==================== iir_chk_fifo
Fig. 1: iir_chk_fifo, routed metal, one colour a layer
Scale bar: 20 um. Two of the layers only.
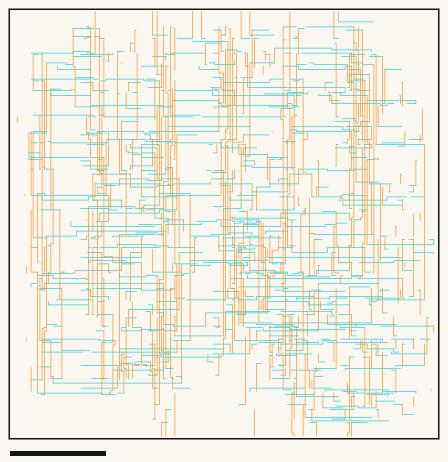

==> config.mk <==
export PLATFORM = sky130hd
export DESIGN_NAME = iir_chk_fifo
export DESIGN_NICKNAME = d
export VERILOG_FILES = /design/src/rtl/iir_chk_fifo.sv
export SDC_FILE = /design/constraint.sdc
export NUM_CORES = 1
export LEC_CHECK = 0
export CAP_MARGIN = 25
export CORE_UTILIZATION = 57
export CTS_CLUSTER_DIAMETER = 60
export DETAILED_ROUTE_END_ITERATION = 12
export PLACE_DENSITY = 0.78
export SLEW_MARGIN = 15
export SYNTH_ARGS = -nofsm -noshare
export SYNTH_HDL_FRONTEND = slang
export SYNTH_SLANG_ARGS = --single-unit
==> constraint.sdc <==
create_clock -name clk -period 3.3 [get_ports clk]
set_input_delay 0.66 -clock clk [delete_from_list [all_inputs] [get_ports clk]]
set_output_delay 0.66 -clock clk [all_outputs]
set_load 0.01 [all_outputs]
==> src/rtl/iir_chk_fifo.sv <==
// iir_chk_fifo: expected-value FIFO; a push into a full FIFO is accepted only alongside a pop.
module iir_chk_fifo #(
    parameter int NB    = 12,
    parameter int DEPTH = 8
) (
    input  logic                         clk,
    input  logic                         rst,
    input  logic                         push,
    input  logic                         pop,
    input  logic [NB-1:0]                din,
    output logic [NB-1:0]                dout,
    output logic                         full,
    output logic                         empty,
    output logic [$clog2(DEPTH+1)-1:0]   count
);
    localparam int AW = $clog2(DEPTH);
    localparam int CW = $clog2(DEPTH + 1);
    logic [NB-1:0] mem [DEPTH];
    logic [AW-1:0] wr, rd;
    logic          wr_en, rd_en;
    assign full  = count == CW'(DEPTH);
    assign empty = count == '0;
    assign dout  = mem[rd];
    assign rd_en = pop & ~empty;
    assign wr_en = push & (~full | rd_en);
    always_ff @(posedge clk)
        if (wr_en) mem[wr] <= din;
    always_ff @(posedge clk or posedge rst)
        if (rst) begin
            wr    <= '0;
            rd    <= '0;
            count <= '0;
        end else begin
            if (wr_en) wr <= wr + AW'(1);
            if (rd_en) rd <= rd + AW'(1);
            count <= count + CW'(wr_en) - CW'(rd_en);
        end
endmodule

==================== dmem_bridge
File: src/rtl/dmem_bridge.sv
// dmem_bridge
//   Bridges the core's load/store port to a word-wide RAM / peripheral bus.
//   A byte-addressed RISC-V access (op = funct3 style size/sign code) is
//   turned into a word-aligned bus request with byte enables and
//   lane-replicated store data. The bus handshake tolerates wait states,
//   and load data comes back sign- or zero-extended. Misaligned accesses,
//   illegal op codes and bus timeouts all end in a one-cycle error pulse.
//
// Parameters
//   TIMEOUT  max WAIT cycles without mem_ack before aborting (>= 1)
//   TO_W     timeout counter width, 2**TO_W > TIMEOUT
//
// Ports
//   clk, rst              clock, synchronous active-high reset
//   cpu_req/we/addr/op/wdata   core request (sampled in IDLE only)
//   cpu_rdata             extended load data, meaningful while cpu_done=1
//   cpu_busy              stall to the core
//   cpu_done / cpu_err    one-cycle completion / error pulses
//   mem_req/we/addr/be/wdata   bus request side
//   mem_rdata, mem_ack    bus response (data valid with ack)
module dmem_bridge #(
  parameter int TIMEOUT = 64,
  parameter int TO_W    = 7
) (
  input  logic        clk,
  input  logic        rst,
  input  logic        cpu_req,
  input  logic        cpu_we,
  input  logic [31:0] cpu_addr,
  input  logic [2:0]  cpu_op,
  input  logic [31:0] cpu_wdata,
  output logic [31:0] cpu_rdata,
  output logic        cpu_busy,
  output logic        cpu_done,
  output logic        cpu_err,
  output logic        mem_req,
  output logic        mem_we,
  output logic [31:0] mem_addr,
  output logic [3:0]  mem_be,
  output logic [31:0] mem_wdata,
  input  logic [31:0] mem_rdata,
  input  logic        mem_ack
);

  typedef enum logic [1:0] {IDLE, WAIT, DONE, ERR} state_t;

  localparam logic [TO_W-1:0] TO_LIMIT = TO_W'(TIMEOUT);

  state_t          state_reg, state_next;
  logic            we_reg;
  logic [31:0]     addr_reg;
  logic [2:0]      op_reg;
  logic [31:0]     wdata_reg;
  logic [TO_W-1:0] to_cnt_reg, to_cnt_next, to_cnt_inc;
  logic [31:0]     rdata_reg, rdata_next;
  logic            capture;
  logic            req_bad;
  logic [3:0]      be_lanes;
  logic [31:0]     wdata_lanes;
  logic [7:0]      ld_byte;
  logic [15:0]     ld_half;
  logic [31:0]     ld_value;

  // Reject illegal op codes and accesses that straddle their natural size.
  always_comb begin
    req_bad = 1'b0;
    case (cpu_op)
      3'b000, 3'b100: req_bad = 1'b0;
      3'b001, 3'b101: req_bad = cpu_addr[0];
      3'b010:         req_bad = (cpu_addr[1:0] != 2'b00);
      default:        req_bad = 1'b1;
    endcase
  end

  // Byte enables and store-data replication from the latched request.
  always_comb begin
    be_lanes    = 4'b1111;
    wdata_lanes = wdata_reg;
    case (op_reg[1:0])
      2'b00: begin
        be_lanes    = 4'b0001 << addr_reg[1:0];
        wdata_lanes = {4{wdata_reg[7:0]}};
      end
      2'b01: begin
        be_lanes    = 4'b0011 << addr_reg[1:0];
        wdata_lanes = {2{wdata_reg[15:0]}};
      end
      default: begin
        be_lanes    = 4'b1111;
        wdata_lanes = wdata_reg;
      end
    endcase
  end

  // Lane select and extension of the returned bus word.
  always_comb begin
    ld_byte = mem_rdata[7:0];
    case (addr_reg[1:0])
      2'b00:   ld_byte = mem_rdata[7:0];
      2'b01:   ld_byte = mem_rdata[15:8];
      2'b10:   ld_byte = mem_rdata[23:16];
      default: ld_byte = mem_rdata[31:24];
    endcase
    ld_half = addr_reg[1] ? mem_rdata[31:16] : mem_rdata[15:0];
    case (op_reg)
      3'b000:  ld_value = {{24{ld_byte[7]}}, ld_byte};
      3'b100:  ld_value = {24'h000000, ld_byte};
      3'b001:  ld_value = {{16{ld_half[15]}}, ld_half};
      3'b101:  ld_value = {16'h0000, ld_half};
      default: ld_value = mem_rdata;
    endcase
  end

  assign to_cnt_inc = to_cnt_reg + 1'b1;

  always_comb begin
    state_next  = state_reg;
    to_cnt_next = to_cnt_reg;
    rdata_next  = rdata_reg;
    capture     = 1'b0;
    case (state_reg)
      IDLE: begin
        to_cnt_next = '0;
        if (cpu_req) begin
          capture    = 1'b1;
          state_next = req_bad ? ERR : WAIT;
        end
      end
      WAIT: begin
        // to_cnt_inc is the 1-based index of the current WAIT cycle; an ack
        // in the final allowed cycle still completes normally.
        if (mem_ack) begin
          if (!we_reg) rdata_next = ld_value;
          to_cnt_next = '0;
          state_next  = DONE;
        end else if (to_cnt_inc == TO_LIMIT) begin
          to_cnt_next = '0;
          state_next  = ERR;
        end else begin
          to_cnt_next = to_cnt_inc;
        end
      end
      DONE:    state_next = IDLE;
      ERR:     state_next = IDLE;
      default: state_next = IDLE;
    endcase
  end

  always_ff @(posedge clk) begin
    if (rst) begin
      state_reg  <= IDLE;
      we_reg     <= 1'b0;
      addr_reg   <= '0;
      op_reg     <= '0;
      wdata_reg  <= '0;
      to_cnt_reg <= '0;
      rdata_reg  <= '0;
    end else begin
      state_reg  <= state_next;
      to_cnt_reg <= to_cnt_next;
      rdata_reg  <= rdata_next;
      if (capture) begin
        we_reg    <= cpu_we;
        addr_reg  <= cpu_addr;
        op_reg    <= cpu_op;
        wdata_reg <= cpu_wdata;
      end
    end
  end

  // The request-cycle stall is combinational so the core freezes at once.
  assign cpu_busy  = (state_reg == WAIT) || ((state_reg == IDLE) && cpu_req && !rst);
  assign cpu_done  = (state_reg == DONE);
  assign cpu_err   = (state_reg == ERR);
  assign cpu_rdata = cpu_err ? 32'h0 : rdata_reg;

  assign mem_req   = (state_reg == WAIT);
  assign mem_we    = mem_req && we_reg;
  assign mem_addr  = {addr_reg[31:2], 2'b00};
  assign mem_be    = mem_req ? be_lanes : 4'b0000;
  assign mem_wdata = mem_req ? wdata_lanes : 32'h0;

endmodule

File: config.mk
export PLATFORM = sky130hd
export DESIGN_NAME = dmem_bridge
export DESIGN_NICKNAME = d
export VERILOG_FILES = /design/src/rtl/dmem_bridge.sv
export SDC_FILE = /design/constraint.sdc
export NUM_CORES = 1
export LEC_CHECK = 0
export CORE_MARGIN = 5
export CORE_UTILIZATION = 49
export CTS_BUF_LIST = sky130_fd_sc_hd__clkbuf_4 sky130_fd_sc_hd__clkbuf_8
export DETAILED_ROUTE_END_ITERATION = 10
export PLACE_DENSITY = 0.95
export RECOVER_POWER = 50
export REMOVE_ABC_BUFFERS = 1
export SETUP_SLACK_MARGIN = 0.05
export SLEW_MARGIN = 30
export SYNTH_ARGS = -nofsm -noshare
export SYNTH_HDL_FRONTEND = slang
export SYNTH_SLANG_ARGS = --single-unit
File: constraint.sdc
create_clock -name clk -period 4.3 [get_ports clk]
set_input_delay 0.86 -clock clk [delete_from_list [all_inputs] [get_ports clk]]
set_output_delay 0.86 -clock clk [all_outputs]
set_load 0.02 [all_outputs]
==================== mem_access_unit
## src/rtl/mem_access_unit.sv

```systemverilog
// Data-memory access stage: one load/store per request over a req/ack bus, with lane formatting.
// Optional MEM_TIMEOUT_EN adds a BUSY watchdog that aborts to ERR with a BusError pulse.
module mem_access_unit #(
  parameter int unsigned TIMEOUT = 255
) (
  input  logic        clk,
  input  logic        rst_n,
  input  logic [31:0] ALUResult,
  input  logic [31:0] Read_data2,
  input  logic        MemRead,
  input  logic        MemWrite,
  input  logic [1:0]  MemSize,
  input  logic        MemSignExt,
  output logic        Stall,
  output logic        Done,
  output logic [31:0] MemData,
  output logic        Misaligned,
  output logic        BusError,
  output logic        mem_req,
  output logic        mem_we,
  output logic [31:0] mem_addr,
  output logic [31:0] mem_wdata,
  output logic [3:0]  mem_be,
  input  logic        mem_ack,
  input  logic [31:0] mem_rdata
);

  typedef enum logic [1:0] {IDLE, BUSY, DONE, ERR} state_t;

  state_t      state, state_next;
  logic        req_any, misalign, timeout_hit, err_pulse;
  logic [3:0]  be_fmt;
  logic [31:0] wdata_fmt, shifted, load_fmt;
  logic [1:0]  lane_q, size_q;
  logic        sign_q, we_q, bus_err_q;
  logic [31:0] addr_q, wdata_q;
  logic [3:0]  be_q;

  assign req_any = MemRead | MemWrite;

  always_comb begin
    misalign  = 1'b0;
    be_fmt    = '0;
    wdata_fmt = '0;
    case (MemSize)
      2'b00: begin
        be_fmt    = 4'b0001 << ALUResult[1:0];
        wdata_fmt = {4{Read_data2[7:0]}};
      end
      2'b01: begin
        misalign  = ALUResult[0];
        be_fmt    = 4'b0011 << ALUResult[1:0];
        wdata_fmt = {2{Read_data2[15:0]}};
      end
      default: begin
        misalign  = |ALUResult[1:0];
        be_fmt    = '1;
        wdata_fmt = Read_data2;
      end
    endcase
  end

  always_comb begin
    shifted  = mem_rdata >> {lane_q, 3'b000};
    load_fmt = shifted;
    case (size_q)
      2'b00:   load_fmt = {{24{sign_q & shifted[7]}}, shifted[7:0]};
      2'b01:   load_fmt = {{16{sign_q & shifted[15]}}, shifted[15:0]};
      default: load_fmt = shifted;
    endcase
  end

`ifdef MEM_TIMEOUT_EN
  logic [15:0] busy_cnt;

  // Counter is held at zero outside BUSY, so every BUSY entry starts from zero.
  assign timeout_hit = (state == BUSY) && !mem_ack && (busy_cnt == 16'(TIMEOUT - 1));

  always_ff @(posedge clk or negedge rst_n) begin
    if (!rst_n)              busy_cnt <= '0;
    else if (state != BUSY)  busy_cnt <= '0;
    else                     busy_cnt <= busy_cnt + 16'd1;
  end
`else
  logic unused_timeout;
  assign unused_timeout = ^TIMEOUT;
  assign timeout_hit    = 1'b0;
`endif

  always_ff @(posedge clk or negedge rst_n) begin
    if (!rst_n) state <= IDLE;
    else        state <= state_next;
  end

  always_comb begin
    state_next = state;
    case (state)
      IDLE: if (req_any) state_next = misalign ? ERR : BUSY;
      BUSY: begin
        if (mem_ack)          state_next = DONE;
        else if (timeout_hit) state_next = ERR;
      end
      DONE:    state_next = IDLE;
      ERR:     state_next = IDLE;
      default: state_next = IDLE;
    endcase
  end

  always_ff @(posedge clk or negedge rst_n) begin
    if (!rst_n) begin
      addr_q    <= '0;
      wdata_q   <= '0;
      be_q      <= '0;
      lane_q    <= '0;
      size_q    <= '0;
      sign_q    <= 1'b0;
      we_q      <= 1'b0;
      bus_err_q <= 1'b0;
      MemData   <= '0;
    end else begin
      if (state == IDLE && req_any && !misalign) begin
        addr_q  <= {ALUResult[31:2], 2'b00};
        wdata_q <= wdata_fmt;
        be_q    <= be_fmt;
        lane_q  <= ALUResult[1:0];
        size_q  <= MemSize;
        sign_q  <= MemSignExt;
        we_q    <= MemWrite;
      end
      if (state_next == ERR) bus_err_q <= (state == BUSY);
      if (state == BUSY && mem_ack && !we_q) MemData <= load_fmt;
    end
  end

  always_comb begin
    Stall     = 1'b0;
    Done      = 1'b0;
    mem_req   = 1'b0;
    mem_we    = 1'b0;
    err_pulse = 1'b0;
    case (state)
      IDLE: Stall = req_any;
      BUSY: begin
        Stall   = 1'b1;
        mem_req = 1'b1;
        mem_we  = we_q;
      end
      DONE:    Done = 1'b1;
      ERR:     err_pulse = 1'b1;
      default: ;
    endcase
  end

  assign Misaligned = err_pulse & ~bus_err_q;
`ifdef MEM_TIMEOUT_EN
  assign BusError   = err_pulse & bus_err_q;
`else
  assign BusError   = 1'b0;
`endif

  assign mem_addr  = addr_q;
  assign mem_wdata = wdata_q;
  assign mem_be    = be_q;

endmodule
```

## config.mk

```make
export PLATFORM = sky130hd
export DESIGN_NAME = mem_access_unit
export DESIGN_NICKNAME = d
export VERILOG_FILES = /design/src/rtl/mem_access_unit.sv
export SDC_FILE = /design/constraint.sdc
export NUM_CORES = 1
export LEC_CHECK = 0
export ABC_AREA = 1
export CORE_UTILIZATION = 40
export CTS_BUF_LIST = sky130_fd_sc_hd__clkbuf_4 sky130_fd_sc_hd__clkbuf_8 sky130_fd_sc_hd__clkbuf_16
export DETAILED_ROUTE_END_ITERATION = 16
export GPL_TIMING_DRIVEN = 0
export PLACE_DENSITY = 0.87
export SLEW_MARGIN = 20
export SYNTH_ARGS = -nofsm -noshare
export SYNTH_HDL_FRONTEND = slang
export SYNTH_SLANG_ARGS = --single-unit
```

## constraint.sdc

```tcl
create_clock -name clk -period 4.4 [get_ports clk]
set_input_delay 0.44 -clock clk [delete_from_list [all_inputs] [get_ports clk]]
set_output_delay 0.44 -clock clk [all_outputs]
set_load 0.03 [all_outputs]
```

==================== uart_tx_frame
<file path="src/rtl/uart_tx_frame.sv">
// uart_tx_frame: parametrised UART transmitter (start, LSB-first data,
// optional parity, 1 or 2 stop bits) with a send_start/busy handshake and a
// one-cycle done pulse on the last stop-bit cycle.
// Optional line-break generation is enabled with `define UART_TX_BREAK_EN.
module uart_tx_frame #(
  parameter int CLOCKS_PER_BIT = 217,
  parameter int DATA_BITS      = 8,
  parameter int PARITY         = 0,   // 0 none, 1 odd, 2 even
  parameter int STOP_BITS      = 1
) (
  input  logic                 clock,
  input  logic                 reset,
  input  logic                 send_start,
  input  logic [DATA_BITS-1:0] to_send,
`ifdef UART_TX_BREAK_EN
  input  logic                 break_req,
`endif
  output logic                 busy,
  output logic                 done,
  output logic                 out
);
  localparam int BW = $clog2(CLOCKS_PER_BIT);
  localparam int NW = $clog2(DATA_BITS + 2);

`ifdef UART_TX_BREAK_EN
  typedef enum logic [2:0] {S_IDLE, S_START, S_DATA, S_PARITY, S_STOP, S_BREAK} state_t;
`else
  typedef enum logic [2:0] {S_IDLE, S_START, S_DATA, S_PARITY, S_STOP} state_t;
`endif

  state_t               state, state_n;
  logic [BW-1:0]        baud_cnt, baud_n;
  logic [NW-1:0]        bit_cnt, bit_n;
  logic [DATA_BITS-1:0] shreg, shreg_n;
  logic                 par_bit, par_n;
  logic                 out_n, busy_n, done_n;
  logic                 accept, last_baud;

  // A new frame is taken whenever the line is not busy; this includes the
  // done cycle, which gives back-to-back frames with no idle gap.
  assign accept    = send_start && !busy;
  assign last_baud = (baud_cnt == BW'(CLOCKS_PER_BIT - 1));

  // State, counters and registered outputs.
  always_ff @(posedge clock) begin
    if (reset) begin
      state    <= S_IDLE;
      baud_cnt <= '0;
      bit_cnt  <= '0;
      shreg    <= '0;
      par_bit  <= 1'b0;
      out      <= 1'b1;
      busy     <= 1'b0;
      done     <= 1'b0;
    end else begin
      state    <= state_n;
      baud_cnt <= baud_n;
      bit_cnt  <= bit_n;
      shreg    <= shreg_n;
      par_bit  <= par_n;
      out      <= out_n;
      busy     <= busy_n;
      done     <= done_n;
    end
  end

  // Next-state, counter sequencing and next output values.
  always_comb begin
    state_n = state;
    baud_n  = baud_cnt;
    bit_n   = bit_cnt;
    shreg_n = shreg;
    par_n   = par_bit;
    if (accept) begin
      state_n = S_START;
      baud_n  = '0;
      bit_n   = '0;
      shreg_n = to_send;
      // Even parity makes the total count of ones even; odd inverts it.
      par_n   = (PARITY == 1) ? ~(^to_send) : (^to_send);
    end else begin
      unique case (state)
        S_IDLE: begin
`ifdef UART_TX_BREAK_EN
          if (break_req) begin
            state_n = S_BREAK;
            baud_n  = '0;
            bit_n   = '0;
          end
`endif
        end
        S_START: begin
          if (last_baud) begin
            state_n = S_DATA;
            baud_n  = '0;
            bit_n   = '0;
          end else baud_n = baud_cnt + 1'b1;
        end
        S_DATA: begin
          if (last_baud) begin
            baud_n  = '0;
            shreg_n = shreg >> 1;
            if (bit_cnt == NW'(DATA_BITS - 1)) begin
              state_n = (PARITY != 0) ? S_PARITY : S_STOP;
              bit_n   = '0;
            end else bit_n = bit_cnt + 1'b1;
          end else baud_n = baud_cnt + 1'b1;
        end
        S_PARITY: begin
          if (last_baud) begin
            state_n = S_STOP;
            baud_n  = '0;
            bit_n   = '0;
          end else baud_n = baud_cnt + 1'b1;
        end
        S_STOP: begin
          if (last_baud) begin
            baud_n = '0;
            if (bit_cnt == NW'(STOP_BITS - 1)) begin
              state_n = S_IDLE;
              bit_n   = '0;
            end else bit_n = bit_cnt + 1'b1;
          end else baud_n = baud_cnt + 1'b1;
        end
`ifdef UART_TX_BREAK_EN
        // bit_cnt 0: holding the line low; 1: one bit time of mark after release.
        S_BREAK: begin
          if (bit_cnt == '0) begin
            if (!break_req) begin
              bit_n  = NW'(1);
              baud_n = '0;
            end
          end else if (last_baud) begin
            state_n = S_IDLE;
            bit_n   = '0;
            baud_n  = '0;
          end else baud_n = baud_cnt + 1'b1;
        end
`endif
        default: state_n = S_IDLE;
      endcase
    end

    unique case (state_n)
      S_START:  out_n = 1'b0;
      S_DATA:   out_n = shreg_n[0];
      S_PARITY: out_n = par_n;
`ifdef UART_TX_BREAK_EN
      S_BREAK:  out_n = (bit_n != '0);
`endif
      default:  out_n = 1'b1;
    endcase

    // The final stop-bit cycle reports done and drops busy so a new request
    // can be accepted on that same edge.
    done_n = (state_n == S_STOP) && (bit_n == NW'(STOP_BITS - 1)) &&
             (baud_n == BW'(CLOCKS_PER_BIT - 1));
    busy_n = (state_n != S_IDLE) && !done_n;
  end
endmodule

</file>
<file path="config.mk">
export PLATFORM = sky130hd
export DESIGN_NAME = uart_tx_frame
export DESIGN_NICKNAME = d
export VERILOG_FILES = /design/src/rtl/uart_tx_frame.sv
export SDC_FILE = /design/constraint.sdc
export NUM_CORES = 1
export LEC_CHECK = 0
export ABC_AREA = 0
export CELL_PAD_IN_SITES_DETAIL_PLACEMENT = 0
export CELL_PAD_IN_SITES_GLOBAL_PLACEMENT = 1
export CORE_MARGIN = 10
export CORE_UTILIZATION = 30
export CTS_CLUSTER_DIAMETER = 120
export DETAILED_ROUTE_END_ITERATION = 8
export PLACE_DENSITY_LB_ADDON = 0.05
export SYNTH_ARGS = -nofsm -noshare
export SYNTH_HDL_FRONTEND = slang
export SYNTH_SLANG_ARGS = --single-unit
</file>
<file path="constraint.sdc">
create_clock -name clock -period 2.3 [get_ports clock]
set_clock_uncertainty 0.05 [all_clocks]
set_input_delay 0.46 -clock clock [delete_from_list [all_inputs] [get_ports clock]]
set_output_delay 0.46 -clock clock [all_outputs]
set_load 0.02 [all_outputs]
</file>
Fig. 2: iir_chk_fifo, PDN straps and rails
Scale bar: 20 um. Pins as bars on the die edge.
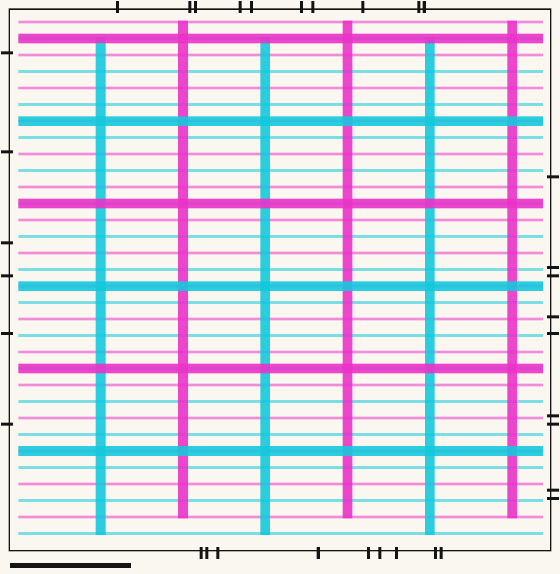
Key: VSS = cyan; VDD = magenta
32 met1 rails follow the rows. 34 signal pins sit on the boundary.

Notes on Fig. 1 above:
Key: met1 = cyan [wire length 2,820 um]; met2 = orange [wire length 3,430 um]

==> tab_implementation.tex, iir_chk_fifo <==
% Implementation results table
\begin{tabular}{lr}
\hline
Metric & Value \\
\hline
\multicolumn{2}{l}{\textbf{Status}} \\
Status & finished clean \\
\multicolumn{2}{l}{\textbf{Yosys}} \\
Count of mapped cells out of synthesis & 202 \\
\multicolumn{2}{l}{\textbf{Place}} \\
Final Wtd Congestion & 0.726 \\
Area post-placement & 4870 um2 \\
\multicolumn{2}{l}{\textbf{Setup path}} \\
Number of buffer and inverter instances along the worst setup path & 2 \\
Capturing point of the worst reg2reg path & count[2] \\
Reg2Reg Setup Slack & 0.93 ns \\
Worst flop-to-flop path startpoint & count[2] \\
Chain of cells forming the critical path & buf\_4, mux4\_1, mux2\_2, clkdlybuf4s50\_1 \\
\multicolumn{2}{l}{\textbf{Global route}} \\
Global-route wire length before repair & 10.4 mm \\
Overflow left after global routing & 0 \\
\multicolumn{2}{l}{\textbf{Floorplan}} \\
Core Util at FP & 59.2\% \\
\multicolumn{2}{l}{\textbf{Pwr}} \\
Sequential cell fraction of total power & 46.2\% \\
Biggest consumer & registers \\
\multicolumn{2}{l}{\textbf{Clock network}} \\
Cts-stage hold buffer count & 0 \\
Postcts setup bufs & 0 \\
\hline
\end{tabular}
-- iir_chk_fifo: registers in the layout, summed over array words and instances, names as in the netlist --
signal,cells
mem,96
count,4
rd,3
wr,3
-- iir_chk_fifo: per-layer routing --
metal / part of all wire, % / global-route usage [%]
met5: 0 / 0
met4: 2.7 / 9.24
met3: 4.8 / 5.54
met2: 51 / 31.5
met1: 42 / 24.0
-- iir_chk_fifo: logic make-up (layout without fill, tap and decap cells) --
logic type / count (synthesis) / in the layout / share of synthesized area (%)
buf+inv: 15 / 73 / 1.88
simple gates: 23 / 23 / 2.72
xor+xnor: 6 / 6 / 1.22
compound gates: 5 / 5 / 0.783
mux: 39 / 39 / 18.3
flops: 106 / 106 / 72.6
fa+ha+maj: 8 / 8 / 2.49
-- iir_chk_fifo: layout make-up --
type	instances	area (um2)
fillers	494	2260
inverters	7	26.3
flip-flops and latches	106	3130
well taps	99	124
multi-input cells	81	1130
clock inverters	6	33.8
clock buffers	10	128
repair buffers	50	458
Fig. 3: mem_access_unit, M3 wires
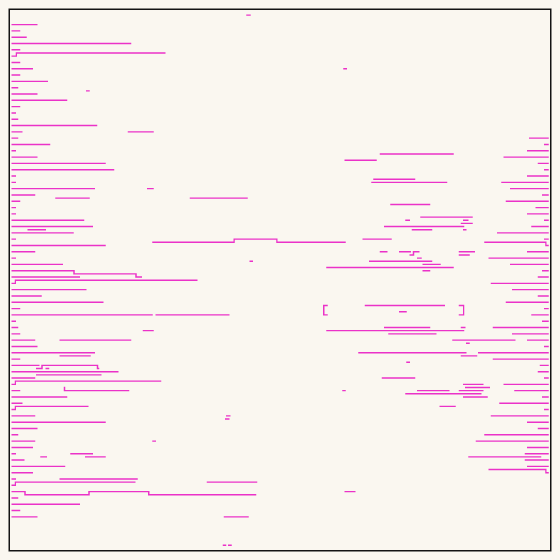
The layer holds 9.6% of the routed length. The longest straight run is 39.1 um. The wires run mostly horizontal. The layer carries 1,610 um of wire. 187 nets have wire on it.

==> tab_implementation.tex, mem_access_unit <==
% Implementation results table
\begin{tabular}{lr}
\hline
Metric & Value \\
\hline
\multicolumn{2}{l}{\textbf{Status}} \\
Status & finished clean \\
\multicolumn{2}{l}{\textbf{Place}} \\
Detailed-placement wirelength estimate & 12.3 mm \\
\multicolumn{2}{l}{\textbf{Final timing}} \\
Post-layout minimum cycle time & 2.43 ns \\
\multicolumn{2}{l}{\textbf{Final layout}} \\
Area growth from synthesis to final layout & 50.1\% \\
ANT cells & 0 \\
\multicolumn{2}{l}{\textbf{Global route}} \\
Global routing usage on met2 & 42.3\% \\
\multicolumn{2}{l}{\textbf{Route}} \\
Length of routed met2 wiring & 7.77 mm \\
Antenna Nets Post-Route & 0 \\
Violation count after the first detailed-routing iteration & 334 \\
\multicolumn{2}{l}{\textbf{Floorplan}} \\
Full die area & 13,500 um2 \\
Width of the die & 116 um \\
\multicolumn{2}{l}{\textbf{Clock network}} \\
Max Buffers Root-to-Sink & 2 \\
Clock input transition at the sequential cells of the worst setup and hold paths & 0.07 ns \\
\multicolumn{2}{l}{\textbf{Pwr}} \\
Int Pwr & 3.25 mW \\
Combinational share of power & 57.6\% \\
\hline
\end{tabular}
==> mem_access_unit: layout make-up <==
type,instances,area [um2],area share (%)
repair buffers,208,2100,26.7
multi-input cells,498,2170,27.6
well taps,172,215,2.74
flip-flops and latches,107,2680,34.1
clock inverters,2,17.5,0.223
inverters,42,158,2.01
clock buffers,14,282,3.58
plain buffers,42,233,2.96
==> mem_access_unit: worst paths after layout <==
check                             start      endpoint  slack [ns]
min                        mem_wdata[7]  mem_wdata[7]        0.47
max                            MemWrite         Stall        1.97
min reg2reg                mem_wdata[7]  mem_wdata[7]        0.47
max reg2reg                   lane_q[0]   MemData[13]        2.72
max in group asynchronous         rst_n     size_q[1]        3.16
min in group asynchronous         rst_n   MemData[28]        0.53
==> mem_access_unit: cell families (layout without fill, tap and decap cells) <==
family | Yosys count | in the layout | share of synthesized area, %
AOI/OAI and AO/OA | 64 | 64 | 6.55
buffers and inverters | 84 | 308 | 7.46
DFF | 107 | 107 | 51.2
other | 1 | 3 | 0.0717
and+or+nand+nor | 431 | 431 | 34.7
Fig. 4: dmem_bridge, routed metal, one colour a layer
Scale bar: 20 um. Two of the layers only.
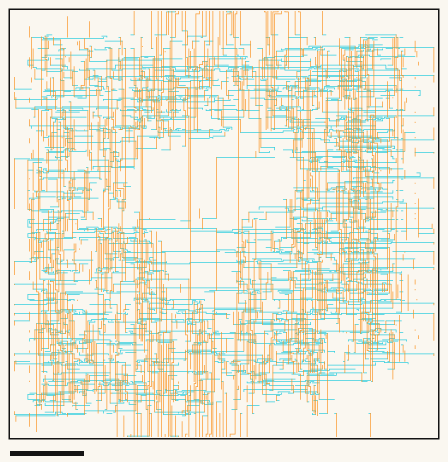
Key: met2 = orange [wire length 7,850 um]; met1 = cyan [wire length 6,380 um]

==> tab_implementation.tex, dmem_bridge <==
% Implementation results table
\begin{tabular}{lr}
\hline
Metric & Value \\
\hline
\multicolumn{2}{l}{\textbf{Yosys}} \\
Count of mapped cells out of synthesis & 731 \\
Average footprint of a synthesized cell & 7.38 um2 \\
Number of synthesized register bits & 109 \\
Yosys stat cell total & 731 \\
\multicolumn{2}{l}{\textbf{Final layout}} \\
Area of all placed cells without fillers & 7400 um2 \\
Proportion of cell area spent on the clock network & 2.72\% \\
Register Area & 2180 um2 \\
\multicolumn{2}{l}{\textbf{Route}} \\
Vias after detailed routing & 5,436 \\
Violation count after the first detailed-routing iteration & 411 \\
\multicolumn{2}{l}{\textbf{Final timing}} \\
Count of final max-slew check failures & 97 \\
Setup Total Neg Slack & 0 ns \\
\multicolumn{2}{l}{\textbf{Floorplan}} \\
Die height & 115 um \\
\multicolumn{2}{l}{\textbf{Min path}} \\
Worst min-delay path category & register to register \\
\multicolumn{2}{l}{\textbf{Setup path}} \\
Worst Setup SP & cpu\_req \\
Reg2Reg Setup Slack & 1.13 ns \\
\multicolumn{2}{l}{\textbf{Status}} \\
Violations in the final reports & capacitance limit, slew limit \\
Status & complete, but fails checks \\
\multicolumn{2}{l}{\textbf{Run}} \\
MaxCap Viol Count & 2 \\
\multicolumn{2}{l}{\textbf{Place}} \\
Detailed-placement wirelength estimate & 11.7 mm \\
\multicolumn{2}{l}{\textbf{Global route}} \\
Pin count of the biggest net entering global routing & 86 \\
\hline
\end{tabular}
==> dmem_bridge: per-layer routing <==
| metal | global-route usage [%] | wire [um] |
|---|---|---|
| met2 | 40.7 | 7850 |
| met5 | 0 | 0 |
| met3 | 8.84 | 1720 |
| met1 | 27.8 | 6380 |
| met4 | 6.89 | 263 |
==> dmem_bridge: worst max-delay path: stages <==
cell and delay [ns]:
sky130_fd_sc_hd__dlygate4sd3_1 0.58, sky130_fd_sc_hd__nand2b_1 0.17, sky130_fd_sc_hd__or2_1 1.43, sky130_fd_sc_hd__clkbuf_1 0.53, sky130_fd_sc_hd__nand2_1 0.14, sky130_fd_sc_hd__a21oi_1 0.19
==> dmem_bridge: cell usage in the layout, fill, tap and decap left out, drive strengths merged, types with 2 or more instances in the layout <==
cell type,instances
a211oi,9
a21oi,111
a221oi,7
a22oi,8
a31oi,4
and2,41
and3,3
buf,7
clkbuf,12
clkdlybuf4s50,173
clkinv,3
conb,2
dfxtp,109
dlygate4sd3,32
inv,8
mux2,2
mux2i,24
nand2,183
nand2b,6
nand3,11
nand3b,4
nor2,55
nor2b,2
nor3b,2
o211ai,3
o21ai,39
or2,2
Fig. 5: uart_tx_frame, metal 2
Scale bar: 20 um.
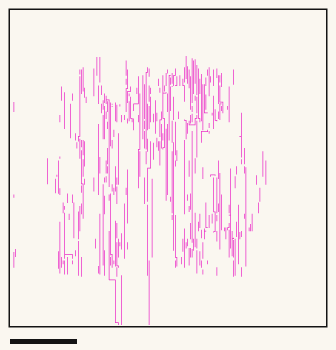
The longest straight run is 33.3 um. The wires run mostly vertical. The layer holds 48% of the routed length.

==> tab_implementation.tex, uart_tx_frame <==
% Implementation results table
\begin{tabular}{lr}
\hline
Metric & Value \\
\hline
\multicolumn{2}{l}{\textbf{Yosys}} \\
Number of synthesized flops with an enable pin & 0 \\
Average footprint of a synthesized cell & 8.34 um2 \\
Number of warnings issued by yosys & 0 \\
Area figure in the yosys stat output & 1670 um2 \\
Synthesized-area fraction occupied by xor and xnor cells & 7.88\% \\
\multicolumn{2}{l}{\textbf{Final timing}} \\
Final worst hold slack & 0.467 ns \\
Setup Total Neg Slack & 0 ns \\
Achievable clock frequency & 463 MHz \\
Setup ws final & 0.141 ns \\
\multicolumn{2}{l}{\textbf{Clock network}} \\
Clock latency on the worst-skew pair & 0.28 ns \\
\multicolumn{2}{l}{\textbf{Global route}} \\
Global routing usage on met2 & 15.6\% \\
Pin count of the biggest net entering global routing & 17 \\
Total global-route track usage & 9.64\% \\
Initial antenna violation count & 0 \\
\multicolumn{2}{l}{\textbf{Route}} \\
Routed wl met3 & 163 um \\
Highest signal layer in the routed design & met4 \\
\multicolumn{2}{l}{\textbf{Floorplan}} \\
Die height & 94.6 um \\
Number of placement rows & 27 \\
\multicolumn{2}{l}{\textbf{Setup path}} \\
Worst flop-to-flop path startpoint & bit\_cnt[1] \\
\multicolumn{2}{l}{\textbf{Status}} \\
Status & finished clean \\
\multicolumn{2}{l}{\textbf{Place}} \\
Placed Instances & 290 \\
\hline
\end{tabular}
uart_tx_frame: power by group:
part           internal, mW  switching, mW  total [mW]  leakage, nW
registers             0.487         0.0128       0.500        0.221
logic                0.0726         0.0764       0.149        0.461
clock network         0.124          0.155       0.279       0.0228
uart_tx_frame: final cells by class:
cell class	instances	area share (%)
sequential	27	26.9
tap	72	4.47
timing repair buffer	30	12.8
inverter	9	1.68
clock buffer	4	2.23
multi-input combinational	152	52.0
uart_tx_frame: worst paths after layout:
check             slack [ns]      end  depth (start not counted)
hold reg to reg         0.47  par_bit                          2
setup reg to reg        0.14     busy                          8
hold / removal          0.47  par_bit                          2
setup / recovery        0.14     busy                          8
uart_tx_frame: worst reg2reg max path, stage by stage (launching register included):
cell and delay (ns):
sky130_fd_sc_hd__dfxtp_2 0.36, sky130_fd_sc_hd__inv_1 0.08, sky130_fd_sc_hd__ha_1 0.13, sky130_fd_sc_hd__or3b_2 0.50
sky130_fd_sc_hd__a21oi_1 0.28, sky130_fd_sc_hd__o32ai_1 0.14, sky130_fd_sc_hd__a32oi_1 0.18, sky130_fd_sc_hd__nand4_1 0.15
sky130_fd_sc_hd__and2_1 0.19

## Gallery

Clock routing.
Plate I
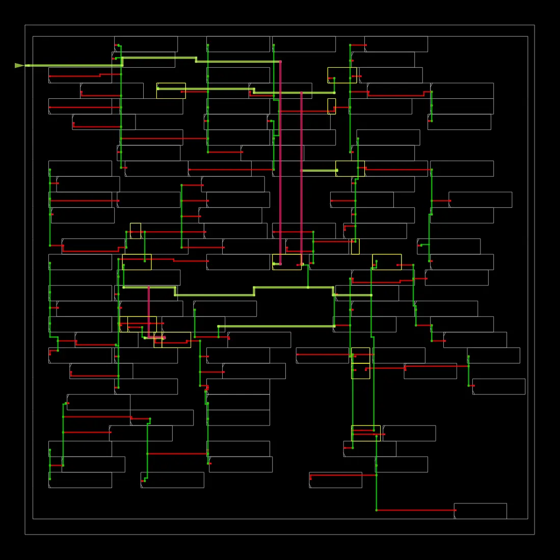
Plate II
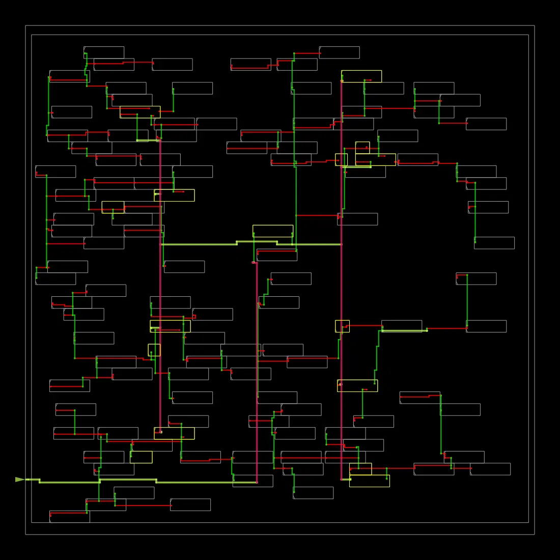
Plate III
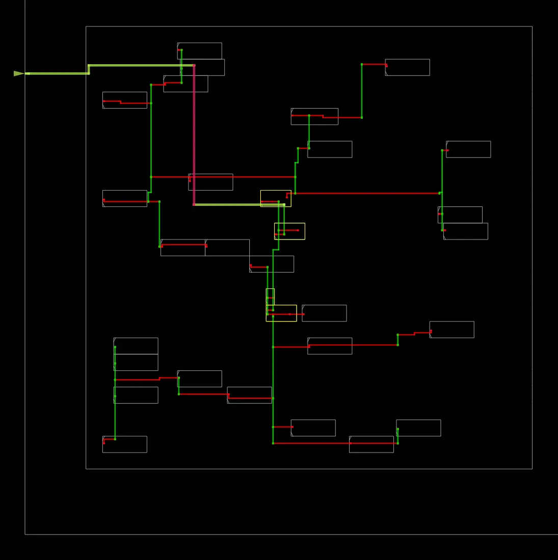
Plate IV
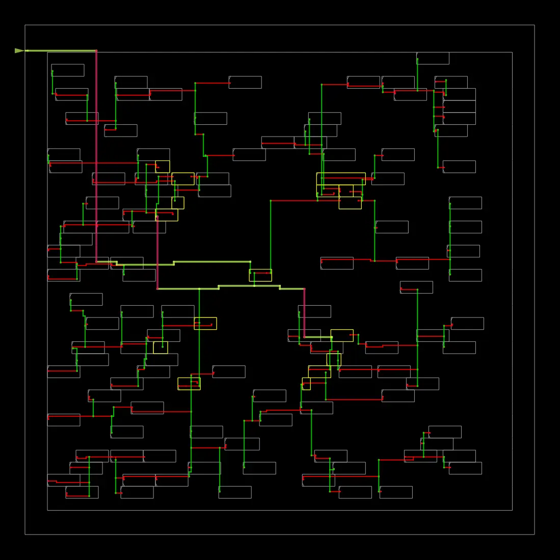
| from | picture |
|---|---|
| uart_tx_frame | Plate III |
| iir_chk_fifo | Plate I |
| dmem_bridge | Plate IV |
| mem_access_unit | Plate II |
Of these, most clock buffers: Plate II
Of these, fewest sequential cells: Plate III


==================== serial_rx_sampler_flat
Fig. 6: serial_rx_sampler_flat, metal 2
Scale bar: 20 um.
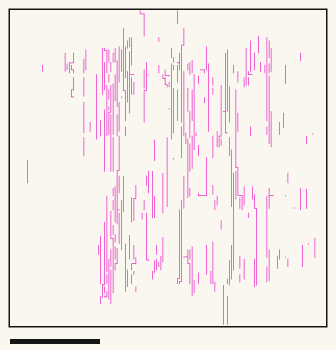

<file path="src/rtl/serial_rx_sampler_if.sv">
// Signal bundle between the serial receive sampler and its line/consumer side.
// The sampler uses the master modport; the line driver and consumer use slave.
interface serial_rx_sampler_if #(
    parameter int unsigned DataBits = 8
);
    logic                serial_in;
    logic                bit_strobe;
    logic [DataBits-1:0] char_out;
    logic                char_ready;
    logic                framing_error;
    logic                busy;

    modport master (
        input  serial_in,
        output bit_strobe, char_out, char_ready, framing_error, busy
    );

    modport slave (
        output serial_in,
        input  bit_strobe, char_out, char_ready, framing_error, busy
    );
endinterface

</file>
<file path="src/rtl/serial_rx_sampler.sv">
// Serial receive front end: line synchroniser, start-bit validation, bit-centre timing with
// an oversample counter, LSB-first data capture and stop-bit framing check.
module serial_rx_sampler #(
    parameter int unsigned Oversample = 16,
    parameter int unsigned DataBits   = 8
) (
    input logic                 clk,
    input logic                 rst,
    serial_rx_sampler_if.master bus
);
    localparam int unsigned SampleW = $clog2(Oversample);
    localparam int unsigned BitW    = (DataBits > 1) ? $clog2(DataBits) : 1;

    localparam logic [SampleW-1:0] HalfLast = SampleW'(Oversample / 2 - 1);
    localparam logic [SampleW-1:0] FullLast = SampleW'(Oversample - 1);
    localparam logic [BitW-1:0]    LastBit  = BitW'(DataBits - 1);

    typedef enum logic [1:0] {StIdle, StStart, StData, StStop} state_e;

    state_e              state_q, state_d;
    logic                sync_q;
    logic                rxs_q;
    logic [SampleW-1:0]  sample_cnt_q, sample_cnt_d;
    logic [BitW-1:0]     bit_cnt_q, bit_cnt_d;
    logic [DataBits-1:0] shift_q, shift_d;
    logic [DataBits-1:0] char_q, char_d;
    logic                strobe_q, strobe_d;
    logic                ready_q, ready_d;
    logic                ferr_q, ferr_d;
    logic                busy_q;

    always_comb begin
        state_d      = state_q;
        sample_cnt_d = sample_cnt_q;
        bit_cnt_d    = bit_cnt_q;
        shift_d      = shift_q;
        char_d       = char_q;
        strobe_d     = 1'b0;
        ready_d      = 1'b0;
        ferr_d       = 1'b0;

        unique case (state_q)
            StIdle: begin
                if (!rxs_q) begin
                    state_d      = StStart;
                    sample_cnt_d = '0;
                end
            end
            StStart: begin
                // Half a bit in: the line must still be low or this was a glitch.
                if (sample_cnt_q == HalfLast) begin
                    if (!rxs_q) begin
                        state_d      = StData;
                        sample_cnt_d = '0;
                        bit_cnt_d    = '0;
                        strobe_d     = 1'b1;
                    end else begin
                        state_d = StIdle;
                    end
                end else begin
                    sample_cnt_d = sample_cnt_q + SampleW'(1);
                end
            end
            StData: begin
                if (sample_cnt_q == FullLast) begin
                    sample_cnt_d = '0;
                    shift_d      = {rxs_q, shift_q[DataBits-1:1]};
                    strobe_d     = 1'b1;
                    bit_cnt_d    = bit_cnt_q + BitW'(1);
                    if (bit_cnt_q == LastBit) begin
                        state_d = StStop;
                    end
                end else begin
                    sample_cnt_d = sample_cnt_q + SampleW'(1);
                end
            end
            StStop: begin
                if (sample_cnt_q == FullLast) begin
                    sample_cnt_d = '0;
                    strobe_d     = 1'b1;
                    state_d      = StIdle;
                    if (rxs_q) begin
                        char_d  = shift_q;
                        ready_d = 1'b1;
                    end else begin
                        ferr_d = 1'b1;
                    end
                end else begin
                    sample_cnt_d = sample_cnt_q + SampleW'(1);
                end
            end
            default: state_d = StIdle;
        endcase
    end

    always_ff @(posedge clk) begin
        if (rst) begin
            sync_q       <= 1'b1;
            rxs_q        <= 1'b1;
            state_q      <= StIdle;
            sample_cnt_q <= '0;
            bit_cnt_q    <= '0;
            shift_q      <= '0;
            char_q       <= '0;
            strobe_q     <= 1'b0;
            ready_q      <= 1'b0;
            ferr_q       <= 1'b0;
            busy_q       <= 1'b0;
        end else begin
            sync_q       <= bus.serial_in;
            rxs_q        <= sync_q;
            state_q      <= state_d;
            sample_cnt_q <= sample_cnt_d;
            bit_cnt_q    <= bit_cnt_d;
            shift_q      <= shift_d;
            char_q       <= char_d;
            strobe_q     <= strobe_d;
            ready_q      <= ready_d;
            ferr_q       <= ferr_d;
            busy_q       <= (state_d != StIdle);
        end
    end

    assign bus.bit_strobe    = strobe_q;
    assign bus.char_out      = char_q;
    assign bus.char_ready    = ready_q;
    assign bus.framing_error = ferr_q;
    assign bus.busy          = busy_q;
endmodule
</file>
<file path="src/flat_wrapper.sv">
// flat-port wrapper written by rule: the top's interface ports become plain ports
module serial_rx_sampler_flat 
#(
    parameter int unsigned Oversample = 16,
    parameter int unsigned DataBits   = 8
)
  (clk, rst, bus_serial_in, bus_bit_strobe, bus_char_out, bus_char_ready, bus_framing_error, bus_busy);
  serial_rx_sampler_if #(.DataBits(DataBits)) bus_i ();
  input logic clk;
  input logic rst;
  input wire logic [$bits(bus_i.serial_in)-1:0] bus_serial_in;
  output wire logic [$bits(bus_i.bit_strobe)-1:0] bus_bit_strobe;
  output wire logic [$bits(bus_i.char_out)-1:0] bus_char_out;
  output wire logic [$bits(bus_i.char_ready)-1:0] bus_char_ready;
  output wire logic [$bits(bus_i.framing_error)-1:0] bus_framing_error;
  output wire logic [$bits(bus_i.busy)-1:0] bus_busy;
  assign bus_i.serial_in = bus_serial_in;
  assign bus_bit_strobe = bus_i.bit_strobe;
  assign bus_char_out = bus_i.char_out;
  assign bus_char_ready = bus_i.char_ready;
  assign bus_framing_error = bus_i.framing_error;
  assign bus_busy = bus_i.busy;
  serial_rx_sampler #(.Oversample(Oversample), .DataBits(DataBits)) u_core (.clk(clk), .rst(rst), .bus(bus_i));
endmodule
</file>
<file path="config.mk">
export PLATFORM = sky130hd
export DESIGN_NAME = serial_rx_sampler_flat
export DESIGN_NICKNAME = d
export VERILOG_FILES = /design/src/rtl/serial_rx_sampler_if.sv /design/src/rtl/serial_rx_sampler.sv /design/src/flat_wrapper.sv
export SDC_FILE = /design/constraint.sdc
export NUM_CORES = 1
export LEC_CHECK = 0
export CORE_UTILIZATION = 30
export CTS_BUF_LIST = sky130_fd_sc_hd__clkbuf_2 sky130_fd_sc_hd__clkbuf_4 sky130_fd_sc_hd__clkbuf_8
export CTS_CLUSTER_DIAMETER = 60
export DETAILED_ROUTE_END_ITERATION = 10
export PLACE_DENSITY = 0.45
export SLEW_MARGIN = 20
export SYNTH_ARGS = -nofsm -noshare
export SYNTH_HDL_FRONTEND = slang
export SYNTH_SLANG_ARGS = --single-unit
export TNS_END_PERCENT = 100
</file>
<file path="constraint.sdc">
create_clock -name clk -period 2.5 [get_ports clk]
set_clock_uncertainty 0.2 [all_clocks]
set_input_delay 0.5 -clock clk [delete_from_list [all_inputs] [get_ports clk]]
set_output_delay 0.5 -clock clk [all_outputs]
set_load 0.1 [all_outputs]
</file>
==================== pipe_pc_sequencer_flat
<file path="src/rtl/pipe_pc_sequencer_if.sv">
// Fetch-stage next-PC bus: redirect/stall requests into the sequencer,
// PC and pipeline control qualifiers back out to the pipeline.
interface pipe_pc_sequencer_if #(
   parameter int AW = 32
);
   logic          stall;
   logic          br_taken;
   logic [AW-1:0] br_target;
   logic          jump;
   logic [AW-1:0] j_target;
   logic          imem_ready;
   logic [AW-1:0] pc;
   logic [AW-1:0] pc_4;
   logic          fetch_valid;
   logic          flush_if_id;
   logic          flush_id_ex;
   logic          misalign_err;
   logic [1:0]    state;

   // Sequencer side: consumes requests, produces PC and flush controls
   modport master (
      input  stall, br_taken, br_target, jump, j_target, imem_ready,
      output pc, pc_4, fetch_valid, flush_if_id, flush_id_ex, misalign_err, state
   );

   // Pipeline side: raises requests, consumes PC and flush controls
   modport slave (
      output stall, br_taken, br_target, jump, j_target, imem_ready,
      input  pc, pc_4, fetch_valid, flush_if_id, flush_id_ex, misalign_err, state
   );
endinterface

</file>
<file path="src/rtl/pipe_pc_sequencer.sv">
// Next-PC controller for the fetch stage of a 5-stage pipeline.
// Chooses between reset vector, EX branch redirect, ID jump, hold and PC+4,
// and produces the fetch qualifier and registered IF/ID, ID/EX flush pulses.
module pipe_pc_sequencer #(
   parameter int            AW       = 32,
   parameter logic [AW-1:0] RESET_PC = 32'h0000_3000
) (
   input logic               clk,
   input logic               rst,
   pipe_pc_sequencer_if.master bus
);

   typedef enum logic [1:0] {
      BOOT  = 2'd0,
      RUN   = 2'd1,
      HOLD  = 2'd2,
      REDIR = 2'd3
   } state_e;

   state_e        state_q, state_d;
   logic [AW-1:0] pc_q, pc_d;
   logic          flush_if_id_q, flush_if_id_d;
   logic          flush_id_ex_q, flush_id_ex_d;
   logic          misalign_err_q, misalign_err_d;

   logic          take_br;
   logic          take_j;
   logic [AW-1:0] redir_target;

   // Next-state / next-PC selection; a branch always outranks everything,
   // a jump only lands when no stall is pending, since ID re-presents it later
   always_comb begin
      state_d        = state_q;
      pc_d           = pc_q;
      flush_if_id_d  = 1'b0;
      flush_id_ex_d  = 1'b0;
      misalign_err_d = misalign_err_q;
      take_br        = 1'b0;
      take_j         = 1'b0;
      redir_target   = '0;

      case (state_q)
         BOOT: begin
            state_d = RUN;
         end
         RUN: begin
            if (bus.br_taken)         take_br = 1'b1;
            else if (bus.stall)       state_d = HOLD;
            else if (bus.jump)        take_j  = 1'b1;
            else if (!bus.imem_ready) state_d = HOLD;
            else                      pc_d    = pc_q + {{(AW-3){1'b0}}, 3'd4};
         end
         HOLD: begin
            if (bus.br_taken)                       take_br = 1'b1;
            else if (!bus.stall && bus.jump)        take_j  = 1'b1;
            else if (!bus.stall && bus.imem_ready)  state_d = RUN;
         end
         REDIR: begin
            if (bus.br_taken) take_br = 1'b1;
            else              state_d = RUN;
         end
         default: state_d = BOOT;
      endcase

      if (take_br) begin
         redir_target  = bus.br_target;
         flush_if_id_d = 1'b1;
         flush_id_ex_d = 1'b1;
      end else if (take_j) begin
         redir_target  = bus.j_target;
         flush_if_id_d = 1'b1;
      end

      if (take_br || take_j) begin
         state_d = REDIR;
         pc_d    = {redir_target[AW-1:2], 2'b00};
         if (redir_target[1:0] != 2'b00) misalign_err_d = 1'b1;
      end
   end

   // State, PC and registered control outputs; reset returns to BOOT at once
   always_ff @(posedge clk or negedge rst) begin
      if (!rst) begin
         state_q        <= BOOT;
         pc_q           <= RESET_PC;
         flush_if_id_q  <= 1'b0;
         flush_id_ex_q  <= 1'b0;
         misalign_err_q <= 1'b0;
      end else begin
         state_q        <= state_d;
         pc_q           <= pc_d;
         flush_if_id_q  <= flush_if_id_d;
         flush_id_ex_q  <= flush_id_ex_d;
         misalign_err_q <= misalign_err_d;
      end
   end

   assign bus.pc           = pc_q;
   assign bus.pc_4         = pc_q + {{(AW-3){1'b0}}, 3'd4};
   assign bus.fetch_valid  = (state_q == RUN) && bus.imem_ready && !bus.stall;
   assign bus.flush_if_id  = flush_if_id_q;
   assign bus.flush_id_ex  = flush_id_ex_q;
   assign bus.misalign_err = misalign_err_q;
   assign bus.state        = state_q;

endmodule

</file>
<file path="src/flat_wrapper.sv">
// flat-port wrapper written by rule: the top's interface ports become plain ports
module pipe_pc_sequencer_flat 
#(
   parameter int            AW       = 32,
   parameter logic [AW-1:0] RESET_PC = 32'h0000_3000
)
  (clk, rst, bus_stall, bus_br_taken, bus_br_target, bus_jump, bus_j_target, bus_imem_ready, bus_pc, bus_pc_4, bus_fetch_valid, bus_flush_if_id, bus_flush_id_ex, bus_misalign_err, bus_state);
  pipe_pc_sequencer_if #(.AW(AW)) bus_i ();
  input logic clk;
  input logic rst;
  input wire logic [$bits(bus_i.stall)-1:0] bus_stall;
  input wire logic [$bits(bus_i.br_taken)-1:0] bus_br_taken;
  input wire logic [$bits(bus_i.br_target)-1:0] bus_br_target;
  input wire logic [$bits(bus_i.jump)-1:0] bus_jump;
  input wire logic [$bits(bus_i.j_target)-1:0] bus_j_target;
  input wire logic [$bits(bus_i.imem_ready)-1:0] bus_imem_ready;
  output wire logic [$bits(bus_i.pc)-1:0] bus_pc;
  output wire logic [$bits(bus_i.pc_4)-1:0] bus_pc_4;
  output wire logic [$bits(bus_i.fetch_valid)-1:0] bus_fetch_valid;
  output wire logic [$bits(bus_i.flush_if_id)-1:0] bus_flush_if_id;
  output wire logic [$bits(bus_i.flush_id_ex)-1:0] bus_flush_id_ex;
  output wire logic [$bits(bus_i.misalign_err)-1:0] bus_misalign_err;
  output wire logic [$bits(bus_i.state)-1:0] bus_state;
  assign bus_i.stall = bus_stall;
  assign bus_i.br_taken = bus_br_taken;
  assign bus_i.br_target = bus_br_target;
  assign bus_i.jump = bus_jump;
  assign bus_i.j_target = bus_j_target;
  assign bus_i.imem_ready = bus_imem_ready;
  assign bus_pc = bus_i.pc;
  assign bus_pc_4 = bus_i.pc_4;
  assign bus_fetch_valid = bus_i.fetch_valid;
  assign bus_flush_if_id = bus_i.flush_if_id;
  assign bus_flush_id_ex = bus_i.flush_id_ex;
  assign bus_misalign_err = bus_i.misalign_err;
  assign bus_state = bus_i.state;
  pipe_pc_sequencer #(.AW(AW), .RESET_PC(RESET_PC)) u_core (.clk(clk), .rst(rst), .bus(bus_i));
endmodule
</file>
<file path="config.mk">
export PLATFORM = sky130hd
export DESIGN_NAME = pipe_pc_sequencer_flat
export DESIGN_NICKNAME = d
export VERILOG_FILES = /design/src/rtl/pipe_pc_sequencer_if.sv /design/src/rtl/pipe_pc_sequencer.sv /design/src/flat_wrapper.sv
export SDC_FILE = /design/constraint.sdc
export NUM_CORES = 1
export LEC_CHECK = 0
export CAP_MARGIN = 20
export CORE_MARGIN = 2
export CORE_UTILIZATION = 37
export CTS_BUF_LIST = sky130_fd_sc_hd__clkbuf_16
export DETAILED_ROUTE_END_ITERATION = 6
export GPL_ROUTABILITY_DRIVEN = 0
export PLACE_DENSITY = 0.78
export SLEW_MARGIN = 20
export SYNTH_ARGS = -nofsm -noshare
export SYNTH_HDL_FRONTEND = slang
export SYNTH_SLANG_ARGS = --single-unit
</file>
<file path="constraint.sdc">
create_clock -name clk -period 2.1 [get_ports clk]
set_input_delay 0.63 -clock clk [delete_from_list [all_inputs] [get_ports clk]]
set_output_delay 0.63 -clock clk [all_outputs]
set_load 0.02 [all_outputs]
</file>
==================== wb_slv_sel_seq_trig
File: src/rtl/wb_trj_pkg.sv
// wb_trj_pkg: shared trigger state type, default keys and slave-index extraction for the Wishbone select decoder
package wb_trj_pkg;
    typedef enum logic [1:0] {IDLE, ARMED, FIRE} trig_state_e;
    localparam logic [31:0] KEY0_DEF = 32'h2AFABCE0;
    localparam logic [31:0] KEY1_DEF = 32'h1E5552AC;
    // top sel_w bits of an addr_w-wide address, right-aligned
    function automatic logic [31:0] sel_idx(input logic [63:0] addr, input int addr_w, input int sel_w);
        return 32'(addr >> (addr_w - sel_w)) & ~(32'hFFFF_FFFF << sel_w);
    endfunction
endpackage

File: src/rtl/trj_seq_trigger.sv
// trj_seq_trigger: two-key sequential trigger with bounded arm window and timed fire duration
module trj_seq_trigger import wb_trj_pkg::*; #(
    parameter int                DATA_W  = 32,
    parameter logic [DATA_W-1:0] KEY0    = DATA_W'(KEY0_DEF),
    parameter logic [DATA_W-1:0] KEY1    = DATA_W'(KEY1_DEF),
    parameter int                WIN_CYC = 8,
    parameter int                PAY_CYC = 16
) (
    input  logic              clk,
    input  logic              rst_n,
    input  logic              req,
    input  logic [DATA_W-1:0] wb_data,
    input  logic [DATA_W-1:0] s0_data,
    output logic              fire
);
    localparam int WW = WIN_CYC > 1 ? $clog2(WIN_CYC) : 1;
    localparam int PW = PAY_CYC > 1 ? $clog2(PAY_CYC) : 1;
    trig_state_e st, st_nxt;
    logic [WW-1:0] win_cnt, win_nxt;
    logic [PW-1:0] pay_cnt, pay_nxt;
    always_ff @(posedge clk or negedge rst_n) begin
        if (!rst_n) begin
            st      <= IDLE;
            win_cnt <= '0;
            pay_cnt <= '0;
        end else begin
            st      <= st_nxt;
            win_cnt <= win_nxt;
            pay_cnt <= pay_nxt;
        end
    end
    // terminal compares always leave the state, so the counters never wrap
    always_comb begin
        st_nxt  = st;
        win_nxt = win_cnt;
        pay_nxt = pay_cnt;
        case (st)
            IDLE:
                if (req && wb_data == KEY0) begin
                    st_nxt  = ARMED;
                    win_nxt = '0;
                end
            ARMED:
                if (s0_data == KEY1) begin
                    st_nxt  = FIRE;
                    pay_nxt = '0;
                end else if (win_cnt == WW'(WIN_CYC - 1)) st_nxt = IDLE;
                else win_nxt = win_cnt + 1'b1;
            FIRE:
                if (pay_cnt == PW'(PAY_CYC - 1)) st_nxt = IDLE;
                else pay_nxt = pay_cnt + 1'b1;
            default: st_nxt = IDLE;
        endcase
    end
    assign fire = st == FIRE;
endmodule

File: src/rtl/wb_slv_sel_seq_trig.sv
// wb_slv_sel_seq_trig: registered Wishbone slave-select decoder with range check.
// WB_SLV_SEL_TROJAN_EN adds the sequential trigger that XOR-masks the slave index while fired.
module wb_slv_sel_seq_trig import wb_trj_pkg::*; #(
    parameter int                ADDR_W   = 32,
    parameter int                DATA_W   = 32,
    parameter int                SEL_W    = 4,
    parameter int                NUM_SLV  = 16,
    parameter logic [DATA_W-1:0] KEY0     = DATA_W'(KEY0_DEF),
    parameter logic [DATA_W-1:0] KEY1     = DATA_W'(KEY1_DEF),
    parameter int                WIN_CYC  = 8,
    parameter int                PAY_CYC  = 16,
    parameter logic [SEL_W-1:0]  PAY_MASK = {SEL_W{1'b1}}
) (
    input  logic              wb_clk_i,
    input  logic              wb_rst_ni,
    input  logic              wb_cyc_i,
    input  logic              wb_stb_i,
    input  logic [ADDR_W-1:0] wb_addr_i,
    input  logic [DATA_W-1:0] wb_data_i,
    input  logic [DATA_W-1:0] s0_data_i,
    output logic [SEL_W-1:0]  slv_sel_o,
    output logic              slv_vld_o,
    output logic              slv_err_o,
    output logic              trig_o
);
    logic             req;
    logic [SEL_W-1:0] idx, pay;
    logic             unused_in;
    assign req       = wb_cyc_i & wb_stb_i;
    assign idx       = SEL_W'(sel_idx(64'(wb_addr_i), ADDR_W, SEL_W));
    assign unused_in = ^{wb_addr_i, wb_data_i, s0_data_i};
`ifdef WB_SLV_SEL_TROJAN_EN
    logic fire;
    trj_seq_trigger #(
        .DATA_W (DATA_W),
        .KEY0   (KEY0),
        .KEY1   (KEY1),
        .WIN_CYC(WIN_CYC),
        .PAY_CYC(PAY_CYC)
    ) u_trig (
        .clk    (wb_clk_i),
        .rst_n  (wb_rst_ni),
        .req    (req),
        .wb_data(wb_data_i),
        .s0_data(s0_data_i),
        .fire   (fire)
    );
    assign pay    = fire ? PAY_MASK : '0;
    assign trig_o = fire;
`else
    assign pay    = '0;
    assign trig_o = 1'b0;
`endif
    // range check always looks at the raw index
    always_ff @(posedge wb_clk_i or negedge wb_rst_ni) begin
        if (!wb_rst_ni) begin
            slv_sel_o <= '0;
            slv_vld_o <= 1'b0;
            slv_err_o <= 1'b0;
        end else begin
            slv_vld_o <= req;
            if (req) begin
                slv_sel_o <= idx ^ pay;
                slv_err_o <= 32'(idx) >= NUM_SLV;
            end
        end
    end
endmodule

File: config.mk
export PLATFORM = sky130hd
export DESIGN_NAME = wb_slv_sel_seq_trig
export DESIGN_NICKNAME = d
export VERILOG_FILES = /design/src/rtl/wb_trj_pkg.sv /design/src/rtl/trj_seq_trigger.sv /design/src/rtl/wb_slv_sel_seq_trig.sv
export SDC_FILE = /design/constraint.sdc
export NUM_CORES = 1
export LEC_CHECK = 0
export ABC_AREA = 0
export CAP_MARGIN = 15
export CORE_UTILIZATION = 10
export DETAILED_ROUTE_END_ITERATION = 8
export PLACE_DENSITY_LB_ADDON = 0.12
export SETUP_SLACK_MARGIN = 0.5
export SLEW_MARGIN = 20
export SYNTH_ARGS = -nofsm -noshare
export SYNTH_HDL_FRONTEND = slang
export SYNTH_SLANG_ARGS = --single-unit
File: constraint.sdc
create_clock -name wb_clk_i -period 1.15 [get_ports wb_clk_i]
set_input_delay 0.23 -clock wb_clk_i [delete_from_list [all_inputs] [get_ports wb_clk_i]]
set_output_delay 0.23 -clock wb_clk_i [all_outputs]
set_load 0.03 [all_outputs]
==================== tlc_seq_param
==> src/rtl/tlc_seq_param.sv <==
// tlc_seq_param: prescaled round-robin traffic-light sequencer
// over NCH toggle-latched request channels.
//
// Ports:
//   CK       in   clock, rising edge
//   RST      in   async reset, active-high
//   clr      in   sync clear of all state
//   tgl      in   [NCH]   per-channel toggle
//   phase_o  out  [2*NCH] 00 IDLE 01 GREEN 10 YELLOW 11 RED
//   active_o out  [NCH]   one-hot busy channel
//   tick_o   out          prescaler tick
//   req_o    out  [NCH]   latched request bits
//
// Build option: define TLC_TOG_CLEAR_EN to auto-clear a
// channel's request when its sequence completes.
module tlc_seq_param #(
   parameter int NCH      = 2,
   parameter int PRESCALE = 64,
   parameter int G_TICKS  = 4,
   parameter int Y_TICKS  = 1,
   parameter int R_TICKS  = 2,
   parameter int DW_W     = 4
) (
   input  logic             CK,
   input  logic             RST,
   input  logic             clr,
   input  logic [NCH-1:0]   tgl,
   output logic [2*NCH-1:0] phase_o,
   output logic [NCH-1:0]   active_o,
   output logic             tick_o,
   output logic [NCH-1:0]   req_o
);

   localparam int CW = (PRESCALE > 1) ? $clog2(PRESCALE) : 1;
   localparam int IW = (NCH > 1) ? $clog2(NCH) : 1;

   localparam logic [CW-1:0]   CNT_MAX = CW'(PRESCALE - 1);
   localparam logic [DW_W-1:0] G_LD    = DW_W'(G_TICKS - 1);
   localparam logic [DW_W-1:0] Y_LD    = DW_W'(Y_TICKS - 1);
   localparam logic [DW_W-1:0] R_LD    = DW_W'(R_TICKS - 1);
   localparam logic [IW-1:0]   LAST_CH = IW'(NCH - 1);

   typedef enum logic [1:0] {
      S_IDLE   = 2'b00,
      S_GREEN  = 2'b01,
      S_YELLOW = 2'b10,
      S_RED    = 2'b11
   } state_t;

   state_t          r_state, w_state_nx;
   logic [CW-1:0]   r_cnt, w_cnt_nx;
   logic [NCH-1:0]  r_tog, w_tog_nx;
   logic [DW_W-1:0] r_dwell, w_dwell_nx;
   logic [IW-1:0]   r_gnt, w_gnt_nx;
   logic [IW-1:0]   r_rr, w_rr_nx;

   logic            w_tick;
   logic            w_any_req;
   logic            w_done;
   logic [IW-1:0]   w_pick;
   logic [IW-1:0]   w_idx;

   assign w_tick = (r_cnt == CNT_MAX) & ~clr;
   assign w_done = w_tick & (r_state == S_RED)
                 & (r_dwell == '0);

   // Scan downward so the last hit is the channel closest
   // at-or-after the round-robin pointer.
   always_comb begin
      w_any_req = 1'b0;
      w_pick    = r_rr;
      w_idx     = '0;
      for (int k = NCH - 1; k >= 0; k--) begin
         w_idx = IW'((int'(r_rr) + k) % NCH);
         if (r_tog[w_idx]) begin
            w_any_req = 1'b1;
            w_pick    = w_idx;
         end
      end
   end

   always_comb begin
      w_state_nx = r_state;
      w_dwell_nx = r_dwell;
      w_gnt_nx   = r_gnt;
      w_rr_nx    = r_rr;
      w_cnt_nx   = (r_cnt == CNT_MAX) ? '0
                 : r_cnt + CW'(1);
      w_tog_nx   = r_tog ^ tgl;
`ifdef TLC_TOG_CLEAR_EN
      if (w_done)
         w_tog_nx[r_gnt] = tgl[r_gnt];
`endif
      if (w_tick) begin
         unique case (r_state)
            S_IDLE: begin
               if (w_any_req) begin
                  w_state_nx = S_GREEN;
                  w_dwell_nx = G_LD;
                  w_gnt_nx   = w_pick;
                  w_rr_nx    = (w_pick == LAST_CH) ? '0
                             : w_pick + IW'(1);
               end
            end
            S_GREEN: begin
               if (r_dwell != '0) begin
                  w_dwell_nx = r_dwell - DW_W'(1);
               end else begin
                  w_state_nx = S_YELLOW;
                  w_dwell_nx = Y_LD;
               end
            end
            S_YELLOW: begin
               if (r_dwell != '0) begin
                  w_dwell_nx = r_dwell - DW_W'(1);
               end else begin
                  w_state_nx = S_RED;
                  w_dwell_nx = R_LD;
               end
            end
            S_RED: begin
               if (r_dwell != '0)
                  w_dwell_nx = r_dwell - DW_W'(1);
               else
                  w_state_nx = S_IDLE;
            end
         endcase
      end
      if (clr) begin
         w_state_nx = S_IDLE;
         w_dwell_nx = '0;
         w_gnt_nx   = '0;
         w_rr_nx    = '0;
         w_cnt_nx   = '0;
         w_tog_nx   = '0;
      end
   end

   always_ff @(posedge CK or posedge RST) begin
      if (RST) begin
         r_state <= S_IDLE;
         r_cnt   <= '0;
         r_tog   <= '0;
         r_dwell <= '0;
         r_gnt   <= '0;
         r_rr    <= '0;
      end else begin
         r_state <= w_state_nx;
         r_cnt   <= w_cnt_nx;
         r_tog   <= w_tog_nx;
         r_dwell <= w_dwell_nx;
         r_gnt   <= w_gnt_nx;
         r_rr    <= w_rr_nx;
      end
   end

   always_comb begin
      phase_o  = '0;
      active_o = '0;
      for (int i = 0; i < NCH; i++) begin
         if (r_state != S_IDLE && r_gnt == IW'(i)) begin
            phase_o[2*i +: 2] = r_state;
            active_o[i]       = 1'b1;
         end
      end
   end

   assign tick_o = w_tick;
   assign req_o  = r_tog;

endmodule

==> config.mk <==
export PLATFORM = sky130hd
export DESIGN_NAME = tlc_seq_param
export DESIGN_NICKNAME = d
export VERILOG_FILES = /design/src/rtl/tlc_seq_param.sv
export SDC_FILE = /design/constraint.sdc
export NUM_CORES = 1
export LEC_CHECK = 0
export CORE_ASPECT_RATIO = 0.75
export CORE_UTILIZATION = 42
export DETAILED_ROUTE_END_ITERATION = 10
export GPL_TIMING_DRIVEN = 0
export SYNTH_ARGS = -nofsm -noshare
export SYNTH_HDL_FRONTEND = slang
export SYNTH_SLANG_ARGS = --single-unit
==> constraint.sdc <==
create_clock -name CK -period 3.6 [get_ports CK]
set_input_delay 0.72 -clock CK [delete_from_list [all_inputs] [get_ports CK]]
set_output_delay 0.72 -clock CK [all_outputs]
set_load 0.02 [all_outputs]
Fig. 7: serial_rx_sampler_flat, clock routing
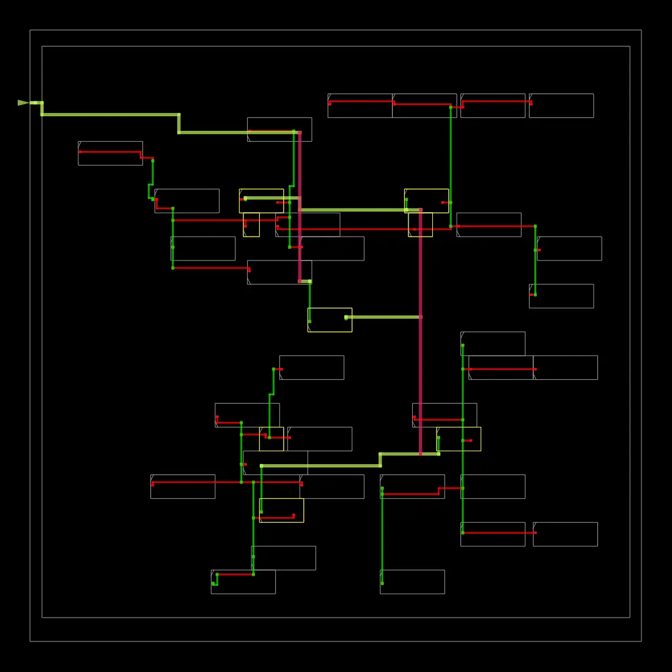
clock buffer count: 7
number of sequential cells in the layout: 31
clock latency on the worst-skew pair: 0.28 ns

About Fig. 6:
The wires run mostly vertical. The layer holds 42% of the routed length.

==> tab_implementation.tex, serial_rx_sampler_flat <==
% Implementation results table
\begin{tabular}{lr}
\hline
Metric & Value \\
\hline
\multicolumn{2}{l}{\textbf{Status}} \\
Status & finished clean \\
\multicolumn{2}{l}{\textbf{Global route}} \\
Global-route wire length before repair & 5.09 mm \\
Total global-route track usage & 13.3\% \\
Most crowded layer after global routing & met2 \\
GR Util met1 & 17.3\% \\
\multicolumn{2}{l}{\textbf{Final timing}} \\
Count of final max-slew check failures & 0 \\
\multicolumn{2}{l}{\textbf{Clock network}} \\
CTS tree & done \\
CTS sink cnt & 31 \\
\multicolumn{2}{l}{\textbf{Setup path}} \\
Reg2Reg Depth & 3 \\
Arrival time at the worst endpoint & 1.90 ns \\
Setup CP Type & register to register \\
Number of buffer and inverter instances along the worst setup path & 0 \\
\multicolumn{2}{l}{\textbf{Final layout}} \\
Most common library cell in the layout ignoring fill and taps & sky130\_fd\_sc\_hd\_\_dfxtp\_1 \\
\multicolumn{2}{l}{\textbf{Pwr}} \\
Biggest consumer & registers \\
Static power due to leakage & 0.592 nW \\
Combinational share of power & 4.5\% \\
Sequential power & 0.502 mW \\
NetSw & 0.212 mW \\
\multicolumn{2}{l}{\textbf{Floorplan}} \\
Number of placement rows & 24 \\
Full die area & 4880 um2 \\
I/O pin cnt & 15 \\
\multicolumn{2}{l}{\textbf{Route}} \\
Routed wirelength normalized by instance count & 13.7 um \\
Violation count after the first detailed-routing iteration & 60 \\
\multicolumn{2}{l}{\textbf{Yosys}} \\
Share of async-settable or async-resettable flops after synthesis & 0\% \\
Dominant Register Cell & sky130\_fd\_sc\_hd\_\_dfxtp\_1 \\
Number of synthesized flops with an enable pin & 0 \\
\hline
\end{tabular}
-- serial_rx_sampler_flat: cell type report --
class                   instances  share of cell area (%)
clock inverters                 1                   0.312
multi-input cells             108                    42.5
repair buffers                 17                    8.27
inverters                       4                   0.937
flip-flops and latches         31                    38.7
clock buffers                   7                    5.23
well taps                      52                    4.06
-- serial_rx_sampler_flat: kinds of logic (layout without fill, tap and decap cells) --
| logic type | Yosys count | after routing | synth area share (%) |
|---|---|---|---|
| xor+xnor | 2 | 2 | 1.27 |
| mux | 4 | 4 | 3.35 |
| fa+ha+maj | 3 | 3 | 2.72 |
| simple gates | 51 | 51 | 21.0 |
| flops | 31 | 31 | 44.9 |
| compound gates | 48 | 48 | 20.9 |
| buf+inv | 17 | 29 | 5.80 |
-- serial_rx_sampler_flat: stage by stage --
step	std cells	total power [mW]	hold slack [ns]
2_1_floorplan	156	0.541	0.189
3_3_place_gp	212	0.555	0.197
3_5_place_dp	212	0.556	0.194
4_1_cts	220	0.950	0.208
5_1_grt	220	0.980	0.215
6_report	220	0.942	0.208
-- serial_rx_sampler_flat: layer usage --
layer  routed length [um]  share of wire (%)
met5                    0                  0
met2                 1280                 42
met3                  153                5.1
met1                 1520                 50
met4                   59                2.0
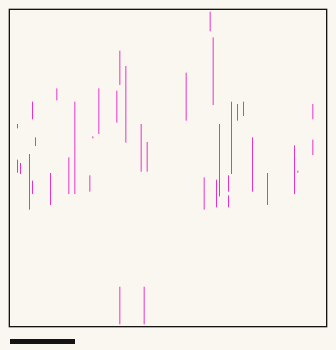
Fig. 8. Metal 2 (wb_slv_sel_seq_trig).
Scale bar: 10 um.
The wires run mostly vertical. The layer carries 181 um of wire. 32 nets have wire on it. The longest straight run is 13.9 um.

==> tab_implementation.tex, wb_slv_sel_seq_trig <==
% Implementation results table
\begin{tabular}{lr}
\hline
Metric & Value \\
\hline
\multicolumn{2}{l}{\textbf{Final timing}} \\
Final worst hold slack & 0.218 ns \\
Post-layout minimum cycle time & 1.02 ns \\
\multicolumn{2}{l}{\textbf{Final layout}} \\
Final net count & 131 \\
Biggest cell category by area in the final layout & non-clock buffers \\
Clock buffer count & 4 \\
\multicolumn{2}{l}{\textbf{Setup path}} \\
Reg2Reg Depth & 2 \\
Reg2Reg Setup Slack & 0.27 ns \\
\multicolumn{2}{l}{\textbf{Status}} \\
Status & finished clean \\
\multicolumn{2}{l}{\textbf{Yosys}} \\
Sequential area share after synthesis & 58.5\% \\
\multicolumn{2}{l}{\textbf{Clock network}} \\
TritonCTS buffer count & 3 \\
Master cell of the clock root buffer & sky130\_fd\_sc\_hd\_\_clkbuf\_4 \\
\multicolumn{2}{l}{\textbf{Route}} \\
Via/cell ratio & 2.68 \\
Detailed-route wire length & 460 um \\
\multicolumn{2}{l}{\textbf{Place}} \\
Final Wtd Congestion & 0.544 \\
\multicolumn{2}{l}{\textbf{Run}} \\
Tally of OpenROAD warnings & 121 \\
\multicolumn{2}{l}{\textbf{Pwr}} \\
Post-layout power & 0.613 mW \\
\hline
\end{tabular}
==> wb_slv_sel_seq_trig: cells in the mapped netlist <==
cell type / count / area, um2
sky130_fd_sc_hd__buf_4: 2 / 15.0
sky130_fd_sc_hd__mux2_4: 4 / 60.1
sky130_fd_sc_hd__dfrtp_1: 5 / 125
sky130_fd_sc_hd__inv_1: 1 / 3.75
sky130_fd_sc_hd__conb_1: 1 / 3.75
sky130_fd_sc_hd__nand2_2: 1 / 6.26
==> wb_slv_sel_seq_trig: registers in the layout, indices dropped and copies added, names as in the netlist <==
name	cells
slv_vld_o	1
slv_sel_o	4
==> wb_slv_sel_seq_trig: per-layer routing <==
metal	GRT usage, %	wire [um]
met5	0	0
met3	3.33	38
met4	3.33	0
met1	5.84	241
met2	6.93	181
==> wb_slv_sel_seq_trig: repair_timing <==
item / in CTS / in global routing
setup buffers: 1 / 0
pin swaps: 1 / 0
endpoints found under the setup margin: 10 / 9
gates cloned: 0 / 0
resized: 9 / 1
==> wb_slv_sel_seq_trig: per-stage QoR <==
stage          TNS (ns)  std cells
6_report              0         57
5_1_grt               0         57
4_1_cts               0         57
3_5_place_dp     -0.514         52
3_3_place_gp     -0.450         52
2_1_floorplan         0         15
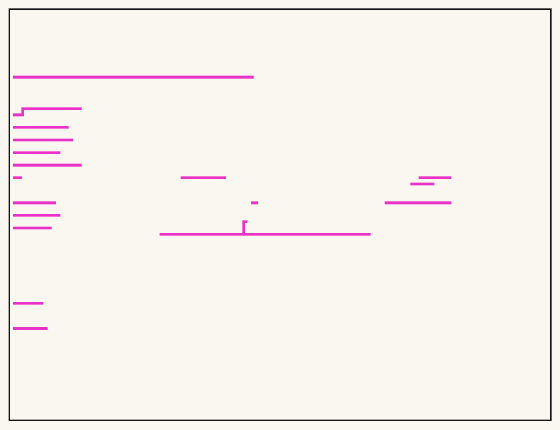
Fig. 9. M3 wires (tlc_seq_param).
17 nets have wire on it. The layer carries 119 um of wire.

Fig. 10: tlc_seq_param, metal 2
Scale bar: 20 um.
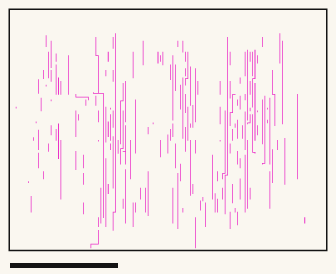
The longest straight run is 33.0 um. The layer carries 800 um of wire. 106 nets have wire on it.

==> tab_implementation.tex, tlc_seq_param <==
% Implementation results table
\begin{tabular}{lr}
\hline
Metric & Value \\
\hline
\multicolumn{2}{l}{\textbf{Final layout}} \\
Most frequent logic cells in the routed design & sky130\_fd\_sc\_hd\_\_dfrtp\_1 (16), sky130\_fd\_sc\_hd\_\_clkdlybuf4s50\_1 (13), sky130\_fd\_sc\_hd\_\_nor3\_1 (12), sky130\_fd\_sc\_hd\_\_nor2\_1 (10), sky130\_fd\_sc\_hd\_\_inv\_1 (8) \\
ANT cells & 0 \\
Sequential share of cell area & 33.5\% \\
\multicolumn{2}{l}{\textbf{Clock network}} \\
Postcts setup bufs & 0 \\
CTS sink cnt & 16 \\
\multicolumn{2}{l}{\textbf{Final timing}} \\
Setup ws final & 0.451 ns \\
Max transition margin & 60.0\% \\
Worst Skew & 0.00209 ns \\
\multicolumn{2}{l}{\textbf{Place}} \\
Detailed-placement wirelength estimate & 1.53 mm \\
\multicolumn{2}{l}{\textbf{Pwr}} \\
Power density normalized to cell area & 268 nW/um2 \\
Static power due to leakage & 0.496 nW \\
Sequential cell fraction of total power & 59.5\% \\
\multicolumn{2}{l}{\textbf{Setup path}} \\
Kind of cell adding the most delay to the critical path & buffers and inverters \\
Arrival time at the worst endpoint & 2.43 ns \\
Crit-path most repeated cell & sky130\_fd\_sc\_hd\_\_clkdlybuf4s50\_1 \\
Logic depth of the worst setup path including buffers & 4 \\
Crit path required time & 2.88 ns \\
\multicolumn{2}{l}{\textbf{Yosys}} \\
Post-synthesis share of cell area spent on and, or, nand and nor gates & 27.8\% \\
Dominant Register Cell & sky130\_fd\_sc\_hd\_\_dfrtp\_1 \\
\multicolumn{2}{l}{\textbf{Route}} \\
Detailed-route wire length & 2.06 mm \\
\multicolumn{2}{l}{\textbf{Global route}} \\
Pin count of the biggest net entering global routing & 17 \\
\multicolumn{2}{l}{\textbf{Status}} \\
Status & finished clean \\
\hline
\end{tabular}
tlc_seq_param: synthesized netlist by cell type, drive strengths merged, types with 2 or more instances:
| master | instances | share of area (%) |
|---|---|---|
| and3 | 2 | 1.9 |
| o211a | 2 | 2.0 |
| o21ai | 2 | 1.0 |
| nand2 | 6 | 2.2 |
| nor3b | 2 | 2.0 |
| nor2b | 2 | 1.2 |
| buf | 2 | 1.6 |
| nand3 | 2 | 2.2 |
| nor3 | 13 | 7.0 |
| nor2 | 10 | 3.7 |
| dfrtp | 16 | 40 |
| a21oi | 7 | 3.5 |
| a211oi | 2 | 2.0 |
| clkbuf | 2 | 0.75 |
| xnor2 | 5 | 4.4 |
| ha | 7 | 8.7 |
| nor4 | 4 | 2.5 |
| nand4 | 3 | 1.9 |
| inv | 8 | 3.0 |
tlc_seq_param: metal layers:
layer  share of wire [%]  global-route usage, %  wire length [um]
met1                  55                   28.3              1130
met2                  39                   27.4               799
met3                 5.8                   5.85               119
met5                   0                      0                 0
met4                0.63                   5.24                13
Fig. 11: pipe_pc_sequencer_flat, metal 2
Scale bar: 20 um.
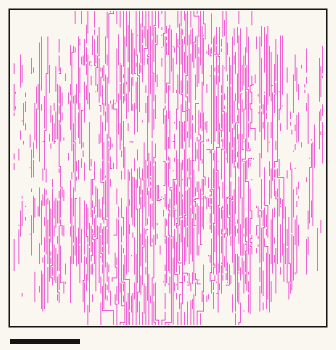
The wires run mostly vertical. The layer holds 51% of the routed length.

==> tab_implementation.tex, pipe_pc_sequencer_flat <==
% Implementation results table
\begin{tabular}{lr}
\hline
Metric & Value \\
\hline
\multicolumn{2}{l}{\textbf{Final timing}} \\
Max transition margin & 49.0\% \\
Count of final hold-check violations & 0 \\
Setup ws final & -0.542 ns \\
Final number of setup-violating endpoints & 26 \\
Setup Total Neg Slack & -10.0 ns \\
\multicolumn{2}{l}{\textbf{Route}} \\
Violation count after the first detailed-routing iteration & 272 \\
\multicolumn{2}{l}{\textbf{Final layout}} \\
Share of layout cells above drive strength 1 & 48.1\% \\
\multicolumn{2}{l}{\textbf{Clock network}} \\
Master cell of the clock root buffer & sky130\_fd\_sc\_hd\_\_clkbuf\_16 \\
Total number of H-tree levels & 2 \\
Cts-stage hold buffer count & 0 \\
\multicolumn{2}{l}{\textbf{Status}} \\
Status & complete, but fails checks \\
Violations in the final reports & setup timing \\
\multicolumn{2}{l}{\textbf{Setup path}} \\
Critical path startpoint category & register \\
CP Max Fanout & 5 \\
\multicolumn{2}{l}{\textbf{Run}} \\
Tally of OpenROAD warnings & 32 \\
\multicolumn{2}{l}{\textbf{Global route}} \\
Met3 track demand over resource in global routing & 6.26\% \\
\hline
\end{tabular}
pipe_pc_sequencer_flat: metrics by stage:
step | power [mW] | worst slack (ns) | utilization, %
4_1_cts | 3.40 | -0.495 | 77.4
3_3_place_gp | 2.61 | -0.663 | 70.8
2_1_floorplan | 1.71 | -0.277 | -
5_1_grt | 3.75 | -0.589 | 82.8
6_report | 3.61 | -0.542 | 82.8
3_5_place_dp | 2.65 | -0.685 | 70.8
pipe_pc_sequencer_flat: logic make-up (layout without fill, tap and decap cells):
family / after synthesis / after routing / synth area share, %
buffers and inverters: 32 / 288 / 5.79
flip-flops: 35 / 35 / 31.8
multiplexers: 1 / 1 / 0.362
adder cells (fa/ha/maj): 5 / 5 / 2.26
AND/OR/NAND/NOR: 123 / 123 / 27.3
XOR/XNOR: 34 / 34 / 10.8
AND-OR/OR-AND: 82 / 82 / 21.7
other: 1 / 4 / 0.136
pipe_pc_sequencer_flat: area by class of cell:
| class | count | area (um2) |
|---|---|---|
| fillers | 391 | 1240 |
| flip-flops and latches | 35 | 886 |
| clock inverters | 3 | 12.5 |
| repair buffers | 272 | 2480 |
| clock buffers | 5 | 125 |
| multi-input cells | 249 | 2350 |
| well taps | 99 | 124 |
| inverters | 8 | 30.0 |


## Gallery

PDN straps and rails.
panel A
Scale bar: 10 um. Pins as bars on the die edge.
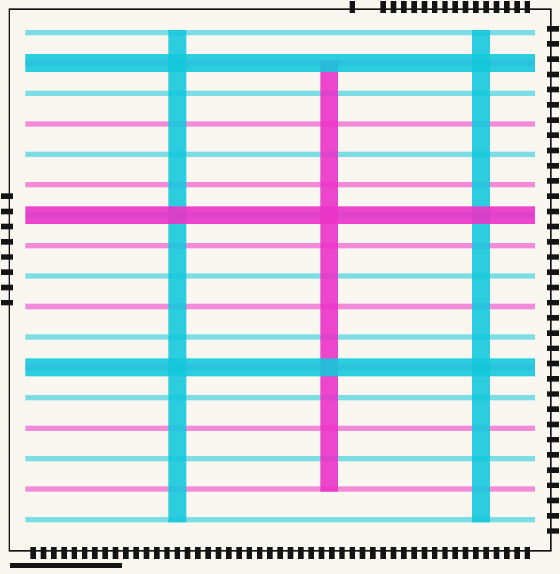
panel B
Scale bar: 20 um. Pins as bars on the die edge.
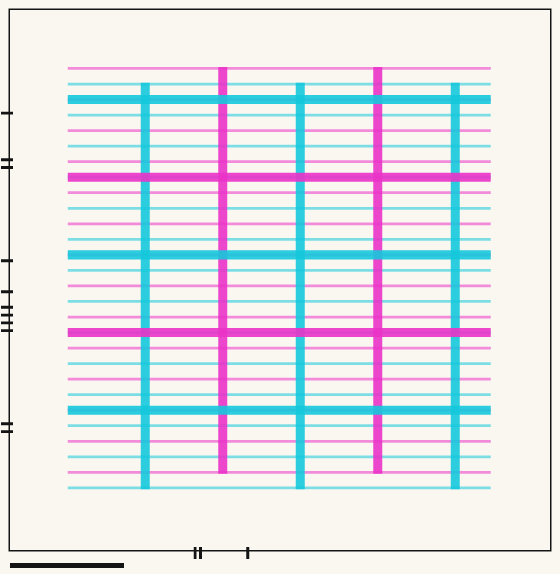
panel C
Scale bar: 20 um. Pins as bars on the die edge.
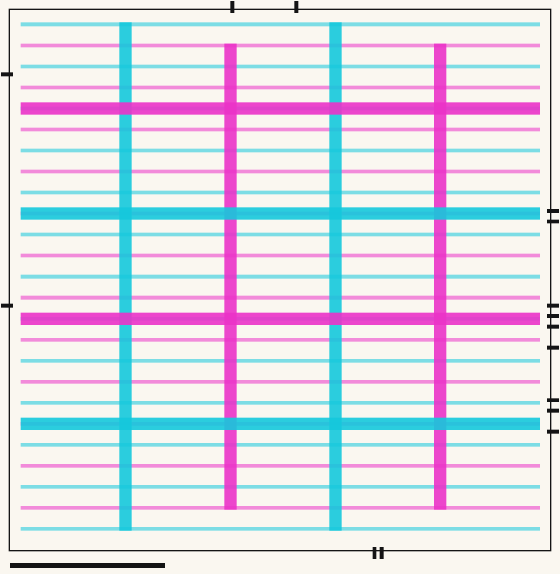
panel D
Scale bar: 20 um. Pins as bars on the die edge.
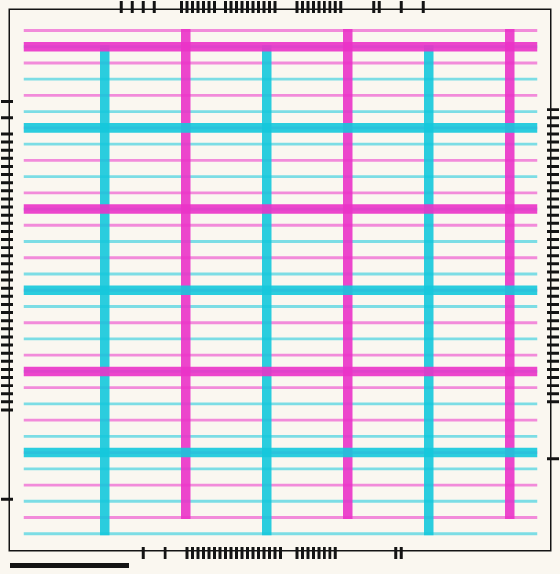
panel E
Scale bar: 20 um. Pins as bars on the die edge.
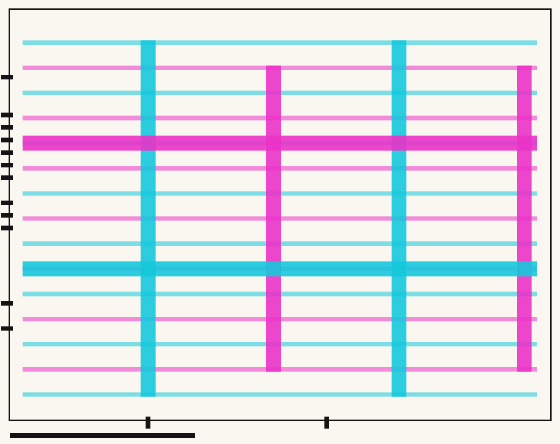
panel F
Scale bar: 20 um. Pins as bars on the die edge.
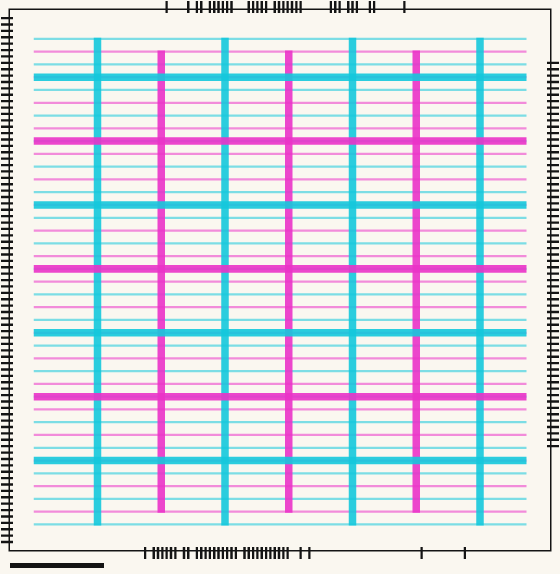
The one with the most pins is panel F.
The one with the largest die is panel F.
- panel B = uart_tx_frame
- panel E = tlc_seq_param
- panel C = serial_rx_sampler_flat
- panel A = wb_slv_sel_seq_trig
- panel F = dmem_bridge
- panel D = pipe_pc_sequencer_flat


## Gallery

Clock routing.
picture 1
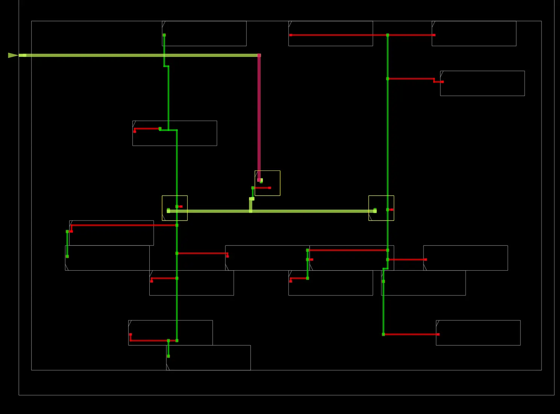
picture 2
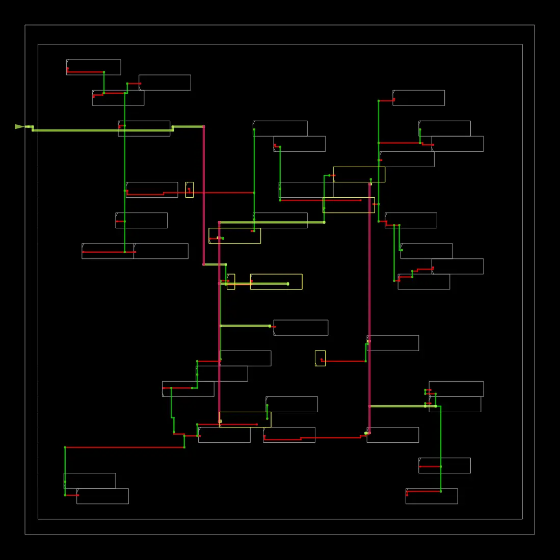
picture 3
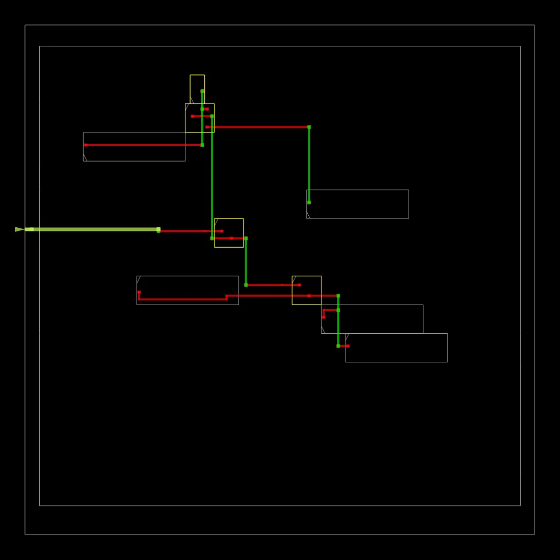
| picture | from |
|---|---|
| picture 3 | wb_slv_sel_seq_trig |
| picture 2 | pipe_pc_sequencer_flat |
| picture 1 | tlc_seq_param |
Of these, fewest sequential cells: picture 3
Of these, most sequential cells: picture 2

Power figures rest on the tool's default switching activity, not on a simulated workload.
